# ---- block 1 ----
block_1/metal_stack.png
Scale bar: 50 um. Only two layers are drawn.
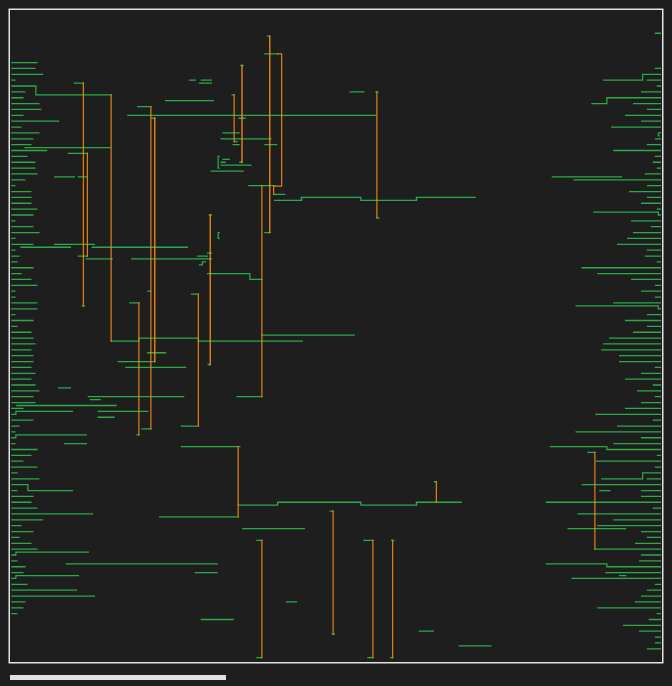

[src/rtl/biriscv_fetch_unit_if.sv]
// Signal bundle between the fetch unit and its neighbours: branch redirect,
// predictor lookup, instruction cache request/response and decode handshake.
interface biriscv_fetch_unit_if;
  logic        branch_request_i;
  logic [31:0] branch_pc_i;
  logic [1:0]  branch_priv_i;
  logic [31:0] next_pc_f_i;
  logic [1:0]  next_taken_f_i;
  logic [31:0] pc_f_o;
  logic        icache_rd_o;
  logic [31:0] icache_pc_o;
  logic [1:0]  icache_priv_o;
  logic        icache_accept_i;
  logic        icache_valid_i;
  logic        icache_error_i;
  logic        icache_page_fault_i;
  logic [63:0] icache_inst_i;
  logic        fetch_valid_o;
  logic [63:0] fetch_instr_o;
  logic [31:0] fetch_pc_o;
  logic [1:0]  fetch_pred_branch_o;
  logic        fetch_fault_fetch_o;
  logic        fetch_fault_page_o;
  logic        fetch_accept_i;

  modport master (
    input  branch_request_i, branch_pc_i, branch_priv_i, next_pc_f_i, next_taken_f_i,
           icache_accept_i, icache_valid_i, icache_error_i, icache_page_fault_i,
           icache_inst_i, fetch_accept_i,
    output pc_f_o, icache_rd_o, icache_pc_o, icache_priv_o, fetch_valid_o, fetch_instr_o,
           fetch_pc_o, fetch_pred_branch_o, fetch_fault_fetch_o, fetch_fault_page_o
  );

  modport slave (
    output branch_request_i, branch_pc_i, branch_priv_i, next_pc_f_i, next_taken_f_i,
           icache_accept_i, icache_valid_i, icache_error_i, icache_page_fault_i,
           icache_inst_i, fetch_accept_i,
    input  pc_f_o, icache_rd_o, icache_pc_o, icache_priv_o, fetch_valid_o, fetch_instr_o,
           fetch_pc_o, fetch_pred_branch_o, fetch_fault_fetch_o, fetch_fault_page_o
  );
endinterface

[src/rtl/biriscv_fetch_unit.sv]
// Fetch engine: one outstanding 8-byte icache request, pass-through response
// path to decode with a one-entry skid buffer, and branch redirect/discard.
module biriscv_fetch_unit #(
  parameter logic [31:0] RESET_PC = 32'h8000_0000
) (
  input logic                  clk_i,
  input logic                  rst_i,
  biriscv_fetch_unit_if.master bus
);

  typedef enum logic [1:0] {IDLE, REQ, WAIT, STALL} state_t;

  typedef struct packed {
    logic [63:0] instr;
    logic [31:0] pc;
    logic [1:0]  pred;
    logic        err;
    logic        pf;
  } bundle_t;

  state_t      state_q, state_d;
  logic [31:0] pc_q, pc_d;
  logic [1:0]  priv_q, priv_d;
  logic        discard_q, discard_d;
  logic [31:0] req_pc_q, req_pc_d;
  logic [1:0]  req_pred_q, req_pred_d;
  bundle_t     skid_q, skid_d;

  logic        rd, acc, resp, pass, branch;
  logic [31:0] pc_inc;
  bundle_t     resp_bun, out_bun;

  always_comb begin
    branch   = bus.branch_request_i;
    rd       = (state_q == REQ) && !branch;
    acc      = rd && bus.icache_accept_i;
    resp     = (state_q == WAIT) && bus.icache_valid_i;
    // A response racing a redirect is dropped outright, so no discard is armed.
    pass     = resp && !discard_q && !branch;
    pc_inc   = {pc_q[31:3] + 29'd1, 3'b000};
    resp_bun = '{instr: bus.icache_inst_i, pc: req_pc_q, pred: req_pred_q,
                 err: bus.icache_error_i, pf: bus.icache_page_fault_i};
    out_bun  = pass ? resp_bun : skid_q;

    state_d    = state_q;
    pc_d       = pc_q;
    priv_d     = priv_q;
    discard_d  = discard_q;
    req_pc_d   = req_pc_q;
    req_pred_d = req_pred_q;
    skid_d     = skid_q;

    case (state_q)
      IDLE: state_d = REQ;
      REQ: begin
        if (acc) begin
          state_d    = WAIT;
          req_pc_d   = pc_q;
          req_pred_d = bus.next_taken_f_i;
          pc_d       = (|bus.next_taken_f_i) ? bus.next_pc_f_i : pc_inc;
        end
      end
      WAIT: begin
        if (resp) begin
          discard_d = 1'b0;
          if (pass && !bus.fetch_accept_i) begin
            state_d = STALL;
            skid_d  = resp_bun;
          end else begin
            state_d = REQ;
          end
        end else if (branch) begin
          discard_d = 1'b1;
        end
      end
      STALL: if (bus.fetch_accept_i) state_d = REQ;
      default: state_d = IDLE;
    endcase

    if (branch) begin
      pc_d   = bus.branch_pc_i;
      priv_d = bus.branch_priv_i;
      if (state_q == STALL) state_d = REQ;
    end
  end

  always_ff @(posedge clk_i or posedge rst_i) begin
    if (rst_i) begin
      state_q    <= IDLE;
      pc_q       <= RESET_PC;
      priv_q     <= 2'b11;
      discard_q  <= 1'b0;
      req_pc_q   <= '0;
      req_pred_q <= '0;
      skid_q     <= '0;
    end else begin
      state_q    <= state_d;
      pc_q       <= pc_d;
      priv_q     <= priv_d;
      discard_q  <= discard_d;
      req_pc_q   <= req_pc_d;
      req_pred_q <= req_pred_d;
      skid_q     <= skid_d;
    end
  end

  assign bus.pc_f_o              = pc_q;
  assign bus.icache_rd_o         = rd;
  assign bus.icache_pc_o         = {pc_q[31:3], 3'b000};
  assign bus.icache_priv_o       = priv_q;
  assign bus.fetch_valid_o       = pass || ((state_q == STALL) && !branch);
  assign bus.fetch_instr_o       = out_bun.instr;
  assign bus.fetch_pc_o          = out_bun.pc;
  assign bus.fetch_pred_branch_o = out_bun.pred;
  assign bus.fetch_fault_fetch_o = out_bun.err;
  assign bus.fetch_fault_page_o  = out_bun.pf;

endmodule
[src/flat_wrapper.sv]
// flat-port wrapper written by rule: the top's interface ports become plain ports
module biriscv_fetch_unit_flat 
#(
  parameter logic [31:0] RESET_PC = 32'h8000_0000
)
  (clk_i, rst_i, bus_branch_request_i, bus_branch_pc_i, bus_branch_priv_i, bus_next_pc_f_i, bus_next_taken_f_i, bus_icache_accept_i, bus_icache_valid_i, bus_icache_error_i, bus_icache_page_fault_i, bus_icache_inst_i, bus_fetch_accept_i, bus_pc_f_o, bus_icache_rd_o, bus_icache_pc_o, bus_icache_priv_o, bus_fetch_valid_o, bus_fetch_instr_o, bus_fetch_pc_o, bus_fetch_pred_branch_o, bus_fetch_fault_fetch_o, bus_fetch_fault_page_o);
  biriscv_fetch_unit_if bus_i ();
  input logic clk_i;
  input logic rst_i;
  input wire logic [$bits(bus_i.branch_request_i)-1:0] bus_branch_request_i;
  input wire logic [$bits(bus_i.branch_pc_i)-1:0] bus_branch_pc_i;
  input wire logic [$bits(bus_i.branch_priv_i)-1:0] bus_branch_priv_i;
  input wire logic [$bits(bus_i.next_pc_f_i)-1:0] bus_next_pc_f_i;
  input wire logic [$bits(bus_i.next_taken_f_i)-1:0] bus_next_taken_f_i;
  input wire logic [$bits(bus_i.icache_accept_i)-1:0] bus_icache_accept_i;
  input wire logic [$bits(bus_i.icache_valid_i)-1:0] bus_icache_valid_i;
  input wire logic [$bits(bus_i.icache_error_i)-1:0] bus_icache_error_i;
  input wire logic [$bits(bus_i.icache_page_fault_i)-1:0] bus_icache_page_fault_i;
  input wire logic [$bits(bus_i.icache_inst_i)-1:0] bus_icache_inst_i;
  input wire logic [$bits(bus_i.fetch_accept_i)-1:0] bus_fetch_accept_i;
  output wire logic [$bits(bus_i.pc_f_o)-1:0] bus_pc_f_o;
  output wire logic [$bits(bus_i.icache_rd_o)-1:0] bus_icache_rd_o;
  output wire logic [$bits(bus_i.icache_pc_o)-1:0] bus_icache_pc_o;
  output wire logic [$bits(bus_i.icache_priv_o)-1:0] bus_icache_priv_o;
  output wire logic [$bits(bus_i.fetch_valid_o)-1:0] bus_fetch_valid_o;
  output wire logic [$bits(bus_i.fetch_instr_o)-1:0] bus_fetch_instr_o;
  output wire logic [$bits(bus_i.fetch_pc_o)-1:0] bus_fetch_pc_o;
  output wire logic [$bits(bus_i.fetch_pred_branch_o)-1:0] bus_fetch_pred_branch_o;
  output wire logic [$bits(bus_i.fetch_fault_fetch_o)-1:0] bus_fetch_fault_fetch_o;
  output wire logic [$bits(bus_i.fetch_fault_page_o)-1:0] bus_fetch_fault_page_o;
  assign bus_i.branch_request_i = bus_branch_request_i;
  assign bus_i.branch_pc_i = bus_branch_pc_i;
  assign bus_i.branch_priv_i = bus_branch_priv_i;
  assign bus_i.next_pc_f_i = bus_next_pc_f_i;
  assign bus_i.next_taken_f_i = bus_next_taken_f_i;
  assign bus_i.icache_accept_i = bus_icache_accept_i;
  assign bus_i.icache_valid_i = bus_icache_valid_i;
  assign bus_i.icache_error_i = bus_icache_error_i;
  assign bus_i.icache_page_fault_i = bus_icache_page_fault_i;
  assign bus_i.icache_inst_i = bus_icache_inst_i;
  assign bus_i.fetch_accept_i = bus_fetch_accept_i;
  assign bus_pc_f_o = bus_i.pc_f_o;
  assign bus_icache_rd_o = bus_i.icache_rd_o;
  assign bus_icache_pc_o = bus_i.icache_pc_o;
  assign bus_icache_priv_o = bus_i.icache_priv_o;
  assign bus_fetch_valid_o = bus_i.fetch_valid_o;
  assign bus_fetch_instr_o = bus_i.fetch_instr_o;
  assign bus_fetch_pc_o = bus_i.fetch_pc_o;
  assign bus_fetch_pred_branch_o = bus_i.fetch_pred_branch_o;
  assign bus_fetch_fault_fetch_o = bus_i.fetch_fault_fetch_o;
  assign bus_fetch_fault_page_o = bus_i.fetch_fault_page_o;
  biriscv_fetch_unit #(.RESET_PC(RESET_PC)) u_core (.clk_i(clk_i), .rst_i(rst_i), .bus(bus_i));
endmodule
[config.mk]
export PLATFORM = sky130hd
export DESIGN_NAME = biriscv_fetch_unit_flat
export DESIGN_NICKNAME = d
export VERILOG_FILES = /design/src/rtl/biriscv_fetch_unit_if.sv /design/src/rtl/biriscv_fetch_unit.sv /design/src/flat_wrapper.sv
export SDC_FILE = /design/constraint.sdc
export NUM_CORES = 1
export LEC_CHECK = 0
export ABC_AREA = 1
export CAP_MARGIN = 20
export CORE_UTILIZATION = 43
export CTS_BUF_LIST = sky130_fd_sc_hd__clkbuf_16
export CTS_CLUSTER_SIZE = 30
export DETAILED_ROUTE_END_ITERATION = 12
export PLACE_DENSITY = 0.86
export SLEW_MARGIN = 20
export SYNTH_ARGS = -nofsm -noshare
export SYNTH_HDL_FRONTEND = slang
export SYNTH_SLANG_ARGS = --single-unit
[constraint.sdc]
create_clock -name clk_i -period 6 [get_ports clk_i]
set_input_delay 1.2 -clock clk_i [delete_from_list [all_inputs] [get_ports clk_i]]
set_output_delay 1.2 -clock clk_i [all_outputs]
set_load 0.005 [all_outputs]
# ---- block 2 ----
[src/rtl/mem_map_pkg.sv]
// Shared address map and state encoding for the memory-stage bridge.
package mem_map_pkg;

    localparam logic [31:0] DEF_IO_BASE = 32'hFFFF_0000;

    // Byte offsets of the MMIO registers relative to the IO base address.
    localparam logic [3:0] IO_LED = 4'h0;
    localparam logic [3:0] IO_SW  = 4'h4;
    localparam logic [3:0] IO_CYC = 4'h8;

    typedef enum logic {IDLE, RD_WAIT} bridge_state_t;

endpackage

[src/rtl/mmio_regs.sv]
// LED register, free-running cycle counter and the MMIO read mux.
module mmio_regs
    import mem_map_pkg::*;
(
    input  logic        clk,
    input  logic        reset,
    input  logic        i_led_we,
    input  logic [7:0]  i_led_d,
    input  logic [3:0]  i_offset,
    input  logic [7:0]  i_switches,
    output logic [7:0]  o_leds,
    output logic [31:0] o_rd_data
);

    logic [7:0]  r_leds;
    logic [31:0] r_cyc;

    // NOTE: sequential state uses non-blocking assignments so every register samples pre-edge values.
    always_ff @(posedge clk or posedge reset) begin
        if (reset) begin
            r_leds <= '0;
            r_cyc  <= '0;
        end else begin
            r_cyc <= r_cyc + 32'd1;
            if (i_led_we) begin
                r_leds <= i_led_d;
            end
        end
    end

    // NOTE: default assigned first so no path through always_comb can infer a latch.
    always_comb begin
        o_rd_data = '0;
        case (i_offset)
            IO_LED:  o_rd_data = {24'd0, r_leds};
            IO_SW:   o_rd_data = {24'd0, i_switches};
            IO_CYC:  o_rd_data = r_cyc;
            default: o_rd_data = '0;
        endcase
    end

    assign o_leds = r_leds;

endmodule

[src/rtl/mem_bridge.sv]
// M-stage bridge: address decode, one-cycle RAM read stall, RAM write port,
// MMIO hosting and a sticky access-error flag.
module mem_bridge
    import mem_map_pkg::*;
#(
    parameter int          ADDR_W  = 10,
    parameter logic [31:0] IO_BASE = DEF_IO_BASE
) (
    input  logic              clk,
    input  logic              reset,
    input  logic              MemWriteM,
    input  logic              MemReadM,
    input  logic [31:0]       DataAdrM,
    input  logic [31:0]       WriteDataM,
    output logic [31:0]       ReadDataM,
    output logic              StallM,
    output logic [ADDR_W-1:0] ram_addr,
    output logic              ram_wren,
    output logic [31:0]       ram_data,
    input  logic [31:0]       ram_q,
    input  logic [7:0]        switches,
    output logic [7:0]        leds,
    output logic              err
);

    localparam logic [32:0] RAM_BYTES = 33'd4 << ADDR_W;

    bridge_state_t r_state, w_next_state;
    logic          r_err;
    logic          w_ram_hit, w_io_hit, w_aligned, w_bad;
    logic          w_rd_only, w_led_we;
    logic [31:0]   w_io_rd_data;

    assign w_ram_hit = {1'b0, DataAdrM} < RAM_BYTES;
    assign w_io_hit  = DataAdrM[31:4] == IO_BASE[31:4];
    assign w_aligned = DataAdrM[1:0] == 2'b00;
    assign w_rd_only = MemReadM & !MemWriteM;

    // A read and write together is an error, but the write still goes through.
    assign w_bad = ((MemReadM | MemWriteM) & (!w_aligned | !(w_ram_hit | w_io_hit)))
                 | (MemReadM & MemWriteM);

    assign w_led_we = MemWriteM & w_io_hit & w_aligned & (DataAdrM[3:0] == IO_LED);

    mmio_regs u_mmio (
        .clk        (clk),
        .reset      (reset),
        .i_led_we   (w_led_we),
        .i_led_d    (WriteDataM[7:0]),
        .i_offset   (DataAdrM[3:0]),
        .i_switches (switches),
        .o_leds     (leds),
        .o_rd_data  (w_io_rd_data)
    );

    always_ff @(posedge clk or posedge reset) begin
        if (reset) begin
            r_state <= IDLE;
        end else begin
            r_state <= w_next_state;
        end
    end

    // RD_WAIT always falls back to IDLE; the still-present load is not re-issued.
    always_comb begin
        w_next_state = IDLE;
        if (r_state == IDLE && w_rd_only && w_ram_hit && w_aligned) begin
            w_next_state = RD_WAIT;
        end
    end

    always_comb begin
        StallM    = (r_state == IDLE) & w_rd_only & w_ram_hit & w_aligned;
        ram_wren  = (r_state == IDLE) & MemWriteM & w_ram_hit & w_aligned;
        ReadDataM = '0;
        if (r_state == RD_WAIT) begin
            ReadDataM = ram_q;
        end else if (w_rd_only && w_io_hit && w_aligned) begin
            ReadDataM = w_io_rd_data;
        end
    end

    always_ff @(posedge clk or posedge reset) begin
        if (reset) begin
            r_err <= 1'b0;
        end else if (w_bad) begin
            r_err <= 1'b1;
        end
    end

    assign ram_addr = DataAdrM[ADDR_W+1:2];
    assign ram_data = WriteDataM;
    assign err      = r_err;

endmodule

[config.mk]
export PLATFORM = sky130hd
export DESIGN_NAME = mem_bridge
export DESIGN_NICKNAME = d
export VERILOG_FILES = /design/src/rtl/mem_map_pkg.sv /design/src/rtl/mmio_regs.sv /design/src/rtl/mem_bridge.sv
export SDC_FILE = /design/constraint.sdc
export NUM_CORES = 1
export LEC_CHECK = 0
export ABC_CLOCK_PERIOD_IN_PS = 3330
export CELL_PAD_IN_SITES_DETAIL_PLACEMENT = 1
export CELL_PAD_IN_SITES_GLOBAL_PLACEMENT = 1
export CORE_MARGIN = 2
export CORE_UTILIZATION = 28
export CTS_CLUSTER_SIZE = 16
export DETAILED_ROUTE_END_ITERATION = 6
export PLACE_DENSITY = 0.9
export SYNTH_ARGS = -nofsm -noshare
export SYNTH_HDL_FRONTEND = slang
export SYNTH_HIERARCHICAL = 1
export SYNTH_SLANG_ARGS = --single-unit
[constraint.sdc]
create_clock -name clk -period 3.33 [get_ports clk]
set_input_delay 0.333 -clock clk [delete_from_list [all_inputs] [get_ports clk]]
set_output_delay 0.333 -clock clk [all_outputs]
set_load 0.01 [all_outputs]
# ---- block 3 ----
$ cat src/rtl/ni_local_tx_pkg.sv
// Shared types and defaults for the local-port packet injector.
package ni_local_tx_pkg;

    // Default flit width of the mesh; METADEFLIT is half of this.
    localparam int TAM_FLIT_DEFAULT = 16;

    // Injector sequencing: one state per flit kind, PAYLOAD loops per word.
    typedef enum logic [2:0] {
        S_IDLE    = 3'd0,
        S_HEADER  = 3'd1,
        S_SIZE    = 3'd2,
        S_SRC     = 3'd3,
        S_PAYLOAD = 3'd4
    } tx_state_t;

endpackage

$ cat src/rtl/ni_local_tx_fifo.sv
// Synchronous payload FIFO; pointers carry one wrap bit to tell full from empty.
module ni_fifo #(
    parameter int WIDTH = 16,
    parameter int DEPTH = 4
) (
    input  logic             clock,
    input  logic             reset,
    input  logic             push,
    input  logic [WIDTH-1:0] wdata,
    input  logic             pop,
    output logic [WIDTH-1:0] rdata,
    output logic             full,
    output logic             empty
);
    localparam int AW = $clog2(DEPTH);

    logic [WIDTH-1:0] mem [DEPTH];
    logic [AW:0]      wr_ptr;
    logic [AW:0]      rd_ptr;

    // Pointer update; push and pop in one cycle leave occupancy unchanged.
    always_ff @(posedge clock or posedge reset) begin
        if (reset) begin
            wr_ptr <= '0;
            rd_ptr <= '0;
        end else begin
            if (push) wr_ptr <= wr_ptr + 1'b1;
            if (pop)  rd_ptr <= rd_ptr + 1'b1;
        end
    end

    // Storage needs no reset: contents are only visible through the pointers.
    always_ff @(posedge clock) begin
        if (push) mem[wr_ptr[AW-1:0]] <= wdata;
    end

    assign rdata = mem[rd_ptr[AW-1:0]];
    assign empty = (wr_ptr == rd_ptr);
    assign full  = (wr_ptr[AW] != rd_ptr[AW]) && (wr_ptr[AW-1:0] == rd_ptr[AW-1:0]);

endmodule

$ cat src/rtl/ni_local_tx.sv
// Local-port packet injector: command + payload FIFO serialized into
// header / size / source / payload flits under the mesh credit protocol.
module ni_local_tx
    import ni_local_tx_pkg::*;
#(
    parameter int                          TAM_FLIT   = TAM_FLIT_DEFAULT,
    parameter logic [TAM_FLIT-1:0]         ADDRESS    = '0,
    parameter int                          FIFO_DEPTH = 4
) (
    input  logic                clock,
    input  logic                reset,
    input  logic                cmd_valid,
    output logic                cmd_ready,
    input  logic [TAM_FLIT-1:0] cmd_target,
    input  logic [TAM_FLIT-2:0] cmd_len,
    input  logic                wr_valid,
    output logic                wr_ready,
    input  logic [TAM_FLIT-1:0] wr_data,
    output logic                tx,
    output logic [TAM_FLIT-1:0] data_out,
    input  logic                credit_i,
    output logic                busy,
    output logic                pkt_sent
);
    localparam int METADEFLIT = TAM_FLIT / 2;
    localparam int LW         = TAM_FLIT - 1;

    // Source flit is the node address laid out as {X, Y}.
    localparam logic [TAM_FLIT-1:0] SRC_FLIT =
        {ADDRESS[TAM_FLIT-1:METADEFLIT], ADDRESS[METADEFLIT-1:0]};

    tx_state_t         state;
    logic [TAM_FLIT-1:0] target;
    logic [LW-1:0]     len;
    logic [LW-1:0]     remaining;
    logic              last_in_reg;  // output register holds the final flit of a packet

    logic              load_ok;
    logic              fifo_full;
    logic              fifo_empty;
    logic              fifo_pop;
    logic [TAM_FLIT-1:0] fifo_rdata;

    assign load_ok   = !tx || credit_i;
    assign cmd_ready = (state == S_IDLE);
    assign busy      = (state != S_IDLE);
    assign wr_ready  = !fifo_full;
    assign fifo_pop  = (state == S_PAYLOAD) && load_ok && !fifo_empty;

    ni_fifo #(
        .WIDTH (TAM_FLIT),
        .DEPTH (FIFO_DEPTH)
    ) u_fifo (
        .clock (clock),
        .reset (reset),
        .push  (wr_valid && !fifo_full),
        .wdata (wr_data),
        .pop   (fifo_pop),
        .rdata (fifo_rdata),
        .full  (fifo_full),
        .empty (fifo_empty)
    );

    // Sequencer and output flit register; state advances when its flit is loaded.
    always_ff @(posedge clock or posedge reset) begin
        if (reset) begin
            state       <= S_IDLE;
            target      <= '0;
            len         <= '0;
            remaining   <= '0;
            tx          <= 1'b0;
            data_out    <= '0;
            last_in_reg <= 1'b0;
            pkt_sent    <= 1'b0;
        end else begin
            pkt_sent <= tx && credit_i && last_in_reg;
            case (state)
                S_IDLE: begin
                    if (load_ok) begin
                        tx          <= 1'b0;
                        last_in_reg <= 1'b0;
                    end
                    if (cmd_valid) begin
                        target    <= cmd_target;
                        len       <= cmd_len;
                        remaining <= cmd_len;
                        state     <= S_HEADER;
                    end
                end
                S_HEADER: if (load_ok) begin
                    tx          <= 1'b1;
                    data_out    <= target;
                    last_in_reg <= 1'b0;
                    state       <= S_SIZE;
                end
                S_SIZE: if (load_ok) begin
                    tx          <= 1'b1;
                    data_out    <= TAM_FLIT'(len) + TAM_FLIT'(1);
                    last_in_reg <= 1'b0;
                    state       <= S_SRC;
                end
                S_SRC: if (load_ok) begin
                    tx          <= 1'b1;
                    data_out    <= SRC_FLIT;
                    last_in_reg <= (len == '0);
                    state       <= (len == '0) ? S_IDLE : S_PAYLOAD;
                end
                S_PAYLOAD: if (load_ok) begin
                    if (!fifo_empty) begin
                        tx          <= 1'b1;
                        data_out    <= fifo_rdata;
                        remaining   <= remaining - LW'(1);
                        last_in_reg <= (remaining == LW'(1));
                        if (remaining == LW'(1)) state <= S_IDLE;
                    end else begin
                        // Payload not yet written: bubble until a word arrives.
                        tx          <= 1'b0;
                        last_in_reg <= 1'b0;
                    end
                end
                default: state <= S_IDLE;
            endcase
        end
    end

endmodule

$ cat config.mk
export PLATFORM = sky130hd
export DESIGN_NAME = ni_local_tx
export DESIGN_NICKNAME = d
export VERILOG_FILES = /design/src/rtl/ni_local_tx_pkg.sv /design/src/rtl/ni_local_tx_fifo.sv /design/src/rtl/ni_local_tx.sv
export SDC_FILE = /design/constraint.sdc
export NUM_CORES = 1
export LEC_CHECK = 0
export ABC_AREA = 1
export CAP_MARGIN = 20
export CELL_PAD_IN_SITES_DETAIL_PLACEMENT = 1
export CELL_PAD_IN_SITES_GLOBAL_PLACEMENT = 1
export CORE_MARGIN = 4
export CORE_UTILIZATION = 47
export CTS_BUF_LIST = sky130_fd_sc_hd__clkbuf_8
export DETAILED_ROUTE_END_ITERATION = 7
export PLACE_DENSITY_LB_ADDON = 0.12
export REMOVE_ABC_BUFFERS = 1
export SLEW_MARGIN = 10
export SYNTH_ARGS = -nofsm -noshare
export SYNTH_HDL_FRONTEND = slang
export SYNTH_SLANG_ARGS = --single-unit
$ cat constraint.sdc
create_clock -name clock -period 6.2 [get_ports clock]
set_clock_uncertainty 0.15 [all_clocks]
set_input_delay 0.62 -clock clock [delete_from_list [all_inputs] [get_ports clock]]
set_output_delay 0.62 -clock clock [all_outputs]
set_load 0.02 [all_outputs]
# ---- block 4 ----
## src/rtl/mod_exp_ctrl_pkg.sv

```systemverilog
// Shared definitions for the modular-exponentiation sequencer.
//   state_t        : sequencer states (IDLE, LOAD, RUN, GAP, DONE)
//   DEF_WIDTH      : default operand / modulus width
//   DEF_EXP_WIDTH  : default exponent width
//   DEF_TIMEOUT    : default per-operation endflag wait limit, in cycles
package mod_exp_ctrl_pkg;

    localparam int unsigned DEF_WIDTH     = 256;
    localparam int unsigned DEF_EXP_WIDTH = 256;
    localparam int unsigned DEF_TIMEOUT   = 64;

    typedef enum logic [2:0] {
        ST_IDLE,
        ST_LOAD,
        ST_RUN,
        ST_GAP,
        ST_DONE
    } state_t;

endpackage

```

## src/rtl/mod_exp_ctrl_msb.sv

```systemverilog
// msb_index: combinational priority encoder returning the position of the
// highest set bit of value. zero is high when no bit is set (index is 0 then).
//   value : input  [WIDTH-1:0]
//   index : output [$clog2(WIDTH)-1:0]
//   zero  : output
module msb_index #(
    parameter int unsigned WIDTH = 256
) (
    input  logic [WIDTH-1:0]         value,
    output logic [$clog2(WIDTH)-1:0] index,
    output logic                     zero
);

    // Ascending scan: the last set bit seen is the most significant one.
    always_comb begin
        index = '0;
        zero  = 1'b1;
        for (int unsigned i = 0; i < WIDTH; i++) begin
            if (value[i]) begin
                index = i[$clog2(WIDTH)-1:0];
                zero  = 1'b0;
            end
        end
    end

endmodule

```

## src/rtl/mod_exp_ctrl.sv

```systemverilog
// mod_exp_ctrl: left-to-right square-and-multiply sequencer driving the
// Montgomery multiply/square (MM) unit. Each exponent bit is one MM operation
// computing acc^2 * (bit ? base : 1); the accumulator starts at one_mont.
//
// Ports:
//   clk, rst          : clock, asynchronous active-high reset
//   start             : begin exponentiation (sampled in IDLE only)
//   base_mont         : base in Montgomery form (latched on start)
//   one_mont          : R mod N, initial accumulator (latched on start)
//   exponent          : exponent (latched on start)
//   busy              : high from cycle after accepted start until DONE cycle
//   done, err         : one-cycle completion pulse; err marks an MM timeout
//   result            : final accumulator, held until next start
//   mm_enable         : MM enable; low makes the MM unit reload operands
//   mm_pow_bit        : current exponent bit
//   mm_multiplicand   : accumulator (value squared)
//   mm_indata         : latched base
//   mm_endflag        : MM single-cycle completion pulse
//   mm_result         : MM result, valid while mm_endflag=1
//
// Build option: define MOD_EXP_LEADING_ZERO_SKIP_EN to start at the highest
// set exponent bit (exponent 0 then finishes with no MM operations).
module mod_exp_ctrl
    import mod_exp_ctrl_pkg::*;
#(
    parameter int unsigned WIDTH     = DEF_WIDTH,
    parameter int unsigned EXP_WIDTH = DEF_EXP_WIDTH,
    parameter int unsigned TIMEOUT   = DEF_TIMEOUT
) (
    input  logic                 clk,
    input  logic                 rst,
    input  logic                 start,
    input  logic [WIDTH-1:0]     base_mont,
    input  logic [WIDTH-1:0]     one_mont,
    input  logic [EXP_WIDTH-1:0] exponent,
    output logic                 busy,
    output logic                 done,
    output logic                 err,
    output logic [WIDTH-1:0]     result,
    output logic                 mm_enable,
    output logic                 mm_pow_bit,
    output logic [WIDTH-1:0]     mm_multiplicand,
    output logic [WIDTH-1:0]     mm_indata,
    input  logic                 mm_endflag,
    input  logic [WIDTH-1:0]     mm_result
);

    localparam int unsigned IDX_W = $clog2(EXP_WIDTH);
    localparam int unsigned CNT_W = $clog2(TIMEOUT);
    localparam logic [IDX_W-1:0] IDX_TOP  = IDX_W'(EXP_WIDTH - 1);
    localparam logic [CNT_W-1:0] CNT_LAST = CNT_W'(TIMEOUT - 1);

    state_t               state, state_n;
    logic [WIDTH-1:0]     acc, acc_n;
    logic [WIDTH-1:0]     base_val, base_n;
    logic [EXP_WIDTH-1:0] exp_val, exp_n;
    logic [IDX_W-1:0]     bit_idx, idx_n;
    logic [CNT_W-1:0]     cnt, cnt_n;
    logic                 err_flag, err_flag_n;
    logic                 busy_n, done_n, err_n, en_n, pow_n;
    logic [WIDTH-1:0]     result_n;

`ifdef MOD_EXP_LEADING_ZERO_SKIP_EN
    logic [IDX_W-1:0] msb_idx;
    logic             exp_zero;

    msb_index #(.WIDTH(EXP_WIDTH)) u_msb (
        .value (exp_val),
        .index (msb_idx),
        .zero  (exp_zero)
    );
`endif

    assign mm_multiplicand = acc;
    assign mm_indata       = base_val;

    always_ff @(posedge clk or posedge rst) begin
        if (rst) begin
            state      <= ST_IDLE;
            acc        <= '0;
            base_val   <= '0;
            exp_val    <= '0;
            bit_idx    <= '0;
            cnt        <= '0;
            err_flag   <= 1'b0;
            busy       <= 1'b0;
            done       <= 1'b0;
            err        <= 1'b0;
            result     <= '0;
            mm_enable  <= 1'b0;
            mm_pow_bit <= 1'b0;
        end else begin
            state      <= state_n;
            acc        <= acc_n;
            base_val   <= base_n;
            exp_val    <= exp_n;
            bit_idx    <= idx_n;
            cnt        <= cnt_n;
            err_flag   <= err_flag_n;
            busy       <= busy_n;
            done       <= done_n;
            err        <= err_n;
            result     <= result_n;
            mm_enable  <= en_n;
            mm_pow_bit <= pow_n;
        end
    end

    always_comb begin
        state_n    = state;
        acc_n      = acc;
        base_n     = base_val;
        exp_n      = exp_val;
        idx_n      = bit_idx;
        cnt_n      = cnt;
        err_flag_n = err_flag;
        busy_n     = busy;
        done_n     = 1'b0;
        err_n      = 1'b0;
        result_n   = result;
        en_n       = mm_enable;
        pow_n      = mm_pow_bit;

        unique case (state)
            ST_IDLE: begin
                if (start) begin
                    base_n     = base_mont;
                    exp_n      = exponent;
                    acc_n      = one_mont;
                    idx_n      = IDX_TOP;
                    cnt_n      = '0;
                    err_flag_n = 1'b0;
                    busy_n     = 1'b1;
                    state_n    = ST_LOAD;
                end
            end
            ST_LOAD: begin
`ifdef MOD_EXP_LEADING_ZERO_SKIP_EN
                if (exp_zero) begin
                    state_n = ST_DONE;
                end else begin
                    idx_n   = msb_idx;
                    pow_n   = exp_val[msb_idx];
                    en_n    = 1'b1;
                    state_n = ST_RUN;
                end
`else
                pow_n   = exp_val[bit_idx];
                en_n    = 1'b1;
                state_n = ST_RUN;
`endif
            end
            ST_RUN: begin
                // endflag takes priority over a coinciding timeout
                if (mm_endflag) begin
                    acc_n = mm_result;
                    en_n  = 1'b0;
                    cnt_n = '0;
                    if (bit_idx == '0) begin
                        state_n = ST_DONE;
                    end else begin
                        idx_n   = bit_idx - 1'b1;
                        state_n = ST_GAP;
                    end
                end else if (cnt == CNT_LAST) begin
                    en_n       = 1'b0;
                    cnt_n      = '0;
                    err_flag_n = 1'b1;
                    state_n    = ST_DONE;
                end else begin
                    cnt_n = cnt + 1'b1;
                end
            end
            ST_GAP: begin
                pow_n   = exp_val[bit_idx];
                en_n    = 1'b1;
                state_n = ST_RUN;
            end
            ST_DONE: begin
                result_n = acc;
                done_n   = 1'b1;
                err_n    = err_flag;
                busy_n   = 1'b0;
                state_n  = ST_IDLE;
            end
            default: state_n = ST_IDLE;
        endcase
    end

endmodule

```

## config.mk

```make
export PLATFORM = sky130hd
export DESIGN_NAME = mod_exp_ctrl
export DESIGN_NICKNAME = d
export VERILOG_FILES = /design/src/rtl/mod_exp_ctrl_pkg.sv /design/src/rtl/mod_exp_ctrl_msb.sv /design/src/rtl/mod_exp_ctrl.sv
export SDC_FILE = /design/constraint.sdc
export NUM_CORES = 2
export LEC_CHECK = 0
export CAP_MARGIN = 20
export CORE_AREA = 2 2 702 704
export DETAILED_ROUTE_END_ITERATION = 6
export DIE_AREA = 0 0 704 706
export HOLD_SLACK_MARGIN = 0.05
export PLACE_DENSITY = 0.37
export SLEW_MARGIN = 10
export SYNTH_ARGS = -nofsm -noshare
export SYNTH_HDL_FRONTEND = slang
export SYNTH_HIERARCHICAL = 1
export SYNTH_SLANG_ARGS = --single-unit
```

## constraint.sdc

```tcl
create_clock -name clk -period 51.4 [get_ports clk]
set_input_delay 10.28 -clock clk [delete_from_list [all_inputs] [get_ports clk]]
set_output_delay 10.28 -clock clk [all_outputs]
set_load 0.01 [all_outputs]
```


==> notes/layouts.md <==
Pictures saved along the way, in no particular order.

Metal 1.
Plate I
Scale bar: 50 um. Cells faint in the background.
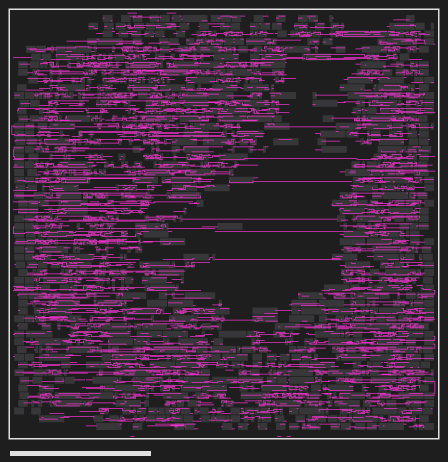
Plate II
Scale bar: 20 um. Cells faint in the background.
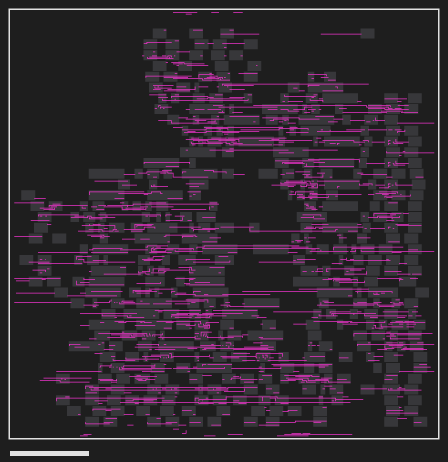
Plate III
Scale bar: 50 um. Cells faint in the background.
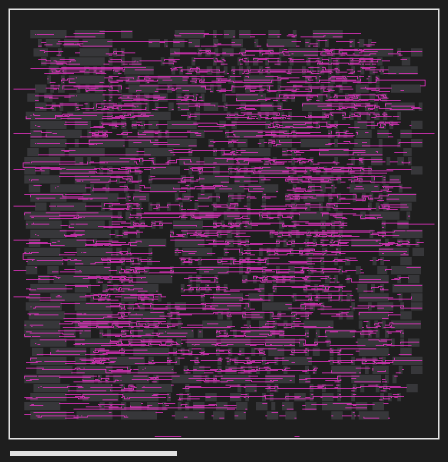
Plate IV
Scale bar: 200 um. Cells faint in the background.
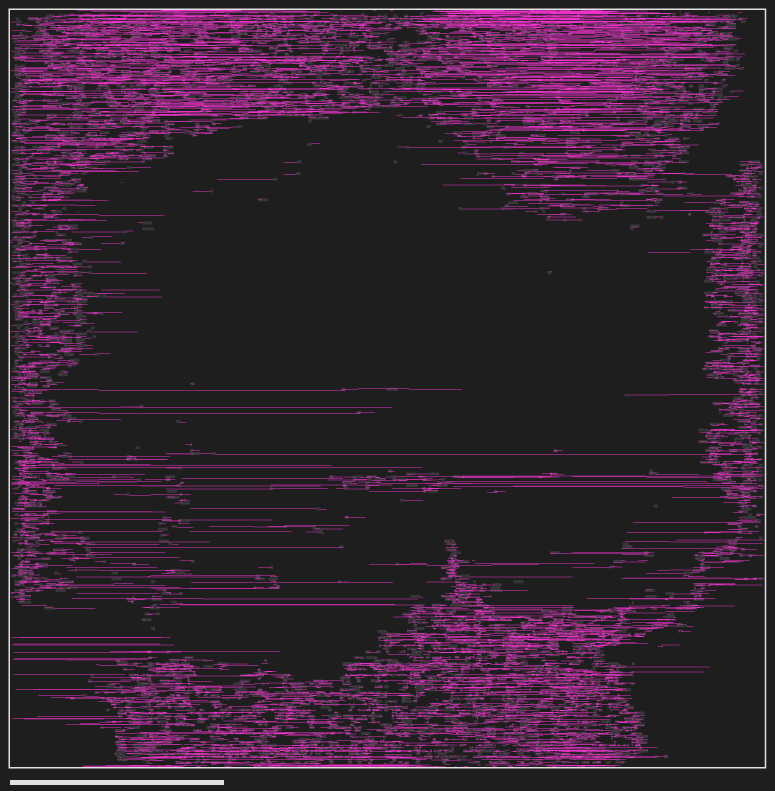
| from | picture |
|---|---|
| block 4 | Plate IV |
| block 1 | Plate I |
| block 2 | Plate II |
| block 3 | Plate III |
The one with the largest die is Plate IV.

block_4/metal_stack.png
Scale bar: 200 um. Only two layers are drawn.
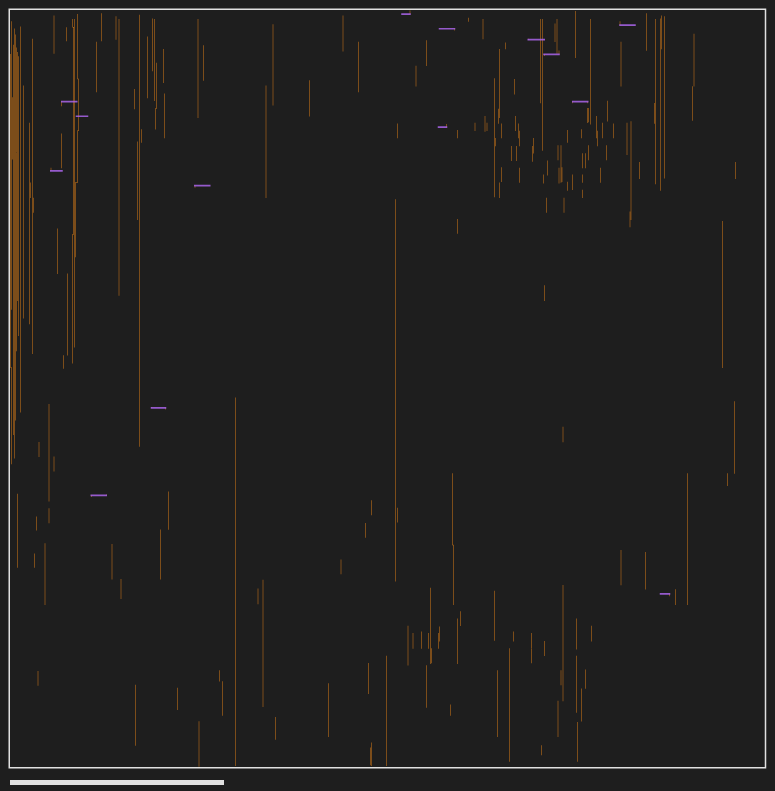
layer	colour	wire length
met5	purple	167 um
met4	orange	11700 um

==> run summary, block 4 <==
Setup-failing EPs final = 0
FMAX = 65.5 MHz
met3 wire length = 21900 um
Cells after DPL = 12200
Post-synth EDFFs = 0
cells after synthesis = 4133
CTS tree = built
worst-path fanout max = 111
worst path required time = 52.18 ns
Critical Path Sink = mm_multiplicand[2]$_DFFE_PP0P_
CP startpoint kind = primary input
via/cell ratio = 3.09
Final nets = 6915
Worst path depth = 8
GRT met1 Usage = 0.148
row cnt = 257
VDD IR max = 0.0464 mV
Clk Latency, worst-skew pair = 0.84 ns
reg2reg setup slack = 47.34 ns
YS warnings = 6
ys flop type = dfrtp_1
Post-Route Utilization = 0.151
outcome = finished clean
Tot Pwr = 4.08 mW
headroom to the max-slew limit = 0.224
Setup Skew = 0.0546 ns
Avg Inst Size Synth = 10.6 um^2
Mux area share = 0.159
# hold bufs at CTS = 0
CP peak stage delay = 0.91 ns
metal2 WL = 155000 um
dominant kind of combinational cell = simple AND/OR/NAND/NOR gates
Final Max Slew Viols = 0
final instance area = 73900 um^2
Root Driver = clkbuf_16
FILL cells = 54800
gr ovfl total = 0
==> block 4: final cells by class <==
| class | instances | area (um^2) | area share |
|---|---|---|---|
| inverter | 9 | 41.3 | 0.000558 |
| multi-input combinational | 2822 | 16100 | 0.217 |
| antenna | 46 | 115 | 0.00156 |
| clock buffer | 197 | 4110 | 0.0555 |
| clock inverter | 58 | 737 | 0.00997 |
| sequential | 1047 | 26200 | 0.354 |
| tap | 6475 | 8100 | 0.110 |
| timing repair buffer | 1857 | 18500 | 0.251 |
==> block 4: flip-flops by register name (all words and copies together) (netlist names) <==
name and flops:
exp_val 256, mm_indata 256, mm_multiplicand 256, result 256, bit_idx 8, cnt 6, state 3, busy 1
done 1, err 1, err_flag 1, mm_enable 1, mm_pow_bit 1
==> block 4: cell usage in the layout, fill, tap and decap left out, types with 46 or more instances in the layout <==
cell             netlist  layout
buf_4                 20      50
clkbuf_16              0     147
clkdlybuf4s50_1        0    1800
dfrtp_1             1047    1045
diode_2                0      46
mux2_2               257     257
mux2i_1              305     305
nand2_1             1821    1820
o21ai_0              272     272
block_1/wire_density.png
The die is cut into 30 by 30 equal tiles; white is low, dark blue is high, scaled to the fullest tile. Values are wire area over tile area, all layers added.
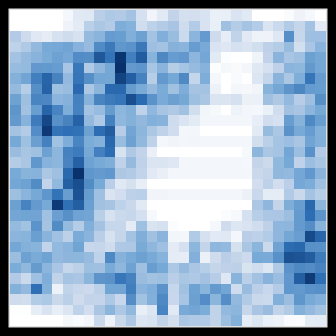
densest ninth of the die	middle left
mean over tiles	0.19
tiles over half the peak	25%
fullest tile	0.53
emptiest ninth of the die	centre

block_1/final_congestion.png
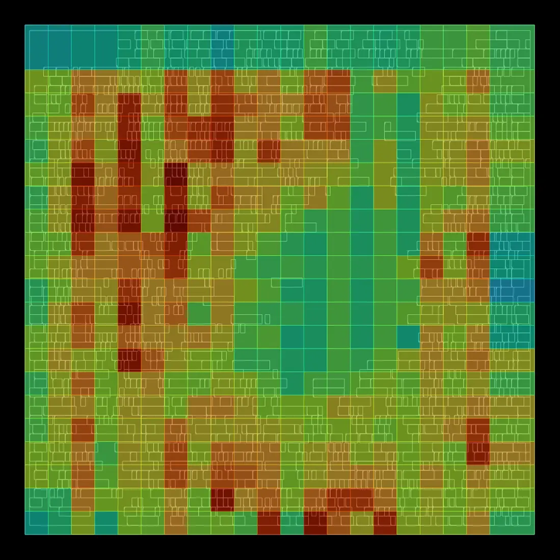
DR WL/cell: 14.5 um
GRT met1 Usage: 0.284
Post-Route Utilization: 0.595
Global Route Usage Sum: 0.228

Notes on block_1/metal_stack.png above:
layer	colour	wire length
met3	green	1940 um
met4	orange	706 um

==> run summary, block 1 <==
outcome = finished clean
hold wc startpoint = u_core.bus.icache_priv_o[0]$_DFFE_PP1P_
initial antenna violation count = 0
DRC viols = 0
critical path startpoint = bus_icache_valid_i
Worst R2R Start = u_core.state_q[1]$_DFF_PP0_
crit end category = primary output
worst-path fanout max = 193
worst slack at placement = 1.52 ns
Worst Tran Pin Value = 0.750 ns
Tmin final = 4.63 ns
dpl hpwl = 19100 um
hold slack final = 0.468 ns
post_cts resized = 0
H-tree Lvls = 4
block 1: metal layers:
metal / global-route usage / vias up / wire length (um)
li1: - / 4464 / -
met3: 0.0512 / 46 / 1940
met2: 0.384 / 347 / 12400
met1: 0.284 / 4056 / 11000
met4: 0.0850 / 0 / 705
met5: 0 / - / 0
block 1: final cells by class:
| cell class | count | area [um^2] |
|---|---|---|
| Tap cell | 280 | 350 |
| Clock inverter | 15 | 140 |
| Inverter | 159 | 609 |
| Multi-Input combinational cell | 851 | 4040 |
| Clock buffer | 17 | 425 |
| Sequential cell | 171 | 4280 |
| Fill cell | 1877 | 8830 |
| Timing Repair Buffer | 311 | 3140 |
block 1: cells in the mapped netlist (3+ instances only):
cell type,number
dfstp_2,3
o21ai_1,10
o21ai_2,90
clkbuf_1,29
o211ai_1,5
inv_2,4
buf_6,22
buf_4,34
nand3_1,55
inv_1,155
nor2_1,83
buf_2,11
dfrtp_1,168
nand2_1,418
nor2_2,3
buf_1,3
nor3_1,3
o21ai_0,166
block 1: power by group:
part / total, mW / internal [mW] / switching, mW
Combinational: 1.13 / 0.618 / 0.515
Sequential: 1.54 / 1.38 / 0.162
Clock: 1.07 / 0.581 / 0.493
block_3/metal_stack.png
Scale bar: 50 um. Only two layers are drawn.
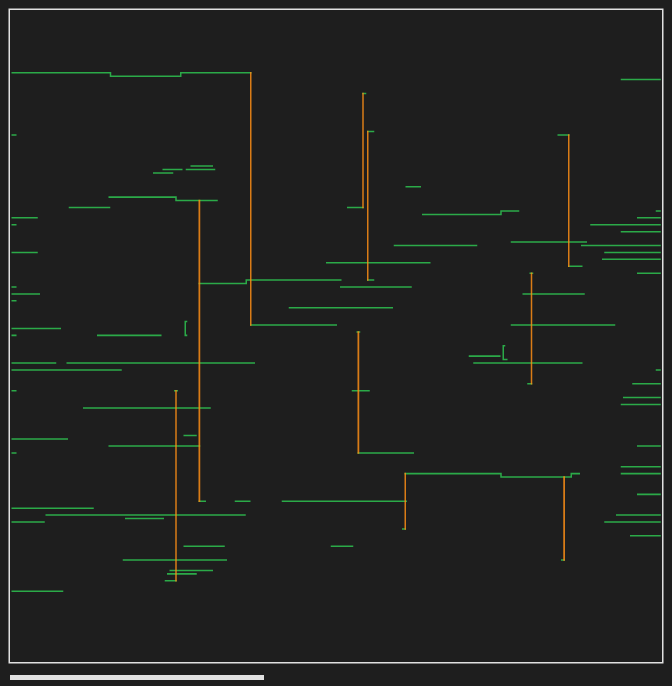
layer	colour	wire length
met4	orange	297 um
met3	green	840 um

block_3/zoom.png
Scale bar: 5 um. Region (86, 86) to (106, 106) um. Cells in grey, sequential cells in the stronger grey; small squares are vias.
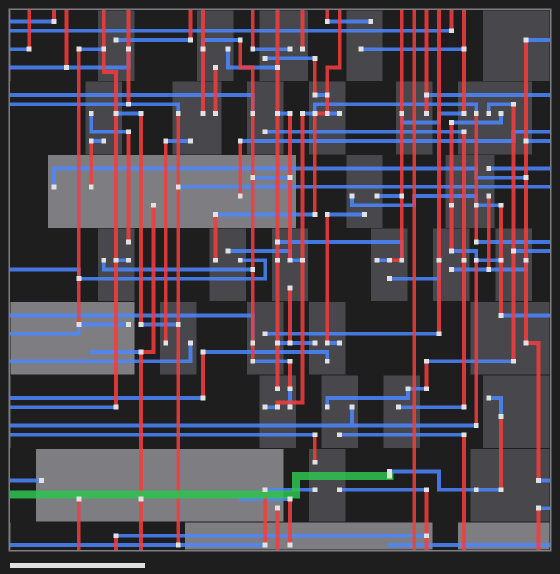
layer	colour
met3	green
met1	blue
met2	red
sequential cells in the window	3
netlist names of flops here include	remaining (2), state (1)
most frequent	nand2_1 (11), nor2_1 (8)
cells with their middle in the window	31

==> run summary, block 3 <==
outcome = finished clean
Boundary Pins = 73
final worst path period share = 0.536
Avg Inst Size Synth = 8.28 um^2
routed vias = 5806
MaxCap Viol Count = 0
reg2reg end = data_out[9]$_DFFE_PP0P_
Adder Share, Synth = 0.0166
hold wc startpoint = data_out[10]$_DFFE_PP0P_
synth top area cells = edfxtp_1, dfrtp_1, nand2_1
DR WL/cell = 18.1 um
ys flops = 138
CP Class = reg -> out
worst slack at placement = 2.68 ns
cell type with the largest total area = edfxtp_1
Tmin final = 3.32 ns
headroom to the max-slew limit = 0.336
Gate Area = 2560 um^2
pin count of the biggest net entering global routing = 75
leakage = 3.73 nW
Clk Latency, worst-skew pair = 0.46 ns
Clock transition at path regs = 0.10 ns
PwrDens = 512 nW/um^2
n_diodes = 0
CTS tree = built
area share, top type = 0.283
hold endpoint = data_out[10]$_DFFE_PP0P_
Post-Route Utilization = 0.577
## block 3: cell usage after synthesis (all sizes together)
| cell | number |
|---|---|
| nand2 | 315 |
| nand3 | 94 |
| inv | 81 |
| nor2 | 81 |
| dfrtp | 74 |
| edfxtp | 64 |
| o21ai | 48 |
| buf | 22 |
| nand4 | 10 |
| ha | 9 |
| a21oi | 8 |
| clkbuf | 5 |
| xor2 | 5 |
| o211ai | 2 |
| a31oi | 1 |
| nand3b | 1 |
| nor3 | 1 |
## block 3: layer usage
layer  track usage  routed length [um]  up-vias
li1              -                   -     2769
met1         0.326                8720     2880
met2         0.426                9770      135
met3        0.0488                 839       22
met4        0.0768                 296        0
met5             0                   0        -
## block 3: kinds of logic after synthesis
kind of cell               Yosys count
xor gates and xnor gates             5
buffers and inverters              108
adders and majority gates            9
AOI/OAI and AO/OA                   59
and+or+nand+nor                    502
DFF                                138
## block 3: final cells by class
class                   count  area share
multi-input cells         575       0.316
inverters                  81      0.0382
repair buffers             79      0.0980
clock inverters            15      0.0253
well taps                 180      0.0278
clock buffers              17      0.0289
flip-flops and latches    138       0.466
block_2/wire_density.png
The die is cut into 22 by 22 equal tiles; white is low, dark blue is high, scaled to the fullest tile. Values are wire area over tile area, all layers added.
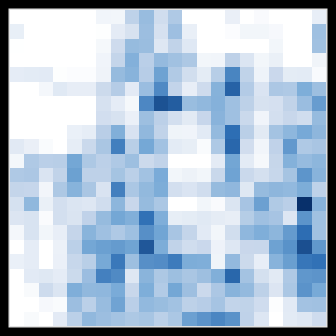
nearly empty tiles	17%
mean over tiles	0.13
fullest tile	0.48

==> run summary, block 2 <==
outcome = finished clean
synth top area cells = dfrtp_1, buf_4, a22o_2
gr ovfl total = 0
Global Route Usage Sum = 0.156
Arr. time, crit path = 2.65 ns
leakage = 1.86 nW
share of cells above drive strength 1 = 0.163
Tmin final = 2.98 ns
FMAX = 335 MHz
Final Max Slew Viols = 0
largest cell class by area = multi-input combinational cells
crit end category = primary output
Top cell excl fill/tap = clkdlybuf4s50_1
Worst path depth = 7
ys flops = 42
Boundary Pins = 193
Critical Path, Cell by Cell = clkdlybuf4s50_1 -> nor4_2 -> nand4_1 -> nor4_4 -> buf_4 -> a22o_2 -> clkdlybuf4s50_1
DRC viols = 0
worst path required time = 3.00 ns
CTS max path bufs = 2
vias in the first global route = 2950
routed vias = 2685
pin count of the biggest net entering global routing = 34
final WL = 9200 um
Setup Skew = 0.00510 ns
Worst Tran Pin Value = 0.827 ns
CP delay by family, top = buffers and inverters
GPL Wtd Cong = 0.731
YS warnings = 6
Mapped Nets = 413
reg2reg setup slack = 1.57 ns
Seq/total area = 0.240
Fin. Hold Viols = 0
Tot Pwr = 1.01 mW
Buf+Inv Stages, Crit Path = 3
-- block 2: stage by stage --
stage	std cells	util	hold WS [ns]	setup slack (ns)
floorplan	304	-	0.0742	1.41
global placement	534	0.412	0.454	0.391
detailed placement	534	0.412	0.469	0.327
CTS	542	0.420	0.220	0.310
global route	542	0.420	0.241	0.176
finish	542	0.420	0.228	0.347
-- block 2: registers in the layout, summed over array words and instances, names as in the netlist --
signal and cells:
u_mmio/r_cyc 32, u_mmio/o_leds 8, err 1, r_state 1
-- block 2: cell families after synthesis --
group / share of synthesized area
adder cells (fa/ha/maj): 0.00413
AND/OR/NAND/NOR: 0.245
multiplexers: 0.0298
XOR/XNOR: 0.0868
AND-OR/OR-AND: 0.135
buffers and inverters: 0.151
flip-flops: 0.347
-- block 2: power breakdown --
group | leakage (nW) | total (mW) | internal (mW) | switching [mW]
logic | 1.24 | 0.165 | 0.111 | 0.0535
registers | 0.567 | 0.509 | 0.509 | 0.00000000184
clock network | 0.0482 | 0.337 | 0.167 | 0.169

# ---- block 5 ----
block_5/wire_density.png
The die is cut into 26 by 26 equal tiles; white is low, dark blue is high, scaled to the fullest tile. Values are wire area over tile area, all layers added.
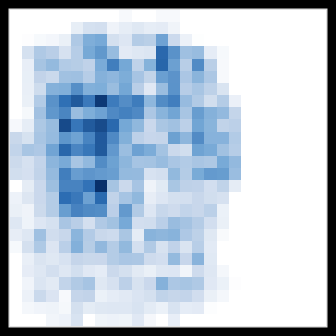

`src/rtl/cordic_vectoring_iterative_pkg.sv`:
```
// -----------------------------------------------------------------------------
// cordic_vectoring_iterative_pkg
// Shared constants for the iterative vectoring-mode CORDIC:
//   - default iteration count
//   - arctangent table in units of pi/128 (truncated)
//   - FSM state encodings
//   - pre-rotation angle (pi/2 = 64 units)
//   - gain-compensation shift set (1/2 + 1/8 - 1/64 - 1/512 ~= 1/K)
// -----------------------------------------------------------------------------
package cordic_vectoring_iterative_pkg;

  localparam int CORDIC_ITERATIONS = 6;

  // pi/2 expressed in pi/128 angle units
  localparam int PREROT_ANGLE = 64;

  // Gain compensation: x*(2^-1 + 2^-3 - 2^-6 - 2^-9)
  localparam int COMP_SH_A = 1;
  localparam int COMP_SH_B = 3;
  localparam int COMP_SH_C = 6;
  localparam int COMP_SH_D = 9;

  typedef enum logic [2:0] {
    ST_IDLE   = 3'd0,
    ST_PREROT = 3'd1,
    ST_CALC   = 3'd2,
    ST_COMP   = 3'd3,
    ST_OUTPUT = 3'd4
  } state_e;

  // atan(2^-i) in units of pi/128, truncated toward zero
  function automatic int atan_lut(input int i);
    case (i)
      0:       return 32;
      1:       return 18;
      2:       return 9;
      3:       return 5;
      4:       return 2;
      5:       return 1;
      default: return 0;
    endcase
  endfunction

endpackage

```
`src/rtl/cordic_vectoring_slice.sv`:
```
// -----------------------------------------------------------------------------
// cordic_vectoring_slice
// One combinational vectoring micro-rotation. Direction is chosen from the
// sign of y so that y is driven toward zero; both updates use the incoming
// (pre-update) x and y.
// Ports:
//   x_i, y_i     signed W-bit vector components
//   z_i          signed Z_W-bit accumulated angle
//   shift_i      iteration index i (arithmetic right-shift amount)
//   angle_i      atan(2^-i) in angle units
//   x_o, y_o, z_o  rotated vector and updated angle
// -----------------------------------------------------------------------------
module cordic_vectoring_slice #(
  parameter int W    = 10,
  parameter int Z_W  = 8,
  parameter int SH_W = 3
) (
  input  logic signed [W-1:0]   x_i,
  input  logic signed [W-1:0]   y_i,
  input  logic signed [Z_W-1:0] z_i,
  input  logic        [SH_W-1:0] shift_i,
  input  logic signed [Z_W-1:0] angle_i,
  output logic signed [W-1:0]   x_o,
  output logic signed [W-1:0]   y_o,
  output logic signed [Z_W-1:0] z_o
);

  logic signed [W-1:0] x_sh;
  logic signed [W-1:0] y_sh;

  assign x_sh = x_i >>> shift_i;
  assign y_sh = y_i >>> shift_i;

  always_comb begin
    x_o = x_i;
    y_o = y_i;
    z_o = z_i;
    if (!y_i[W-1]) begin
      x_o = x_i + y_sh;
      y_o = y_i - x_sh;
      z_o = z_i + angle_i;
    end else begin
      x_o = x_i - y_sh;
      y_o = y_i + x_sh;
      z_o = z_i - angle_i;
    end
  end

endmodule

```
`src/rtl/cordic_vectoring_iterative.sv`:
```
// -----------------------------------------------------------------------------
// cordic_vectoring_iterative
// Iterative vectoring-mode CORDIC: converts a Q1.7 Cartesian vector (x, y)
// into magnitude (Q3.7) and phase (pi/128 units, wrapping two's complement).
// One micro-rotation slice is reused once per cycle under FSM control.
// Optional build macro: CORDIC_GAIN_COMP_EN adds a COMP state that scales the
// magnitude by ~1/K (0.6074) so mag_o is |v|; otherwise mag_o carries K~1.6465.
// Ports:
//   clk_i                    clock, rising edge
//   rst_i                    asynchronous active-high reset
//   x_i, y_i                 signed Q1.7 input components
//   data_in_valid_strobe_i   one-cycle input-valid pulse (ignored when busy)
//   mag_o                    signed Q3.7 magnitude (>= 0), held until next result
//   z_o                      signed angle, LSB = pi/128, -128 = -pi
//   busy_o                   high from accept edge until result is registered
//   data_out_valid_strobe_o  one-cycle result-valid pulse
// -----------------------------------------------------------------------------
module cordic_vectoring_iterative
  import cordic_vectoring_iterative_pkg::*;
#(
  parameter int N_FRAC     = 7,
  parameter int ITERATIONS = CORDIC_ITERATIONS
) (
  input  logic                     clk_i,
  input  logic                     rst_i,
  input  logic signed [N_FRAC:0]   x_i,
  input  logic signed [N_FRAC:0]   y_i,
  input  logic                     data_in_valid_strobe_i,
  output logic signed [N_FRAC+2:0] mag_o,
  output logic signed [N_FRAC:0]   z_o,
  output logic                     busy_o,
  output logic                     data_out_valid_strobe_o
);

  localparam int W     = N_FRAC + 3;
  localparam int Z_W   = N_FRAC + 1;
  localparam int CNT_W = (ITERATIONS > 2) ? $clog2(ITERATIONS) : 1;

  localparam logic [CNT_W-1:0]      CNT_LAST   = CNT_W'(ITERATIONS - 1);
  localparam logic signed [Z_W-1:0] PREROT_POS = Z_W'(PREROT_ANGLE);
  localparam logic signed [Z_W-1:0] PREROT_NEG = Z_W'(-PREROT_ANGLE);

  state_e              state_q, state_d;
  logic [CNT_W-1:0]    cnt_q, cnt_d;
  logic signed [W-1:0] x_q, x_d;
  logic signed [W-1:0] y_q, y_d;
  logic signed [Z_W-1:0] z_q, z_d;
  logic                zero_q, zero_d;
  logic signed [W-1:0] mag_q, mag_d;
  logic signed [Z_W-1:0] zout_q, zout_d;
  logic                busy_q, busy_d;
  logic                vld_q, vld_d;

  logic signed [W-1:0]   x_ext, y_ext;
  logic signed [Z_W-1:0] angle;
  logic signed [W-1:0]   sl_x, sl_y;
  logic signed [Z_W-1:0] sl_z;

`ifdef CORDIC_GAIN_COMP_EN
  // Shift-add approximation of 1/K, each term truncated
  function automatic logic signed [W-1:0] gain_comp(input logic signed [W-1:0] v);
    return (v >>> COMP_SH_A) + (v >>> COMP_SH_B) - (v >>> COMP_SH_C) - (v >>> COMP_SH_D);
  endfunction
`endif

  // Q1.7 -> Q3.7 sign extension leaves headroom for the K gain and for
  // negating -1.0 during pre-rotation.
  assign x_ext = {{(W-N_FRAC-1){x_i[N_FRAC]}}, x_i};
  assign y_ext = {{(W-N_FRAC-1){y_i[N_FRAC]}}, y_i};
  assign angle = Z_W'(atan_lut(int'(cnt_q)));

  cordic_vectoring_slice #(
    .W    (W),
    .Z_W  (Z_W),
    .SH_W (CNT_W)
  ) u_slice (
    .x_i     (x_q),
    .y_i     (y_q),
    .z_i     (z_q),
    .shift_i (cnt_q),
    .angle_i (angle),
    .x_o     (sl_x),
    .y_o     (sl_y),
    .z_o     (sl_z)
  );

  always_comb begin
    state_d = state_q;
    cnt_d   = cnt_q;
    x_d     = x_q;
    y_d     = y_q;
    z_d     = z_q;
    zero_d  = zero_q;
    mag_d   = mag_q;
    zout_d  = zout_q;
    busy_d  = busy_q;
    vld_d   = 1'b0;
    case (state_q)
      ST_IDLE: begin
        if (data_in_valid_strobe_i) begin
          x_d     = x_ext;
          y_d     = y_ext;
          z_d     = '0;
          zero_d  = (x_i == '0) && (y_i == '0);
          busy_d  = 1'b1;
          state_d = ST_PREROT;
        end
      end
      ST_PREROT: begin
        // Fold left half-plane vectors into the right half-plane by +/-pi/2
        // so the micro-rotations only have to cover +/-pi/2.
        if (x_q[W-1] && !y_q[W-1]) begin
          x_d = y_q;
          y_d = -x_q;
          z_d = PREROT_POS;
        end else if (x_q[W-1]) begin
          x_d = -y_q;
          y_d = x_q;
          z_d = PREROT_NEG;
        end else begin
          z_d = '0;
        end
        cnt_d   = '0;
        state_d = ST_CALC;
      end
      ST_CALC: begin
        x_d = sl_x;
        y_d = sl_y;
        z_d = sl_z;
        if (cnt_q == CNT_LAST) begin
`ifdef CORDIC_GAIN_COMP_EN
          state_d = ST_COMP;
`else
          state_d = ST_OUTPUT;
`endif
        end else begin
          cnt_d = cnt_q + CNT_W'(1);
        end
      end
`ifdef CORDIC_GAIN_COMP_EN
      ST_COMP: begin
        x_d     = gain_comp(x_q);
        state_d = ST_OUTPUT;
      end
`endif
      ST_OUTPUT: begin
        mag_d   = x_q;
        // Zero vector has no defined phase; report 0 instead of the
        // accumulated table sum.
        zout_d  = zero_q ? '0 : z_q;
        vld_d   = 1'b1;
        busy_d  = 1'b0;
        state_d = ST_IDLE;
      end
      default: begin
        state_d = ST_IDLE;
      end
    endcase
  end

  always_ff @(posedge clk_i or posedge rst_i) begin
    if (rst_i) begin
      state_q <= ST_IDLE;
      cnt_q   <= '0;
      x_q     <= '0;
      y_q     <= '0;
      z_q     <= '0;
      zero_q  <= 1'b0;
      mag_q   <= '0;
      zout_q  <= '0;
      busy_q  <= 1'b0;
      vld_q   <= 1'b0;
    end else begin
      state_q <= state_d;
      cnt_q   <= cnt_d;
      x_q     <= x_d;
      y_q     <= y_d;
      z_q     <= z_d;
      zero_q  <= zero_d;
      mag_q   <= mag_d;
      zout_q  <= zout_d;
      busy_q  <= busy_d;
      vld_q   <= vld_d;
    end
  end

  assign mag_o                   = mag_q;
  assign z_o                     = zout_q;
  assign busy_o                  = busy_q;
  assign data_out_valid_strobe_o = vld_q;

endmodule

```
`config.mk`:
```
export PLATFORM = sky130hd
export DESIGN_NAME = cordic_vectoring_iterative
export DESIGN_NICKNAME = d
export VERILOG_FILES = /design/src/rtl/cordic_vectoring_iterative_pkg.sv /design/src/rtl/cordic_vectoring_slice.sv /design/src/rtl/cordic_vectoring_iterative.sv
export SDC_FILE = /design/constraint.sdc
export NUM_CORES = 1
export LEC_CHECK = 0
export CAP_MARGIN = 5
export CORE_MARGIN = 5
export CORE_UTILIZATION = 36
export CTS_CLUSTER_DIAMETER = 80
export CTS_CLUSTER_SIZE = 30
export DETAILED_ROUTE_END_ITERATION = 7
export SLEW_MARGIN = 15
export SYNTH_ARGS = -nofsm -noshare
export SYNTH_HDL_FRONTEND = slang
export SYNTH_HIERARCHICAL = 1
export SYNTH_SLANG_ARGS = --single-unit
```
`constraint.sdc`:
```
create_clock -name clk_i -period 9.5 [get_ports clk_i]
set_clock_uncertainty 0.1 [all_clocks]
set_input_delay 2.375 -clock clk_i [delete_from_list [all_inputs] [get_ports clk_i]]
set_output_delay 2.375 -clock clk_i [all_outputs]
set_load 0.03 [all_outputs]
```
# ---- block 6 ----
<file path="config.mk">
export PLATFORM = sky130hd
export DESIGN_NAME = bcd_updown_counter
export DESIGN_NICKNAME = d
export VERILOG_FILES = /design/src/rtl/bcd_updown_counter.sv
export SDC_FILE = /design/constraint.sdc
export NUM_CORES = 1
export LEC_CHECK = 0
export CAP_MARGIN = 20
export CORE_MARGIN = 2
export CORE_UTILIZATION = 47
export DETAILED_ROUTE_END_ITERATION = 8
export HOLD_SLACK_MARGIN = 0.15
export PLACE_DENSITY_LB_ADDON = 0.3
export SLEW_MARGIN = 10
export SYNTH_ARGS = -nofsm -noshare
export SYNTH_HDL_FRONTEND = slang
export SYNTH_SLANG_ARGS = --single-unit
</file>
<file path="constraint.sdc">
create_clock -name clk -period 2.1 [get_ports clk]
set_clock_uncertainty 0.2 [all_clocks]
set_input_delay 0.315 -clock clk [delete_from_list [all_inputs] [get_ports clk]]
set_output_delay 0.315 -clock clk [all_outputs]
set_load 0.01 [all_outputs]
</file>
<file path="src/rtl/bcd_updown_counter.sv">
// Multi-digit packed-BCD up/down counter with parallel load, wrap or saturate at
// the limits, a registered carry pulse and a sticky invalid-load flag.
module bcd_updown_counter #(
  parameter int DIGITS   = 2,
  parameter bit SATURATE = 1'b0
) (
  input  logic                  clk,
  input  logic                  rst_n,
  input  logic                  en,
  input  logic                  dir,
  input  logic                  load,
  input  logic [4*DIGITS-1:0]   load_val,
  output logic [4*DIGITS-1:0]   count,
  output logic                  carry_out,
  output logic                  at_limit,
  output logic                  load_err
);

  localparam int W = 4 * DIGITS;

  logic [W-1:0]      count_q, count_d, step_val;
  logic              carry_q, carry_d;
  logic              load_err_q, load_err_d;
  logic [DIGITS:0]   up_prop, dn_prop;
  logic [DIGITS-1:0] bad_digit;
  logic              all_nine, all_zero, limit_hit, load_ok;

  // up_prop[i]/dn_prop[i]: every digit below i is 9 / 0, so digit i must step.
  assign up_prop[0] = 1'b1;
  assign dn_prop[0] = 1'b1;

  generate
    for (genvar gi = 0; gi < DIGITS; gi++) begin : g_digit
      logic [3:0] dig;
      logic [3:0] nxt;

      assign dig            = count_q[4*gi +: 4];
      assign up_prop[gi+1]  = up_prop[gi] & (dig == 4'd9);
      assign dn_prop[gi+1]  = dn_prop[gi] & (dig == 4'd0);
      assign bad_digit[gi]  = (load_val[4*gi +: 4] > 4'd9);

      always_comb begin
        nxt = dig;
        if (!dir) begin
          if (up_prop[gi]) nxt = (dig == 4'd9) ? 4'd0 : 4'(dig + 4'd1);
        end else begin
          if (dn_prop[gi]) nxt = (dig == 4'd0) ? 4'd9 : 4'(dig - 4'd1);
        end
      end

      assign step_val[4*gi +: 4] = nxt;
    end
  endgenerate

  assign all_nine  = up_prop[DIGITS];
  assign all_zero  = dn_prop[DIGITS];
  assign limit_hit = dir ? all_zero : all_nine;
  assign load_ok   = ~(|bad_digit);

  always_comb begin
    count_d    = count_q;
    carry_d    = 1'b0;
    load_err_d = load_err_q;
    if (load) begin
      load_err_d = ~load_ok;
      if (load_ok) count_d = load_val;
    end else if (en) begin
      carry_d = limit_hit;
      if (!(limit_hit && SATURATE)) count_d = step_val;
    end
  end

  always_ff @(posedge clk or negedge rst_n) begin
    if (!rst_n) begin
      count_q    <= '0;
      carry_q    <= 1'b0;
      load_err_q <= 1'b0;
    end else begin
      count_q    <= count_d;
      carry_q    <= carry_d;
      load_err_q <= load_err_d;
    end
  end

  assign count     = count_q;
  assign carry_out = carry_q;
  assign load_err  = load_err_q;
  assign at_limit  = limit_hit;

endmodule

</file>
# ---- block 7 ----
**src/rtl/uart_rx_peripheral_pkg.sv**
```systemverilog
// Shared definitions for the UART receive peripheral: FSM encoding, status bits, register map.
// Imported by the byte engine and the top-level message controller.
package uart_rx_peripheral_pkg;

    typedef enum logic [2:0] {
        ST_IDLE  = 3'd0,
        ST_START = 3'd1,
        ST_DATA  = 3'd2,
        ST_STOP  = 3'd3,
        ST_WRITE = 3'd4,
        ST_LEN   = 3'd5,
        ST_STAT  = 3'd6
    } state_t;

    localparam int STAT_DONE = 0;
    localparam int STAT_FERR = 1;
    localparam int STAT_OVF  = 2;

    localparam logic [7:0] DEF_REG_LEN_ADDR  = 8'h10;
    localparam logic [7:0] DEF_REG_STAT_ADDR = 8'h11;

    function automatic logic [7:0] stat_byte(input logic ovf, input logic ferr);
        logic [7:0] s;
        s            = '0;
        s[STAT_DONE] = 1'b1;
        s[STAT_FERR] = ferr;
        s[STAT_OVF]  = ovf;
        return s;
    endfunction

endpackage

```
**src/rtl/uart_rx_byte.sv**
```systemverilog
// 8N1 byte engine: 2-flop synchroniser, start/data/stop sampling on a baud counter.
// Emits one-cycle byte/frame-error pulses; i_hold defers a new start edge until released.
module uart_rx_byte
    import uart_rx_peripheral_pkg::*;
#(
    parameter int BIT_CNT = 868
) (
    input  logic       Clk,
    input  logic       Rst_n,
    input  logic       i_rx,
    input  logic       i_en,
    input  logic       i_hold,
    output logic       o_busy,
    output logic       o_start,
    output logic       o_byte_vld,
    output logic [7:0] o_dat,
    output logic       o_frame_err,
    output logic       o_line
);

    localparam int CW = $clog2(BIT_CNT);
    localparam logic [CW-1:0] HALF_M1 = CW'(BIT_CNT / 2 - 1);
    localparam logic [CW-1:0] FULL_M1 = CW'(BIT_CNT - 1);

    logic [1:0]    r_sync;
    logic          r_line_d;
    logic          r_pend;
    state_t        r_state;
    state_t        w_state_nxt;
    logic [CW-1:0] r_cnt;
    logic [2:0]    r_bit;
    logic [7:0]    r_shift;

    logic w_line, w_fall, w_go, w_half, w_full;
    assign w_line = r_sync[1];
    assign w_fall = r_line_d & ~w_line;
    assign w_go   = ~i_hold & (r_pend | (w_fall & i_en));
    assign w_half = (r_cnt == HALF_M1);
    assign w_full = (r_cnt == FULL_M1);

    always_ff @(posedge Clk or negedge Rst_n) begin
        if (!Rst_n) begin
            r_sync   <= 2'b11;
            r_line_d <= 1'b1;
        end else begin
            r_sync   <= {r_sync[0], i_rx};
            r_line_d <= w_line;
        end
    end

    always_ff @(posedge Clk or negedge Rst_n) begin
        if (!Rst_n) r_state <= ST_IDLE;
        else        r_state <= w_state_nxt;
    end

    always_comb begin
        w_state_nxt = r_state;
        case (r_state)
            ST_IDLE:  if (w_go) w_state_nxt = ST_START;
            ST_START: if (w_half) w_state_nxt = w_line ? ST_IDLE : ST_DATA;
            ST_DATA:  if (w_full && r_bit == 3'd7) w_state_nxt = ST_STOP;
            ST_STOP:  if (w_full) w_state_nxt = ST_IDLE;
            default:  w_state_nxt = ST_IDLE;
        endcase
    end

    always_comb begin
        o_busy      = (r_state != ST_IDLE);
        o_start     = 1'b0;
        o_byte_vld  = 1'b0;
        o_frame_err = 1'b0;
        case (r_state)
            ST_START: o_start = w_half & ~w_line;
            ST_STOP: begin
                o_byte_vld  = w_full & w_line;
                o_frame_err = w_full & ~w_line;
            end
            default: ;
        endcase
    end

    // An edge seen while the parent is reporting is remembered and started afterwards.
    always_ff @(posedge Clk or negedge Rst_n) begin
        if (!Rst_n) begin
            r_pend  <= 1'b0;
            r_cnt   <= '0;
            r_bit   <= '0;
            r_shift <= '0;
        end else begin
            if (r_state == ST_IDLE && !i_hold) r_pend <= 1'b0;
            else if (i_hold && w_fall && i_en) r_pend <= 1'b1;
            case (r_state)
                ST_IDLE: begin
                    r_cnt <= '0;
                    r_bit <= '0;
                end
                ST_START: r_cnt <= w_half ? '0 : r_cnt + 1'b1;
                ST_DATA: begin
                    r_cnt <= w_full ? '0 : r_cnt + 1'b1;
                    if (w_full) begin
                        r_bit   <= r_bit + 1'b1;
                        r_shift <= {w_line, r_shift[7:1]};
                    end
                end
                ST_STOP: r_cnt <= w_full ? '0 : r_cnt + 1'b1;
                default: r_cnt <= '0;
            endcase
        end
    end

    assign o_dat  = r_shift;
    assign o_line = w_line;

endmodule

```
**src/rtl/uart_rx_peripheral.sv**
```systemverilog
// UART receive peripheral: stores received bytes into DPRAM and reports length/status on idle timeout.
// RAM write ~9.5 bit-times + 3 cycles after the start edge; no backpressure, one write per byte.
module uart_rx_peripheral
    import uart_rx_peripheral_pkg::*;
#(
    parameter int         CLK_FREQ      = 100000000,
    parameter int         BAUD          = 115200,
    parameter int         IDLE_BITS     = 16,
    parameter logic [7:0] REG_LEN_ADDR  = DEF_REG_LEN_ADDR,
    parameter logic [7:0] REG_STAT_ADDR = DEF_REG_STAT_ADDR
) (
    input  logic        Clk,
    input  logic        Rst_n,
    input  logic        uart_rx,
    input  logic        R_Recv_En,
    input  logic [7:0]  R_Ram_AddrH,
    input  logic [7:0]  R_Ram_AddrL,
    input  logic [7:0]  R_Recv_Max,
    output logic [14:0] RAM_Addr,
    output logic [7:0]  RAM_Write_Data,
    output logic        RAM_Write_En,
    output logic [7:0]  Reg_Addr,
    output logic [7:0]  Reg_Write_Data,
    output logic        Reg_Write_En,
    output logic        R_Rx_Busy
);

    localparam int BIT_CNT = CLK_FREQ / BAUD;
    localparam int IDLE_TO = IDLE_BITS * BIT_CNT;
    localparam int TW      = $clog2(IDLE_TO + 1);
    localparam logic [TW-1:0] IDLE_TO_V = TW'(IDLE_TO);

    state_t        r_state;
    state_t        w_state_nxt;
    logic [14:0]   r_base;
    logic [7:0]    r_max, r_idx, r_rcvd;
    logic          r_ovf, r_ferr, r_open;
    logic [TW-1:0] r_idle_cnt;

    logic       w_busy, w_start, w_byte_vld, w_frame_err, w_line, w_hold, w_timeout, w_store;
    logic [7:0] w_dat;

    assign w_hold    = (r_state == ST_LEN) || (r_state == ST_STAT);
    assign w_timeout = (r_idle_cnt == IDLE_TO_V) && ((r_rcvd != 8'd0) || r_ferr);
    assign w_store   = (r_idx < r_max);

    uart_rx_byte #(.BIT_CNT(BIT_CNT)) u_byte (
        .Clk         (Clk),
        .Rst_n       (Rst_n),
        .i_rx        (uart_rx),
        .i_en        (R_Recv_En),
        .i_hold      (w_hold),
        .o_busy      (w_busy),
        .o_start     (w_start),
        .o_byte_vld  (w_byte_vld),
        .o_dat       (w_dat),
        .o_frame_err (w_frame_err),
        .o_line      (w_line)
    );

    always_ff @(posedge Clk or negedge Rst_n) begin
        if (!Rst_n) r_state <= ST_IDLE;
        else        r_state <= w_state_nxt;
    end

    always_comb begin
        w_state_nxt = r_state;
        case (r_state)
            ST_IDLE: begin
                if (w_byte_vld)     w_state_nxt = ST_WRITE;
                else if (w_timeout) w_state_nxt = ST_LEN;
            end
            ST_WRITE: w_state_nxt = ST_IDLE;
            ST_LEN:   w_state_nxt = ST_STAT;
            ST_STAT:  w_state_nxt = ST_IDLE;
            default:  w_state_nxt = ST_IDLE;
        endcase
    end

    always_comb begin
        RAM_Addr       = '0;
        RAM_Write_Data = '0;
        RAM_Write_En   = 1'b0;
        Reg_Addr       = '0;
        Reg_Write_Data = '0;
        Reg_Write_En   = 1'b0;
        case (r_state)
            ST_WRITE: if (w_store) begin
                RAM_Write_En   = 1'b1;
                RAM_Addr       = r_base + {7'd0, r_idx};
                RAM_Write_Data = w_dat;
            end
            ST_LEN: begin
                Reg_Write_En   = 1'b1;
                Reg_Addr       = REG_LEN_ADDR;
                Reg_Write_Data = r_idx;
            end
            ST_STAT: begin
                Reg_Write_En   = 1'b1;
                Reg_Addr       = REG_STAT_ADDR;
                Reg_Write_Data = stat_byte(r_ovf, r_ferr);
            end
            default: ;
        endcase
    end

    assign R_Rx_Busy = w_busy | r_open;

    // Base/max are latched on the first confirmed start bit so a glitch never opens a message.
    always_ff @(posedge Clk or negedge Rst_n) begin
        if (!Rst_n) begin
            r_base     <= '0;
            r_max      <= '0;
            r_idx      <= '0;
            r_rcvd     <= '0;
            r_ovf      <= 1'b0;
            r_ferr     <= 1'b0;
            r_open     <= 1'b0;
            r_idle_cnt <= '0;
        end else begin
            if (w_busy || !w_line)         r_idle_cnt <= '0;
            else if (r_idle_cnt != IDLE_TO_V) r_idle_cnt <= r_idle_cnt + 1'b1;

            if (w_start && !r_open) begin
                r_base <= {R_Ram_AddrH[6:0], R_Ram_AddrL};
                r_max  <= R_Recv_Max;
                r_open <= 1'b1;
            end
            if (w_frame_err) r_ferr <= 1'b1;

            case (r_state)
                ST_WRITE: begin
                    if (w_store) r_idx <= r_idx + 1'b1;
                    else         r_ovf <= 1'b1;
                    if (r_rcvd != 8'hFF) r_rcvd <= r_rcvd + 1'b1;
                end
                ST_STAT: begin
                    r_idx  <= '0;
                    r_rcvd <= '0;
                    r_ovf  <= 1'b0;
                    r_ferr <= 1'b0;
                    r_open <= 1'b0;
                end
                default: ;
            endcase
        end
    end

endmodule

```
**config.mk**
```make
export PLATFORM = sky130hd
export DESIGN_NAME = uart_rx_peripheral
export DESIGN_NICKNAME = d
export VERILOG_FILES = /design/src/rtl/uart_rx_peripheral_pkg.sv /design/src/rtl/uart_rx_byte.sv /design/src/rtl/uart_rx_peripheral.sv
export SDC_FILE = /design/constraint.sdc
export NUM_CORES = 1
export LEC_CHECK = 0
export CELL_PAD_IN_SITES_DETAIL_PLACEMENT = 1
export CELL_PAD_IN_SITES_GLOBAL_PLACEMENT = 2
export CORE_ASPECT_RATIO = 0.9
export CORE_MARGIN = 8
export CORE_UTILIZATION = 38
export DETAILED_ROUTE_END_ITERATION = 7
export PLACE_DENSITY_LB_ADDON = 0.1
export SETUP_SLACK_MARGIN = 0.5
export SYNTH_ARGS = -nofsm -noshare
export SYNTH_HDL_FRONTEND = slang
export SYNTH_HIERARCHICAL = 1
export SYNTH_SLANG_ARGS = --single-unit
```
**constraint.sdc**
```tcl
create_clock -name Clk -period 7.1 [get_ports Clk]
set_input_delay 1.42 -clock Clk [delete_from_list [all_inputs] [get_ports Clk]]
set_output_delay 1.42 -clock Clk [all_outputs]
set_load 0.005 [all_outputs]
```
# ---- block 8 ----
$ cat src/rtl/counter_game_master.sv
`timescale 1ns/1ps
// counter_game_master
// Initiator side of the multi-mode counter game. Loads the counter, runs
// one round per start request, keeps its own WINNER/LOSER tallies,
// optionally bounces the count direction on every event, and checks the
// counter's GAMEOVER/WHO verdict against those tallies.
//
// Ports:
//   clk, rst_l             clock, async active-low reset
//   start, mode, bounce    round request, initial ctrl, bounce enable
//   seed                   counter load value for the round
//   ctrl, INIT, loadValue  counter control outputs
//   WINNER, LOSER          counter event pulses
//   GAMEOVER, WHO          counter round end and verdict
//   busy, done             round in progress, one-cycle completion pulse
//   result                 WHO latched at GAMEOVER (00 on timeout)
//   win_cnt, lose_cnt      local saturating tallies
//   err                    round error flag, held until next start
//
// state | meaning
// IDLE  | waiting for start
// LOAD  | INIT strobe to the counter
// RUN   | tallying events, waiting for GAMEOVER or timeout
// DONE  | done pulse, then back to IDLE
module counter_game_master #(
  parameter int COUNTER_SIZE = 4,
  parameter int EVT_LIMIT    = 15,
  parameter int TIMEOUT      = 1023,
  parameter int TO_W         = 10
) (
  input  logic                    clk,
  input  logic                    rst_l,
  input  logic                    start,
  input  logic [1:0]              mode,
  input  logic                    bounce,
  input  logic [COUNTER_SIZE-1:0] seed,
  output logic [1:0]              ctrl,
  output logic                    INIT,
  output logic [COUNTER_SIZE-1:0] loadValue,
  input  logic                    WINNER,
  input  logic                    LOSER,
  input  logic                    GAMEOVER,
  input  logic [1:0]              WHO,
  output logic                    busy,
  output logic                    done,
  output logic [1:0]              result,
  output logic [3:0]              win_cnt,
  output logic [3:0]              lose_cnt,
  output logic                    err
);

  typedef enum logic [1:0] {IDLE, LOAD, RUN, DONE} state_t;

  state_t                  state_q;
  logic [1:0]              ctrl_q, ctrl_d;
  logic                    init_q;
  logic [COUNTER_SIZE-1:0] load_q;
  logic                    busy_q;
  logic                    done_q;
  logic [1:0]              result_q;
  logic [3:0]              win_q, win_d;
  logic [3:0]              lose_q, lose_d;
  logic                    err_q;
  logic [TO_W-1:0]         to_q, to_d;
  logic                    both_evt;
  logic                    verdict_ok;
  logic                    timeout_hit;

  // RUN-cycle next values. The verdict uses the post-event tallies because
  // the final WINNER/LOSER pulse arrives together with GAMEOVER.
  always_comb begin
    both_evt = WINNER & LOSER;
    win_d    = win_q;
    lose_d   = lose_q;
    ctrl_d   = ctrl_q;
    if (!both_evt) begin
      if (WINNER) begin
        win_d = (win_q == 4'hF) ? 4'hF : win_q + 4'd1;
        if (bounce) ctrl_d = {1'b1, ctrl_q[0]};
      end
      if (LOSER) begin
        lose_d = (lose_q == 4'hF) ? 4'hF : lose_q + 4'd1;
        if (bounce) ctrl_d = {1'b0, ctrl_q[0]};
      end
    end
    to_d        = to_q + TO_W'(1);
    timeout_hit = (to_d == TO_W'(TIMEOUT));
    verdict_ok  = ((WHO == 2'b01) && (lose_d == 4'(EVT_LIMIT))) ||
                  ((WHO == 2'b10) && (win_d  == 4'(EVT_LIMIT)));
  end

  always_ff @(posedge clk or negedge rst_l) begin
    if (!rst_l) begin
      state_q  <= IDLE;
      ctrl_q   <= 2'b00;
      init_q   <= 1'b0;
      load_q   <= '0;
      busy_q   <= 1'b0;
      done_q   <= 1'b0;
      result_q <= 2'b00;
      win_q    <= 4'd0;
      lose_q   <= 4'd0;
      err_q    <= 1'b0;
      to_q     <= '0;
    end else begin
      case (state_q)
        IDLE: begin
          done_q <= 1'b0;
          if (start) begin
            load_q   <= seed;
            ctrl_q   <= mode;
            win_q    <= 4'd0;
            lose_q   <= 4'd0;
            err_q    <= 1'b0;
            result_q <= 2'b00;
            to_q     <= '0;
            busy_q   <= 1'b1;
            init_q   <= 1'b1;
            state_q  <= LOAD;
          end
        end
        LOAD: begin
          init_q  <= 1'b0;
          state_q <= RUN;
        end
        RUN: begin
          win_q  <= win_d;
          lose_q <= lose_d;
          ctrl_q <= ctrl_d;
          to_q   <= to_d;
          if (both_evt) err_q <= 1'b1;
          // GAMEOVER takes priority over a coincident timeout.
          if (GAMEOVER) begin
            result_q <= WHO;
            if (!verdict_ok) err_q <= 1'b1;
            done_q  <= 1'b1;
            state_q <= DONE;
          end else if (timeout_hit) begin
            result_q <= 2'b00;
            err_q    <= 1'b1;
            done_q   <= 1'b1;
            state_q  <= DONE;
          end
        end
        DONE: begin
          done_q  <= 1'b0;
          busy_q  <= 1'b0;
          state_q <= IDLE;
        end
        default: state_q <= IDLE;
      endcase
    end
  end

  assign ctrl      = ctrl_q;
  assign INIT      = init_q;
  assign loadValue = load_q;
  assign busy      = busy_q;
  assign done      = done_q;
  assign result    = result_q;
  assign win_cnt   = win_q;
  assign lose_cnt  = lose_q;
  assign err       = err_q;

endmodule
$ cat config.mk
export PLATFORM = sky130hd
export DESIGN_NAME = counter_game_master
export DESIGN_NICKNAME = d
export VERILOG_FILES = /design/src/rtl/counter_game_master.sv
export SDC_FILE = /design/constraint.sdc
export NUM_CORES = 1
export LEC_CHECK = 0
export ABC_AREA = 1
export CAP_MARGIN = 20
export CORE_UTILIZATION = 41
export CTS_CLUSTER_SIZE = 30
export DETAILED_ROUTE_END_ITERATION = 12
export GPL_ROUTABILITY_DRIVEN = 0
export GPL_TIMING_DRIVEN = 0
export PLACE_DENSITY = 0.76
export SYNTH_ARGS = -nofsm -noshare
export SYNTH_HDL_FRONTEND = slang
export SYNTH_SLANG_ARGS = --single-unit
$ cat constraint.sdc
create_clock -name clk -period 1.8 [get_ports clk]
set_clock_uncertainty 0.05 [all_clocks]
set_input_delay 0.45 -clock clk [delete_from_list [all_inputs] [get_ports clk]]
set_output_delay 0.45 -clock clk [all_outputs]
set_load 0.05 [all_outputs]
block_8/wire_density.png
The die is cut into 14 by 14 equal tiles; white is low, dark blue is high, scaled to the fullest tile. Values are wire area over tile area, all layers added.
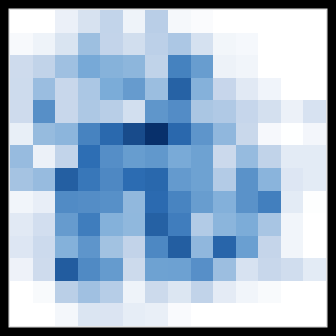
fullest tile	0.45
densest ninth of the die	centre
emptiest ninth of the die	upper right
mean over tiles	0.14
tiles over half the peak	26%
nearly empty tiles	15%

==> run summary, block 8 <==
row cnt = 24
Global Route Usage Sum = 0.193
outcome = finished clean
vias in the first global route = 1708
CTS Buf Count = 5
Top cells excl fill/tap = nand2_1, inv_1, dfrtp_1
CP startpoint kind = register
DRC viols = 0
n_diodes = 0
clock sink count = 32
Setup-failing EPs final = 0
headroom to the max-slew limit = 0.512
Core ar. = 4410 um^2
cell type with the largest total area = dfrtp_1
Setup WS post-layout = 0.0358 ns
Mapped Nets = 277
Arr. time, crit path = 1.26 ns
Worst path depth = 1
block 8: per-layer routing:
layer | vias to the layer above | track usage | wire [um]
li1 | 913 | - | -
met1 | 815 | 0.261 | 2100
met2 | 27 | 0.310 | 2110
met3 | 7 | 0.0404 | 131
met4 | 0 | 0.0533 | 50
met5 | - | 0 | 0
block 8: cell type report:
class / count / area (um^2) / area share
inverter: 38 / 145 / 0.0577
clock buffer: 7 / 96.3 / 0.0383
buffer: 3 / 28.8 / 0.0114
tap: 52 / 65.1 / 0.0259
timing repair buffer: 42 / 373 / 0.148
multi-input combinational: 181 / 1000 / 0.399
sequential: 32 / 805 / 0.320
block 8: what timing repair did:
action / 4_1_cts / 5_1_grt
endpoints found under the setup margin: 39 / 20
gates resized: 26 / 20
pin swaps: 0 / 10
buffers inserted: 3 / 5
block 8: sequential cells by signal (all words and copies together) (netlist names):
signal     count
INIT           1
busy           1
ctrl           2
done           1
err            1
loadValue      4
lose_cnt       4
result         2
state_q        2
to_q          10
win_cnt        4
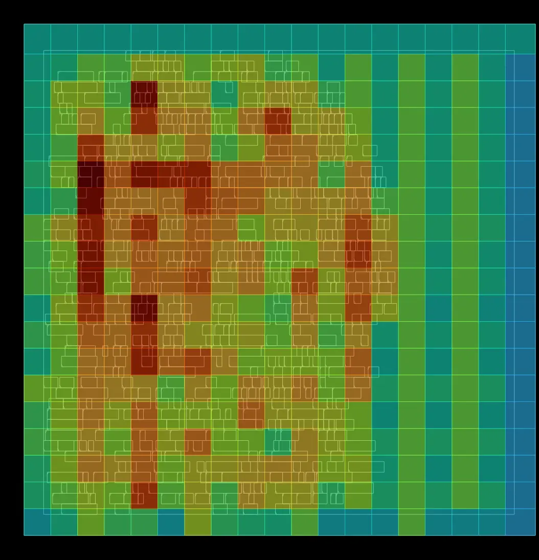
block_5/final_congestion.png
met2 usage: 0.288
grt met3 use: 0.0279

## Picture notes: block_5/wire_density.png
nearly empty tiles	38%
densest ninth of the die	middle left
tiles over half the peak	12%
emptiest ninth of the die	lower right
fullest tile	0.74

==> run summary, block 5 <==
outcome = finished clean
Multi-In Gates = 501
Reg area = 1380 um^2
met1 wire length = 7330 um
final worst path period share = 0.493
Arr. time, crit path = 4.79 ns
CTS Buf Count = 5
gr ovfl total = 0
initial antenna violation count = 0
GPL Wtd Cong = 0.907
hold wc startpoint = busy_o$_DFFE_PP0P_
final WL = 16200 um
Tool Warnings = 29
Simple Share, Synth = 0.187
Root Driver = clkbuf_16
Worst R2R Start = cnt_q[1]$_DFFE_PP0P_
Iter 0 DRT Violations = 354
setup bufs post-CTS = 0
antenna violation net count after detailed routing = 0
initial core utilization = 0.368
Avg Inst Size Synth = 8.44 um^2
worst path required time = 9.61 ns
share of cells above drive strength 1 = 0.0810
dominant kind of combinational cell = AND-OR/OR-AND gates
clock network share of area = 0.0262
Clk Latency, worst-skew pair = 0.31 ns
synth top area cells = dfrtp_1, ha_1, xnor2_1
Global Route Usage Sum = 0.179
top cells by count = dfrtp_1, inv_1, nor2_1
Gate Area = 3660 um^2
RSZ-0062 raised after global routing = no
Post-Route Utilization = 0.414
Cell Type Count = 76
block 5: through the flow:
step                area (um^2)  instances  hold WS [ns]  setup WS, ns
finish                     6020        838         0.383          4.82
global route               6020        838         0.433          4.39
CTS                        6020        838         0.389          4.81
detailed placement         5860        830         0.372          4.84
global placement           5860        830         0.365          4.97
floorplan                  5360        636         0.389          5.48
block 5: worst max-delay path, cell delays in order (launching register included):
cell      delay (ns)
dfrtp_1         0.96
mux4_2          0.47
a222oi_1        0.56
nand4_1         0.26
nor3_2          0.19
o32a_1          0.16
o211ai_1        0.08
ha_1            0.35
a21oi_1         0.17
o21ai_0         0.14
a41oi_1         0.36
inv_1           0.10
a211o_1         0.27
nand4_1         0.11
o22ai_1         0.10
a22oi_1         0.19
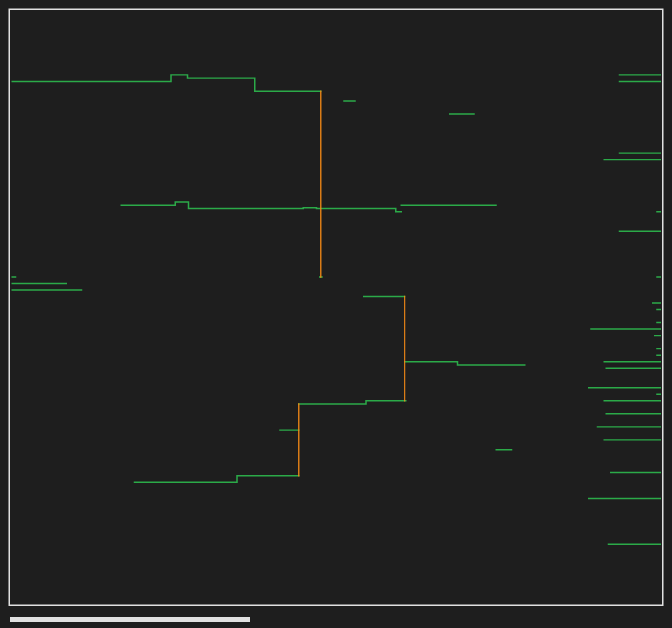
block_7/metal_stack.png
Scale bar: 50 um. Only two layers are drawn.
layer	colour	wire length
met4	orange	75.5 um
met3	green	474 um

==> run summary, block 7 <==
cells after synthesis = 494
Iter 0 DRT Violations = 141
outcome = finished clean
via/cell ratio = 5.30
hold endpoint = u_byte/r_sync[1]$_DFF_PN1_
area share, top type = 0.421
cell type with the largest total area = dfrtp_1
most frequent cell after synthesis = dfrtp_1
# hold bufs at CTS = 0
final instance area = 5930 um^2
MaxCap Viol Count = 0
ys flops = 86
Yosys chip area = 4930 um^2
Top cells excl fill/tap = dfrtp_1, clkdlybuf4s50_1, nor2_1
total iterations of the first detailed-routing run = 4
clock sink count = 86
Boundary Pins = 70
antenna violation net count after detailed routing = 0
Worst Tran Pin Value = 0.646 ns
CTS tree = built
Die Size = 16900 um^2
total negative slack = 0 ns
Hold Path Class = reg -> reg
initial antenna violation count = 0
gr ovfl total = 0
ao+oa area frac = 0.117
CP peak stage delay = 0.63 ns
Global Route Usage Sum = 0.158
Root Driver = clkbuf_16
hold wc startpoint = u_byte/r_sync[0]$_DFF_PN1_
Top Registers = r_base (15), r_idle_cnt (14), u_byte/r_cnt (10)
headroom to the max-slew limit = 0.570
critical path startpoint = r_idx[6]$_DFFE_PN0P_
n_diodes = 0
chip width = 136 um
register bank with the most flops = r_base
==> block 7: through the flow <==
| stage | hold slack [ns] | worst slack (ns) |
|---|---|---|
| floorplan | 0.345 | 3.80 |
| global placement | 0.346 | 2.64 |
| detailed placement | 0.347 | 2.62 |
| CTS | 0.356 | 2.24 |
| global route | 0.366 | 2.05 |
| finish | 0.356 | 2.30 |
==> block 7: final cells by class <==
type / count / area [um^2]
flip-flops and latches: 86 / 2160
multi-input cells: 368 / 2570
well taps: 164 / 205
repair buffers: 64 / 633
clock inverters: 6 / 37.5
inverters: 24 / 90.1
fillers: 1436 / 6760
clock buffers: 10 / 239
==> block 7: per-layer routing <==
metal,global-route usage,up-vias,share of wire
met5,0,-,0
met4,0.0329,0,0.0060
met3,0.0456,8,0.038
met2,0.271,46,0.50
met1,0.196,1908,0.46
li1,-,1867,-
block_6/metal_stack.png
Scale bar: 10 um. Only two layers are drawn.
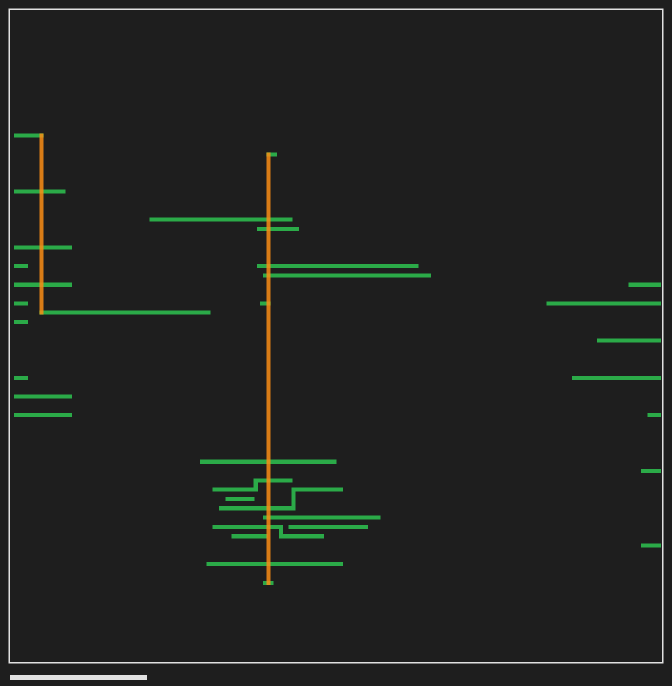
layer	colour	wire length
met3	green	159 um
met4	orange	44.2 um

==> run summary, block 6 <==
via/cell ratio = 5.78
outcome = finished clean
worst-path fanout max = 10
Avg Inst Size Synth = 7.98 um^2
first-pass GRT wire length = 3740 um
Flops = 10
Seq/total area = 0.193
non-clk buf share = 0.286
crit end category = primary output
ys cells = 112
Final nets = 164
DR WL/cell = 14.1 um
chip width = 47.6 um
Clk Latency, worst-skew pair = 0.27 ns
Die Size = 2270 um^2
gr ovfl total = 0
Worst R2R Start = count[3]$_DFFE_PN0P_
Arr. time, crit path = 1.42 ns
Top cell excl fill/tap = clkdlybuf4s50_1
RSZ-0062 raised after global routing = no
Tool Warnings = 26
==> block 6: per-layer routing <==
metal	up-vias	track usage	part of all wire
li1	499	-	-
met1	454	0.326	0.45
met2	48	0.386	0.47
met3	5	0.0226	0.064
met4	0	0.0973	0.018
met5	-	0	0
==> block 6: metrics by stage <==
step	TNS [ns]	std cells	setup slack, ns	hold slack [ns]	util
floorplan	0	112	0.365	-0.181	-
global placement	-0.305	170	-0.299	0.289	0.711
detailed placement	-0.470	170	-0.365	0.284	0.711
CTS	0	174	0.0371	0.188	0.727
global route	0	174	0.0512	0.198	0.734
finish	0	174	0.164	0.169	0.734
==> block 6: registers in the layout, summed over array words and instances (netlist names) <==
signal	cells
carry_out	1
load_err	1
count	8
==> block 6: how the worst max path moves through the flow <==
| stage | end | slack (ns) | cells after the start |
|---|---|---|---|
| final | count[2] | 0.16 | 1 |
| after global routing | at_limit | 0.05 | 5 |
| after CTS | at_limit | 0.04 | 6 |
| after detailed placement | at_limit | -0.37 | 6 |
| after global placement | at_limit | -0.30 | 6 |
| after floorplan | at_limit | 0.36 | 4 |

# ---- block 9 ----
block_9/metal_stack.png
Scale bar: 20 um. Only two layers are drawn.
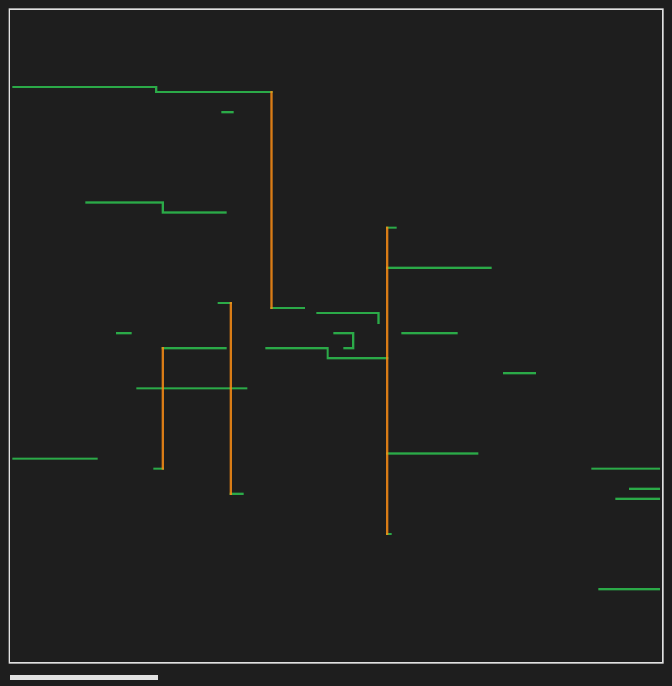

==> config.mk <==
export PLATFORM = sky130hd
export DESIGN_NAME = aes_inv_sbox_seq
export DESIGN_NICKNAME = d
export VERILOG_FILES = /design/src/rtl/aes_sbox_pkg.sv /design/src/rtl/gf256_mul_serial.sv /design/src/rtl/aes_inv_sbox_seq.sv
export SDC_FILE = /design/constraint.sdc
export NUM_CORES = 1
export LEC_CHECK = 0
export CAP_MARGIN = 20
export CORE_MARGIN = 4
export CORE_UTILIZATION = 50
export CTS_CLUSTER_SIZE = 16
export DETAILED_ROUTE_END_ITERATION = 8
export PLACE_DENSITY = 0.71
export SLEW_MARGIN = 25
export SYNTH_ARGS = -nofsm -noshare
export SYNTH_HDL_FRONTEND = slang
export SYNTH_HIERARCHICAL = 1
export SYNTH_SLANG_ARGS = --single-unit
==> constraint.sdc <==
create_clock -name CLOCK_50 -period 3.97 [get_ports CLOCK_50]
set_input_delay 1.191 -clock CLOCK_50 [delete_from_list [all_inputs] [get_ports CLOCK_50]]
set_output_delay 1.191 -clock CLOCK_50 [all_outputs]
set_load 0.005 [all_outputs]
==> src/rtl/aes_sbox_pkg.sv <==
// aes_sbox_pkg: GF(2^8) constants, FSM states and affine helpers shared by the S-box paths.
package aes_sbox_pkg;
    localparam logic [7:0] GF_POLY      = 8'h1B;
    localparam logic [7:0] INV_AFFINE_C = 8'h05;
    localparam logic [7:0] AFFINE_C     = 8'h63;

    typedef enum logic [1:0] {S_IDLE, S_LOAD, S_MUL, S_DONE} state_t;

    function automatic logic [7:0] xtime(input logic [7:0] x);
        return {x[6:0], 1'b0} ^ (x[7] ? GF_POLY : 8'h00);
    endfunction

    function automatic logic [7:0] inv_affine(input logic [7:0] x);
        return {x[6:0], x[7]} ^ {x[4:0], x[7:5]} ^ {x[1:0], x[7:2]} ^ INV_AFFINE_C;
    endfunction

    function automatic logic [7:0] affine(input logic [7:0] x);
        return x ^ {x[6:0], x[7]} ^ {x[5:0], x[7:6]} ^ {x[4:0], x[7:5]} ^ {x[3:0], x[7:4]} ^ AFFINE_C;
    endfunction
endpackage

==> src/rtl/gf256_mul_serial.sv <==
// gf256_mul_serial: Horner-form GF(2^8) multiplier, BITS_PER_CYCLE multiplier bits per clock.
// The first chunk is consumed on the go edge so rdy lands exactly MUL_CYC cycles after go.
module gf256_mul_serial
    import aes_sbox_pkg::*;
#(
    parameter int BITS_PER_CYCLE = 1
) (
    input  logic       clk,
    input  logic       rst_n,
    input  logic       go,
    input  logic [7:0] op_a,
    input  logic [7:0] op_b,
    output logic [7:0] prod,
    output logic       rdy
);
    localparam int MUL_CYC = 8 / BITS_PER_CYCLE;

    logic [7:0] a_q, b_q, src_a, src_b, acc_nx;
    logic [3:0] cnt;

    always_comb begin
        src_a  = go ? op_a : a_q;
        src_b  = go ? op_b : b_q;
        acc_nx = go ? 8'h00 : prod;
        for (int i = 0; i < BITS_PER_CYCLE; i++)
            acc_nx = xtime(acc_nx) ^ (src_b[7-i] ? src_a : 8'h00);
    end

    always_ff @(posedge clk or negedge rst_n) begin
        if (!rst_n) begin
            a_q  <= 8'h00;
            b_q  <= 8'h00;
            prod <= 8'h00;
            cnt  <= 4'd0;
            rdy  <= 1'b0;
        end else if (go) begin
            a_q  <= op_a;
            b_q  <= op_b << BITS_PER_CYCLE;
            prod <= acc_nx;
            cnt  <= 4'(MUL_CYC - 1);
            rdy  <= (MUL_CYC == 1);
        end else if (cnt != 4'd0) begin
            b_q  <= b_q << BITS_PER_CYCLE;
            prod <= acc_nx;
            cnt  <= cnt - 4'd1;
            rdy  <= (cnt == 4'd1);
        end else begin
            rdy  <= 1'b0;
        end
    end
endmodule

==> src/rtl/aes_inv_sbox_seq.sv <==
// aes_inv_sbox_seq: sequential AES inverse S-box; InvAffine then a^254 via 13 serial multiplies.
module aes_inv_sbox_seq
    import aes_sbox_pkg::*;
#(
    parameter int BITS_PER_CYCLE = 1
) (
    input  logic       CLOCK_50,
    input  logic       KEY,
    input  logic       start,
    input  logic [7:0] data_in,
    output logic       busy,
    output logic       done,
    output logic [7:0] data_out
);
    state_t     state, state_nx;
    logic [7:0] a, r, prod, op_a, op_b;
    logic [2:0] step;
    logic       phase, rdy, go, last;

    gf256_mul_serial #(.BITS_PER_CYCLE(BITS_PER_CYCLE)) u_mul (
        .clk(CLOCK_50), .rst_n(KEY), .go(go), .op_a(op_a), .op_b(op_b), .prod(prod), .rdy(rdy)
    );

    // Next multiply is launched on the rdy cycle itself, so operands forward prod, not r.
    always_comb begin
        last     = step == 3'd6;
        go       = (state == S_LOAD) || (state == S_MUL && rdy && !last);
        op_a     = state == S_LOAD ? a : prod;
        op_b     = (state == S_MUL && !phase) ? a : op_a;
        state_nx = state == S_IDLE ? (start ? S_LOAD : S_IDLE) :
                   state == S_LOAD ? S_MUL :
                   state == S_MUL  ? ((rdy && last) ? S_DONE : S_MUL) : S_IDLE;
    end

    always_ff @(posedge CLOCK_50 or negedge KEY) begin
        if (!KEY) state <= S_IDLE;
        else      state <= state_nx;
    end

    always_ff @(posedge CLOCK_50 or negedge KEY) begin
        if (!KEY) begin
            a        <= 8'h00;
            r        <= 8'h00;
            step     <= 3'd0;
            phase    <= 1'b0;
            busy     <= 1'b0;
            done     <= 1'b0;
            data_out <= 8'h00;
        end else begin
            busy <= (state_nx != S_IDLE) || (state == S_DONE);
            done <= state == S_DONE;
            if (state == S_DONE) data_out <= r;
            if (state == S_IDLE && start) a <= inv_affine(data_in);
            if (state == S_LOAD) begin
                r     <= a;
                step  <= 3'd0;
                phase <= 1'b0;
            end else if (state == S_MUL && rdy) begin
                r     <= prod;
                phase <= ~phase;
                if (phase) step <= step + 3'd1;
            end
        end
    end
endmodule

# ---- block 10 ----
**src/rtl/adc_max10_arbiter.sv**
```systemverilog
// adc_max10_arbiter: round-robin sharing of one MAX10 ADC sequencer among several requesters,
// with an in-order tag FIFO that routes each response back to its owner.
module adc_max10_arbiter #(
   parameter int REQ_COUNT   = 4,
   parameter int OUTSTANDING = 4
) (
   input  logic                   CLK,
   input  logic                   RESET,
   input  logic [REQ_COUNT-1:0]   req_valid,
   input  logic [REQ_COUNT*5-1:0] req_channel,
   output logic [REQ_COUNT-1:0]   req_ready,
   output logic [REQ_COUNT-1:0]   rsp_valid,
   output logic [4:0]             rsp_channel,
   output logic [11:0]            rsp_data,
   output logic                   ADC_C_Valid,
   output logic [4:0]             ADC_C_Channel,
   output logic                   ADC_C_SOP,
   output logic                   ADC_C_EOP,
   input  logic                   ADC_C_Ready,
   input  logic                   ADC_R_Valid,
   input  logic [4:0]             ADC_R_Channel,
   input  logic [11:0]            ADC_R_Data,
   input  logic                   ADC_R_SOP,
   input  logic                   ADC_R_EOP,
   output logic                   busy,
   output logic                   err_mismatch,
   output logic                   err_unexpected,
   input  logic                   clr_err
);
   localparam int IDW = $clog2(REQ_COUNT);
   localparam int AW  = $clog2(OUTSTANDING);
   localparam logic [AW:0] FULL = (AW+1)'(OUTSTANDING);

   typedef enum logic {IDLE, ISSUE} state_t;

   state_t          r_state, w_state_nxt;
   logic [IDW-1:0]  r_rr_ptr, w_win;
   logic            w_any, w_grant, w_pop, w_full, w_empty;
   logic [4:0]      r_cmd_ch, w_win_ch, w_head_ch;
   logic [IDW-1:0]  w_head_id;
   logic [AW-1:0]   r_wr_ptr, r_rd_ptr;
   logic [AW:0]     r_count;
   logic [IDW-1:0]  r_fifo_id [OUTSTANDING];
   logic [4:0]      r_fifo_ch [OUTSTANDING];
   logic [REQ_COUNT-1:0] r_rsp_valid;
   logic [4:0]      r_rsp_ch;
   logic [11:0]     r_rsp_data;
   logic            r_err_mm, r_err_ue;
   logic            w_unused;

   assign w_unused = ADC_R_SOP ^ ADC_R_EOP;

   // scan offsets from high to low so the lowest offset from rr_ptr wins
   always_comb begin
      w_any = 1'b0;
      w_win = '0;
      for (int k = REQ_COUNT - 1; k >= 0; k--) begin
         if (req_valid[(int'(r_rr_ptr) + k) % REQ_COUNT]) begin
            w_any = 1'b1;
            w_win = IDW'((int'(r_rr_ptr) + k) % REQ_COUNT);
         end
      end
   end

   assign w_full      = r_count == FULL;
   assign w_empty     = r_count == '0;
   assign w_win_ch    = req_channel[int'(w_win)*5 +: 5];
   assign w_head_id   = r_fifo_id[r_rd_ptr];
   assign w_head_ch   = r_fifo_ch[r_rd_ptr];
   assign w_pop       = ADC_R_Valid && !w_empty;

   always_comb begin
      w_grant     = (r_state == IDLE) && w_any && !w_full && !RESET;
      w_state_nxt = w_grant ? ISSUE : ((r_state == ISSUE) && ADC_C_Ready) ? IDLE : r_state;
      req_ready   = w_grant ? (REQ_COUNT'(1) << w_win) : '0;
   end

   always_ff @(posedge CLK) begin
      if (RESET) begin
         r_state     <= IDLE;
         r_rr_ptr    <= '0;
         r_wr_ptr    <= '0;
         r_rd_ptr    <= '0;
         r_count     <= '0;
         r_cmd_ch    <= '0;
         r_rsp_valid <= '0;
         r_rsp_ch    <= '0;
         r_rsp_data  <= '0;
         r_err_mm    <= 1'b0;
         r_err_ue    <= 1'b0;
      end else begin
         r_state <= w_state_nxt;
         if (w_grant) begin
            r_cmd_ch            <= w_win_ch;
            r_fifo_id[r_wr_ptr] <= w_win;
            r_fifo_ch[r_wr_ptr] <= w_win_ch;
            r_wr_ptr            <= r_wr_ptr + 1'b1;
            r_rr_ptr            <= (w_win == IDW'(REQ_COUNT - 1)) ? '0 : w_win + 1'b1;
         end
         if (w_pop) begin
            r_rd_ptr   <= r_rd_ptr + 1'b1;
            r_rsp_ch   <= ADC_R_Channel;
            r_rsp_data <= ADC_R_Data;
         end
         r_count     <= r_count + (AW+1)'(w_grant) - (AW+1)'(w_pop);
         r_rsp_valid <= w_pop ? (REQ_COUNT'(1) << w_head_id) : '0;
         // a new error event takes priority over a simultaneous clear
         r_err_mm    <= (w_pop && (ADC_R_Channel != w_head_ch)) || (r_err_mm && !clr_err);
         r_err_ue    <= (ADC_R_Valid && w_empty) || (r_err_ue && !clr_err);
      end
   end

   assign ADC_C_Valid    = r_state == ISSUE;
   assign ADC_C_SOP      = r_state == ISSUE;
   assign ADC_C_EOP      = r_state == ISSUE;
   assign ADC_C_Channel  = r_cmd_ch;
   assign rsp_valid      = r_rsp_valid;
   assign rsp_channel    = r_rsp_ch;
   assign rsp_data       = r_rsp_data;
   assign busy           = (r_state == ISSUE) || !w_empty;
   assign err_mismatch   = r_err_mm;
   assign err_unexpected = r_err_ue;
endmodule

```
**config.mk**
```make
export PLATFORM = sky130hd
export DESIGN_NAME = adc_max10_arbiter
export DESIGN_NICKNAME = d
export VERILOG_FILES = /design/src/rtl/adc_max10_arbiter.sv
export SDC_FILE = /design/constraint.sdc
export NUM_CORES = 1
export LEC_CHECK = 0
export CORE_UTILIZATION = 35
export DETAILED_ROUTE_END_ITERATION = 8
export GPL_ROUTABILITY_DRIVEN = 1
export SLEW_MARGIN = 0
export SYNTH_ARGS = -nofsm -noshare
export SYNTH_HDL_FRONTEND = slang
export SYNTH_SLANG_ARGS = --single-unit
```
**constraint.sdc**
```tcl
create_clock -name CLK -period 2.7 [get_ports CLK]
set_input_delay 0.54 -clock CLK [delete_from_list [all_inputs] [get_ports CLK]]
set_output_delay 0.54 -clock CLK [all_outputs]
set_load 0.005 [all_outputs]
```
# ---- block 11 ----
==> config.mk <==
export PLATFORM = sky130hd
export DESIGN_NAME = iir_2slow_demux
export DESIGN_NICKNAME = d
export VERILOG_FILES = /design/src/rtl/iir_pkg.sv /design/src/rtl/iir_2slow_demux.sv
export SDC_FILE = /design/constraint.sdc
export NUM_CORES = 1
export LEC_CHECK = 0
export CORE_UTILIZATION = 40
export CTS_BUF_LIST = sky130_fd_sc_hd__clkbuf_2
export CTS_CLUSTER_DIAMETER = 30
export DETAILED_ROUTE_END_ITERATION = 8
export GPL_TIMING_DRIVEN = 1
export PLACE_DENSITY = 0.72
export REMOVE_ABC_BUFFERS = 1
export SETUP_SLACK_MARGIN = 0.1
export SYNTH_ARGS = -nofsm -noshare
export SYNTH_HDL_FRONTEND = slang
export SYNTH_SLANG_ARGS = --single-unit
==> constraint.sdc <==
create_clock -name Clk -period 1.5 [get_ports Clk]
set_clock_uncertainty 0.1 [all_clocks]
set_input_delay 0.225 -clock Clk [delete_from_list [all_inputs] [get_ports Clk]]
set_output_delay 0.225 -clock Clk [all_outputs]
set_load 0.02 [all_outputs]
==> src/rtl/iir_pkg.sv <==
`default_nettype none
// ============================================================================
// iir_pkg -- shared types and constants for the 2-slow IIR demultiplexer
// Rev 1.0
// ============================================================================
package iir_pkg;

    localparam int IIR_WIDTH_DEFAULT = 8;

    typedef enum logic [0:0] {
        P_CH1 = 1'b0,
        P_CH2 = 1'b1
    } phase_e;

endpackage : iir_pkg
`default_nettype wire

==> src/rtl/iir_2slow_demux.sv <==
`default_nettype none
// ============================================================================
// iir_2slow_demux -- splits an interleaved 2-slow stream into (y1, y2) pairs
// Rev 1.0
// ============================================================================
module iir_2slow_demux
    import iir_pkg::*;
#(
    parameter int WIDTH     = IIR_WIDTH_DEFAULT,
    parameter bit SOF_CHECK = 1'b1
) (
    input  logic             Clk,
    input  logic             Rst,
    input  logic [WIDTH-1:0] y_in,
    input  logic             in_valid,
    input  logic             in_sof,
    output logic             in_ready,
    output logic [WIDTH-1:0] y1,
    output logic [WIDTH-1:0] y2,
    output logic             out_valid,
    input  logic             out_ready,
    output logic             align_err
);

    phase_e             r_phase;
    phase_e             w_phase_nxt;
    logic [WIDTH-1:0]   r_hold;
    logic [WIDTH-1:0]   r_y1;
    logic [WIDTH-1:0]   r_y2;
    logic               r_out_valid;
    logic               r_align_err;

    logic               w_in_ready;
    logic               w_in_xfer;
    logic               w_out_xfer;
    logic               w_realign;
    logic               w_hold_load;
    logic               w_pair_load;
    logic               w_out_valid_nxt;

    // A channel-1 sample only fills the hold register, so it never waits on downstream.
    assign w_in_ready = (r_phase == P_CH1) || !r_out_valid || out_ready;
    assign w_in_xfer  = in_valid && w_in_ready;
    assign w_out_xfer = r_out_valid && out_ready;

    always_comb begin
        w_phase_nxt     = r_phase;
        w_realign       = 1'b0;
        w_hold_load     = 1'b0;
        w_pair_load     = 1'b0;
        w_out_valid_nxt = r_out_valid;

        if (w_out_xfer) begin
            w_out_valid_nxt = 1'b0;
        end

        if (w_in_xfer) begin
            case (r_phase)
                P_CH1: begin
                    w_hold_load = 1'b1;
                    w_phase_nxt = P_CH2;
                end
                P_CH2: begin
                    if (SOF_CHECK && in_sof) begin
                        // Sample is really channel 1: restart collection, stay in P_CH2.
                        w_realign   = 1'b1;
                        w_hold_load = 1'b1;
                    end else begin
                        w_pair_load     = 1'b1;
                        w_out_valid_nxt = 1'b1;
                        w_phase_nxt     = P_CH1;
                    end
                end
                default: w_phase_nxt = P_CH1;
            endcase
        end
    end

    always_ff @(posedge Clk or negedge Rst) begin
        if (!Rst) begin
            r_phase     <= P_CH1;
            r_hold      <= '0;
            r_y1        <= '0;
            r_y2        <= '0;
            r_out_valid <= 1'b0;
            r_align_err <= 1'b0;
        end else begin
            r_phase     <= w_phase_nxt;
            r_out_valid <= w_out_valid_nxt;
            r_align_err <= w_realign;
            if (w_hold_load) begin
                r_hold <= y_in;
            end
            if (w_pair_load) begin
                r_y1 <= r_hold;
                r_y2 <= y_in;
            end
        end
    end

    assign in_ready  = w_in_ready;
    assign y1        = r_y1;
    assign y2        = r_y2;
    assign out_valid = r_out_valid;
    assign align_err = r_align_err;

endmodule : iir_2slow_demux
`default_nettype wire


==> layout pictures side by side <==
Wire density map.
image #1
The die is cut into 11 by 11 equal tiles; white is low, dark blue is high, scaled to the fullest tile. Values are wire area over tile area, all layers added.
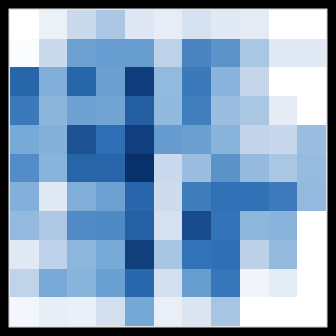
image #2
The die is cut into 18 by 18 equal tiles; white is low, dark blue is high, scaled to the fullest tile. Values are wire area over tile area, all layers added.
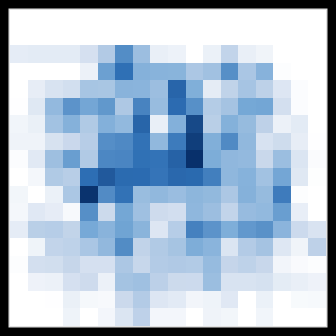
image #3
The die is cut into 19 by 19 equal tiles; white is low, dark blue is high, scaled to the fullest tile. Values are wire area over tile area, all layers added.
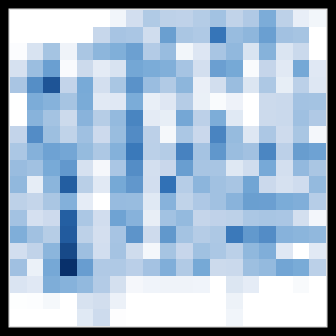
image #3: block 10
image #2: block 9
image #1: block 11

Key to image #2:
densest ninth of the die	centre
mean over tiles	0.12
tiles over half the peak	16%
nearly empty tiles	25%
fullest tile	0.48

block_9/zoom.png
Scale bar: 5 um. Region (56, 56) to (76, 76) um. Cells in grey, sequential cells in the stronger grey; small squares are vias.
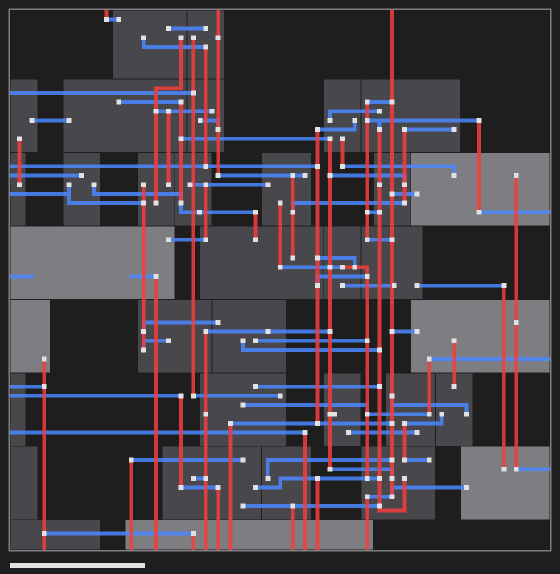
layer	colour
met1	blue
met2	red
sequential cells in the window	3
most frequent	nand2_1 (5)
cells with their middle in the window	27
netlist names of flops here include	u_mul/cnt (3)

block_9/met1.png
Scale bar: 20 um. Cells faint in the background.
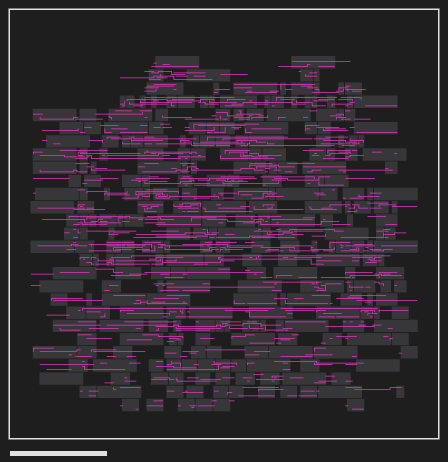
nets with wire on the layer	284
share of all routed wire	47%
wire length on this layer	2950 um

About block_9/metal_stack.png:
layer	colour	wire length
met3	green	201 um
met4	orange	113 um

==> run summary, block 9 <==
CTS Buf Count = 9
switching component of the power = 272 uW
combinational power = 40.9 uW
PwrDens = 312 nW/um^2
area share, top type = 0.466
Boundary Pins = 21
Setup WS post-layout = 1.45 ns
outcome = finished clean
Worst path depth = 8
Crit path top cell by count = mux2_2
Clk Latency, worst-skew pair = 0.35 ns
DR WL/cell = 16.8 um
routed vias = 2088
met1 wire length = 2950 um
gr ovfl total = 0
Tot Pwr = 1.13 mW
CTS tree = built
critical path startpoint = state[1]$_DFF_PN0_
Flops = 60
initial core utilization = 0.529
Mapped Nets = 293
Setup Skew = 0.0121 ns
vias in the first global route = 2217
Net Sw Frac = 0.241
reg2reg setup slack = 1.45 ns
Hold Path Class = reg -> reg
## block 9: Yosys cell counts, types with 3 or more instances
library cell and number:
and3_1 4, nand2_1 25, a21bo_2 3, o31ai_1 4
ha_1 8, mux2i_1 9, nor2_1 10, mux2_4 4
mux2_2 36, nand3_1 6, dfrtp_1 60, xor2_1 5
inv_1 11, a21boi_0 3, and3b_1 3, o21bai_1 5
a21oi_2 3, a311oi_1 3, nor3_1 4, o31ai_4 3
clkbuf_1 9, xnor2_1 14, nand3b_1 4, o21ai_0 15
## block 9: worst reg2reg max path: stages (launching register included)
cell and delay, ns:
dfrtp_1 0.41, inv_1 0.10, ha_1 0.14, buf_4 0.24, mux2_2 0.41, mux2_2 0.39
and3_1 0.26, a311oi_1 0.35, a21oi_2 0.10
## block 9: per-stage QoR
step	cells	hold WS [ns]
2_1_floorplan	274	0.462
3_3_place_gp	357	0.485
3_5_place_dp	357	0.490
4_1_cts	373	0.506
5_1_grt	373	0.521
6_report	373	0.503
## block 9: routing by layer
layer,track usage,vias up
li1,-,999
met1,0.252,1045
met2,0.292,33
met3,0.0484,11
met4,0.0810,0
met5,0,-
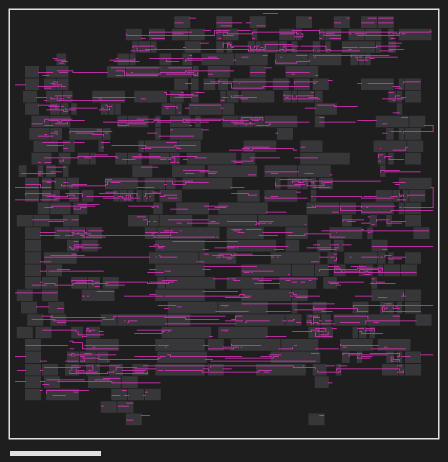
block_10/met1.png
Scale bar: 20 um. Cells faint in the background.
main direction	horizontal
nets with wire on the layer	350

==> run summary, block 10 <==
outcome = finished clean
crit end category = primary output
Simple Share, Synth = 0.151
Final Max Slew Viols = 0
vias in the first global route = 2132
H-tree Lvls = 3
Final nets = 415
headroom to the max-slew limit = 0.693
Clock transition at path regs = 0.07 ns
met1 wire length = 2800 um
Die Size = 8790 um^2
share of cells above drive strength 1 = 0.139
Top cells excl fill/tap = clkdlybuf4s50_1, nand2_1, dfxtp_1
routed vias = 2190
dpl hpwl = 4340 um
gr ovfl total = 0
combinational power = 1.15 mW
block 10: what timing repair did:
action,CTS,global route
pin swaps,1,1
gates resized,13,7
gates cloned,0,0
buffers inserted,2,1
endpoints found under the setup margin,4,2
block 10: worst max-delay path by stage:
stage	endpoint	slack, ns
floorplan	r_count[2]$_SDFF_PP0_	0.34
global placement	req_ready[1]	-0.28
detailed placement	req_ready[0]	-0.37
CTS	req_ready[0]	0.006
global route	req_ready[1]	0.06
finish	req_ready[2]	0.11
block 10: per-stage QoR:
| step | total power [mW] | hold slack, ns | cell area [um^2] | setup TNS (ns) |
|---|---|---|---|---|
| after global routing | 3.62 | 0.473 | 4180 | 0 |
| after CTS | 3.42 | 0.456 | 4170 | 0 |
| after floorplan | 2.07 | 0.450 | 2950 | 0 |
| after global placement | 2.58 | 0.441 | 3980 | -1.20 |
| after detailed placement | 2.61 | 0.446 | 3980 | -2.22 |
| final | 3.38 | 0.454 | 4180 | 0 |
block 10: state kept, by name, summed over array words and instances, names as in the netlist, 3 cells and up, named ones only:
| name | flops |
|---|---|
| rsp_channel | 5 |
| r_fifo_id | 8 |
| rsp_data | 12 |
| rsp_valid | 4 |
| ADC_C_Channel | 5 |
| r_fifo_ch | 20 |
| r_count | 3 |
block_11/metal_stack.png
Scale bar: 20 um. Only two layers are drawn.
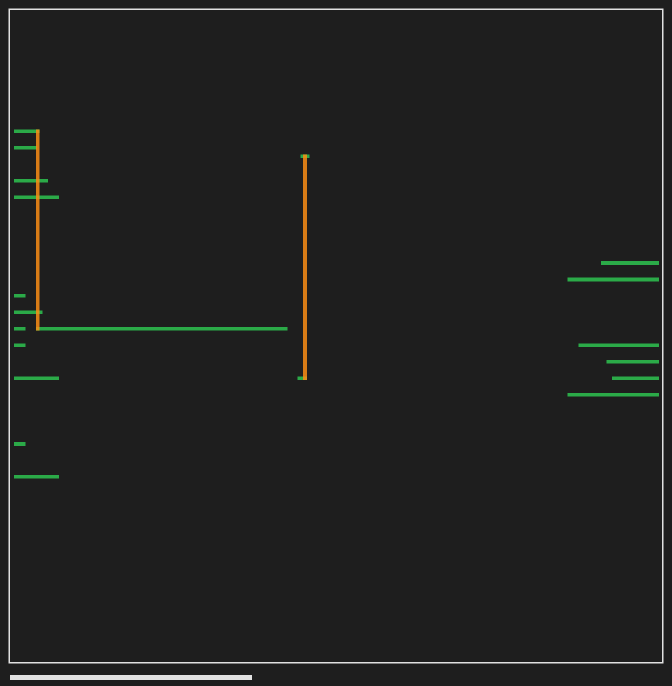
layer	colour	wire length
met3	green	75.1 um
met4	orange	34.7 um

==> run summary, block 11 <==
outcome = finished, violations left
failing checks = setup timing
most frequent cell after synthesis = dfrtp_1
Fin. Hold Viols = 0
post_cts resized = 76
share of cells above drive strength 1 = 0.612
Flops = 27
Die Size = 2900 um^2
leakage = 0.788 nW
FILL cells = 196
Post-synth seq share = 0.627
Mapped Area = 1080 um^2
largest cell class by area = sequential cells
Async SR Flop Fraction = 1.00
Mux area share = 0.279
headroom to the max-slew limit = 0.774
DRC viols = 0
Area Overhead vs Synth = 52.6%
Worst Tran Pin Value = 0.339 ns
final instance count without filler cells = 146
worst slack at placement = -0.300 ns
Arr. time, crit path = 1.75 ns
# hold bufs at CTS = 0
MaxCap Viol Count = 0
non-clk buf share = 0.287
gr ovfl total = 0
Setup-failing EPs final = 24
Clock transition at path regs = 0.24 ns
ao+oa area frac = 0.0116
first-pass GRT wire length = 3550 um
Setup WS post-layout = -0.0768 ns
Post-synth EDFFs = 0
Yosys chip area = 1080 um^2
Crit-path slowest cell = dfrtp_1
top cells by count = dfrtp_1, mux2_2, mux2_4
block 11: metal layers:
| metal | wire length (um) | up-vias | part of all wire | track usage |
|---|---|---|---|---|
| met1 | 1080 | 359 | 0.45 | 0.233 |
| met5 | 0 | - | 0 | 0 |
| met2 | 1200 | 19 | 0.50 | 0.311 |
| met3 | 75 | 4 | 0.031 | 0.0339 |
| li1 | - | 323 | - | - |
| met4 | 34 | 0 | 0.014 | 0.0789 |
block 11: report_power, final:
part	internal (mW)	switching, mW
registers	0.934	0.118
clock network	0.0703	0.211
logic	0.569	0.433
total	1.57	0.762
block 11: final timing paths:
path,start,end,slack [ns]
max,out_valid$_DFF_PN0_,y2[6]$_DFFE_PN0P_,-0.08
min,Rst,y1[6]$_DFFE_PN0P_,0.09
max reg2reg,out_valid$_DFF_PN0_,y2[6]$_DFFE_PN0P_,-0.08
min reg2reg,y2[5]$_DFFE_PN0P_,y2[5]$_DFFE_PN0P_,0.44
max in group asynchronous,Rst,r_phase$_DFFE_PN0P_,0.94
min in group Clk,y_in[6],r_hold[6]$_DFFE_PN0P_,0.40


==> layout pictures side by side <==
Track usage over the die.
picture 1
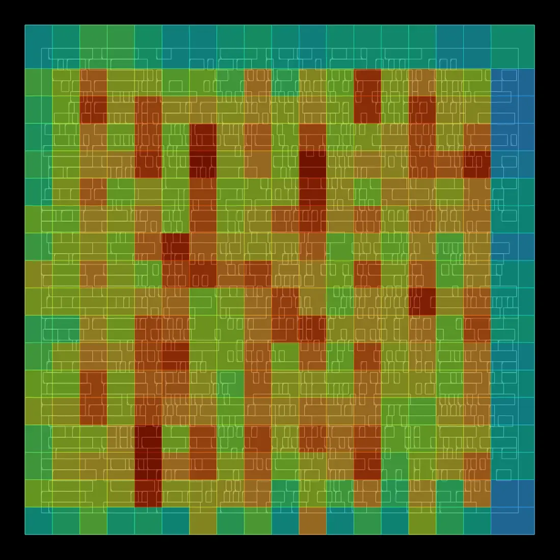
picture 2
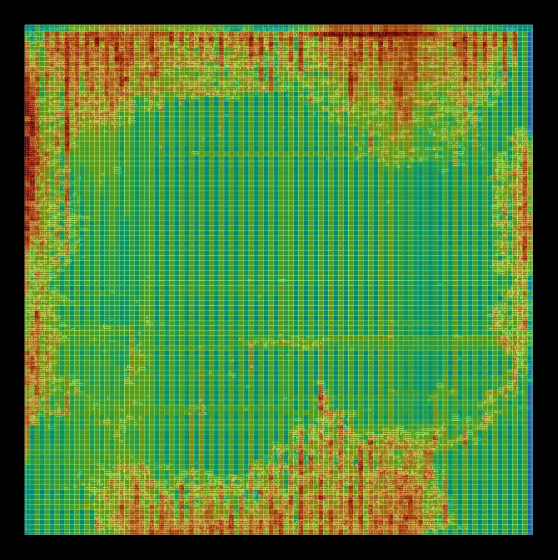
picture 3
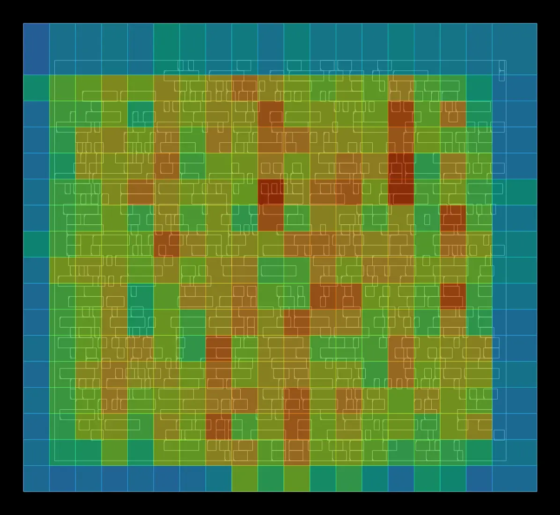
picture 4
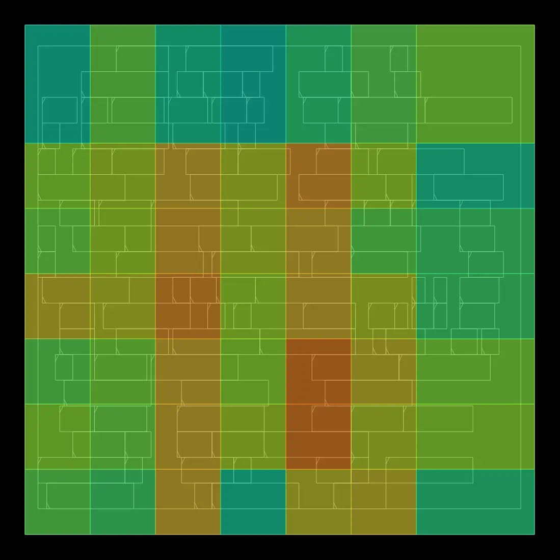
picture 5
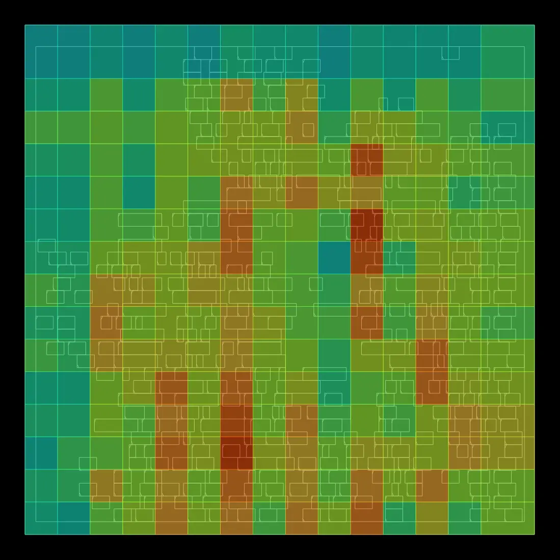
picture 6
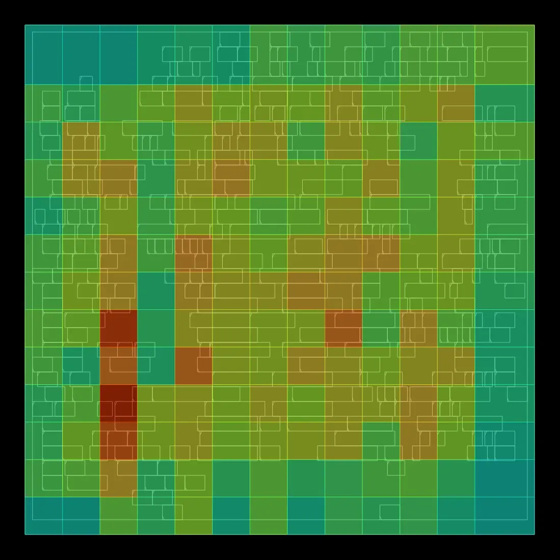
block 3: picture 1
block 7: picture 3
block 10: picture 6
block 4: picture 2
block 2: picture 5
block 11: picture 4


==> layout pictures side by side <==
Metal 1.
(a)
Scale bar: 20 um. Cells faint in the background.
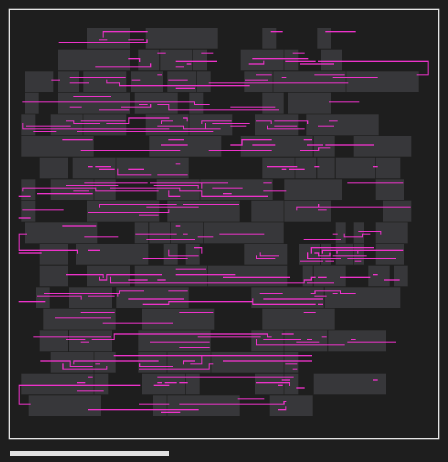
(b)
Scale bar: 50 um. Cells faint in the background.
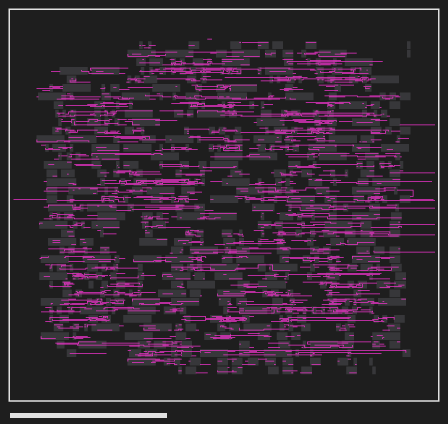
(c)
Scale bar: 10 um. Cells faint in the background.
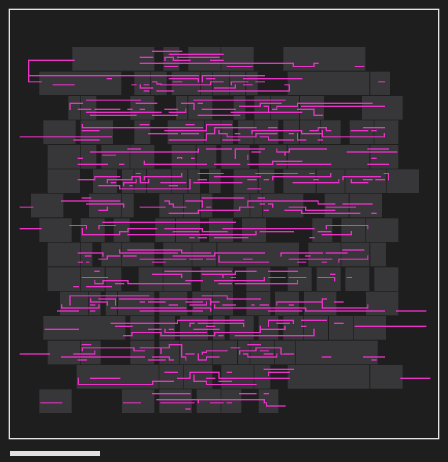
(d)
Scale bar: 20 um. Cells faint in the background.
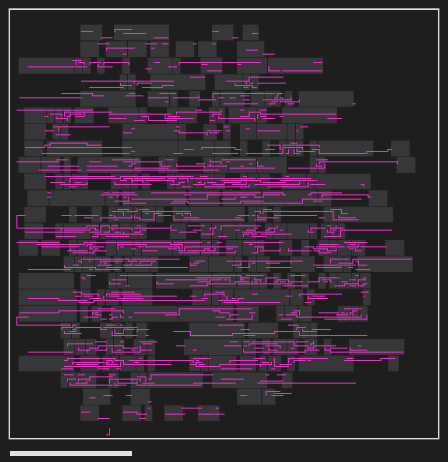
(e)
Scale bar: 50 um. Cells faint in the background.
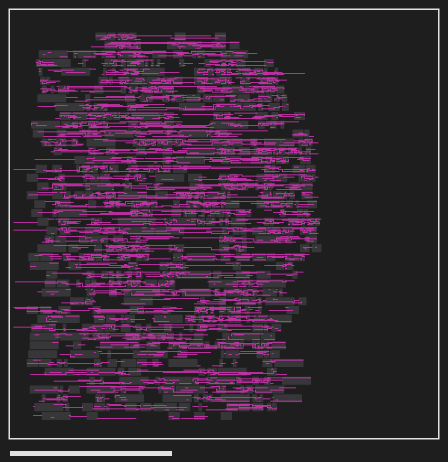
For block 11, see (a).
For block 8, see (d).
For block 7, see (b).
For block 6, see (c).
For block 5, see (e).
- smallest die: (c)

Key to (c):
nets with wire on the layer	145
share of all routed wire	45%
wire length on this layer	1090 um
main direction	horizontal

Power figures rest on the tool's default switching activity, not on a simulated workload.
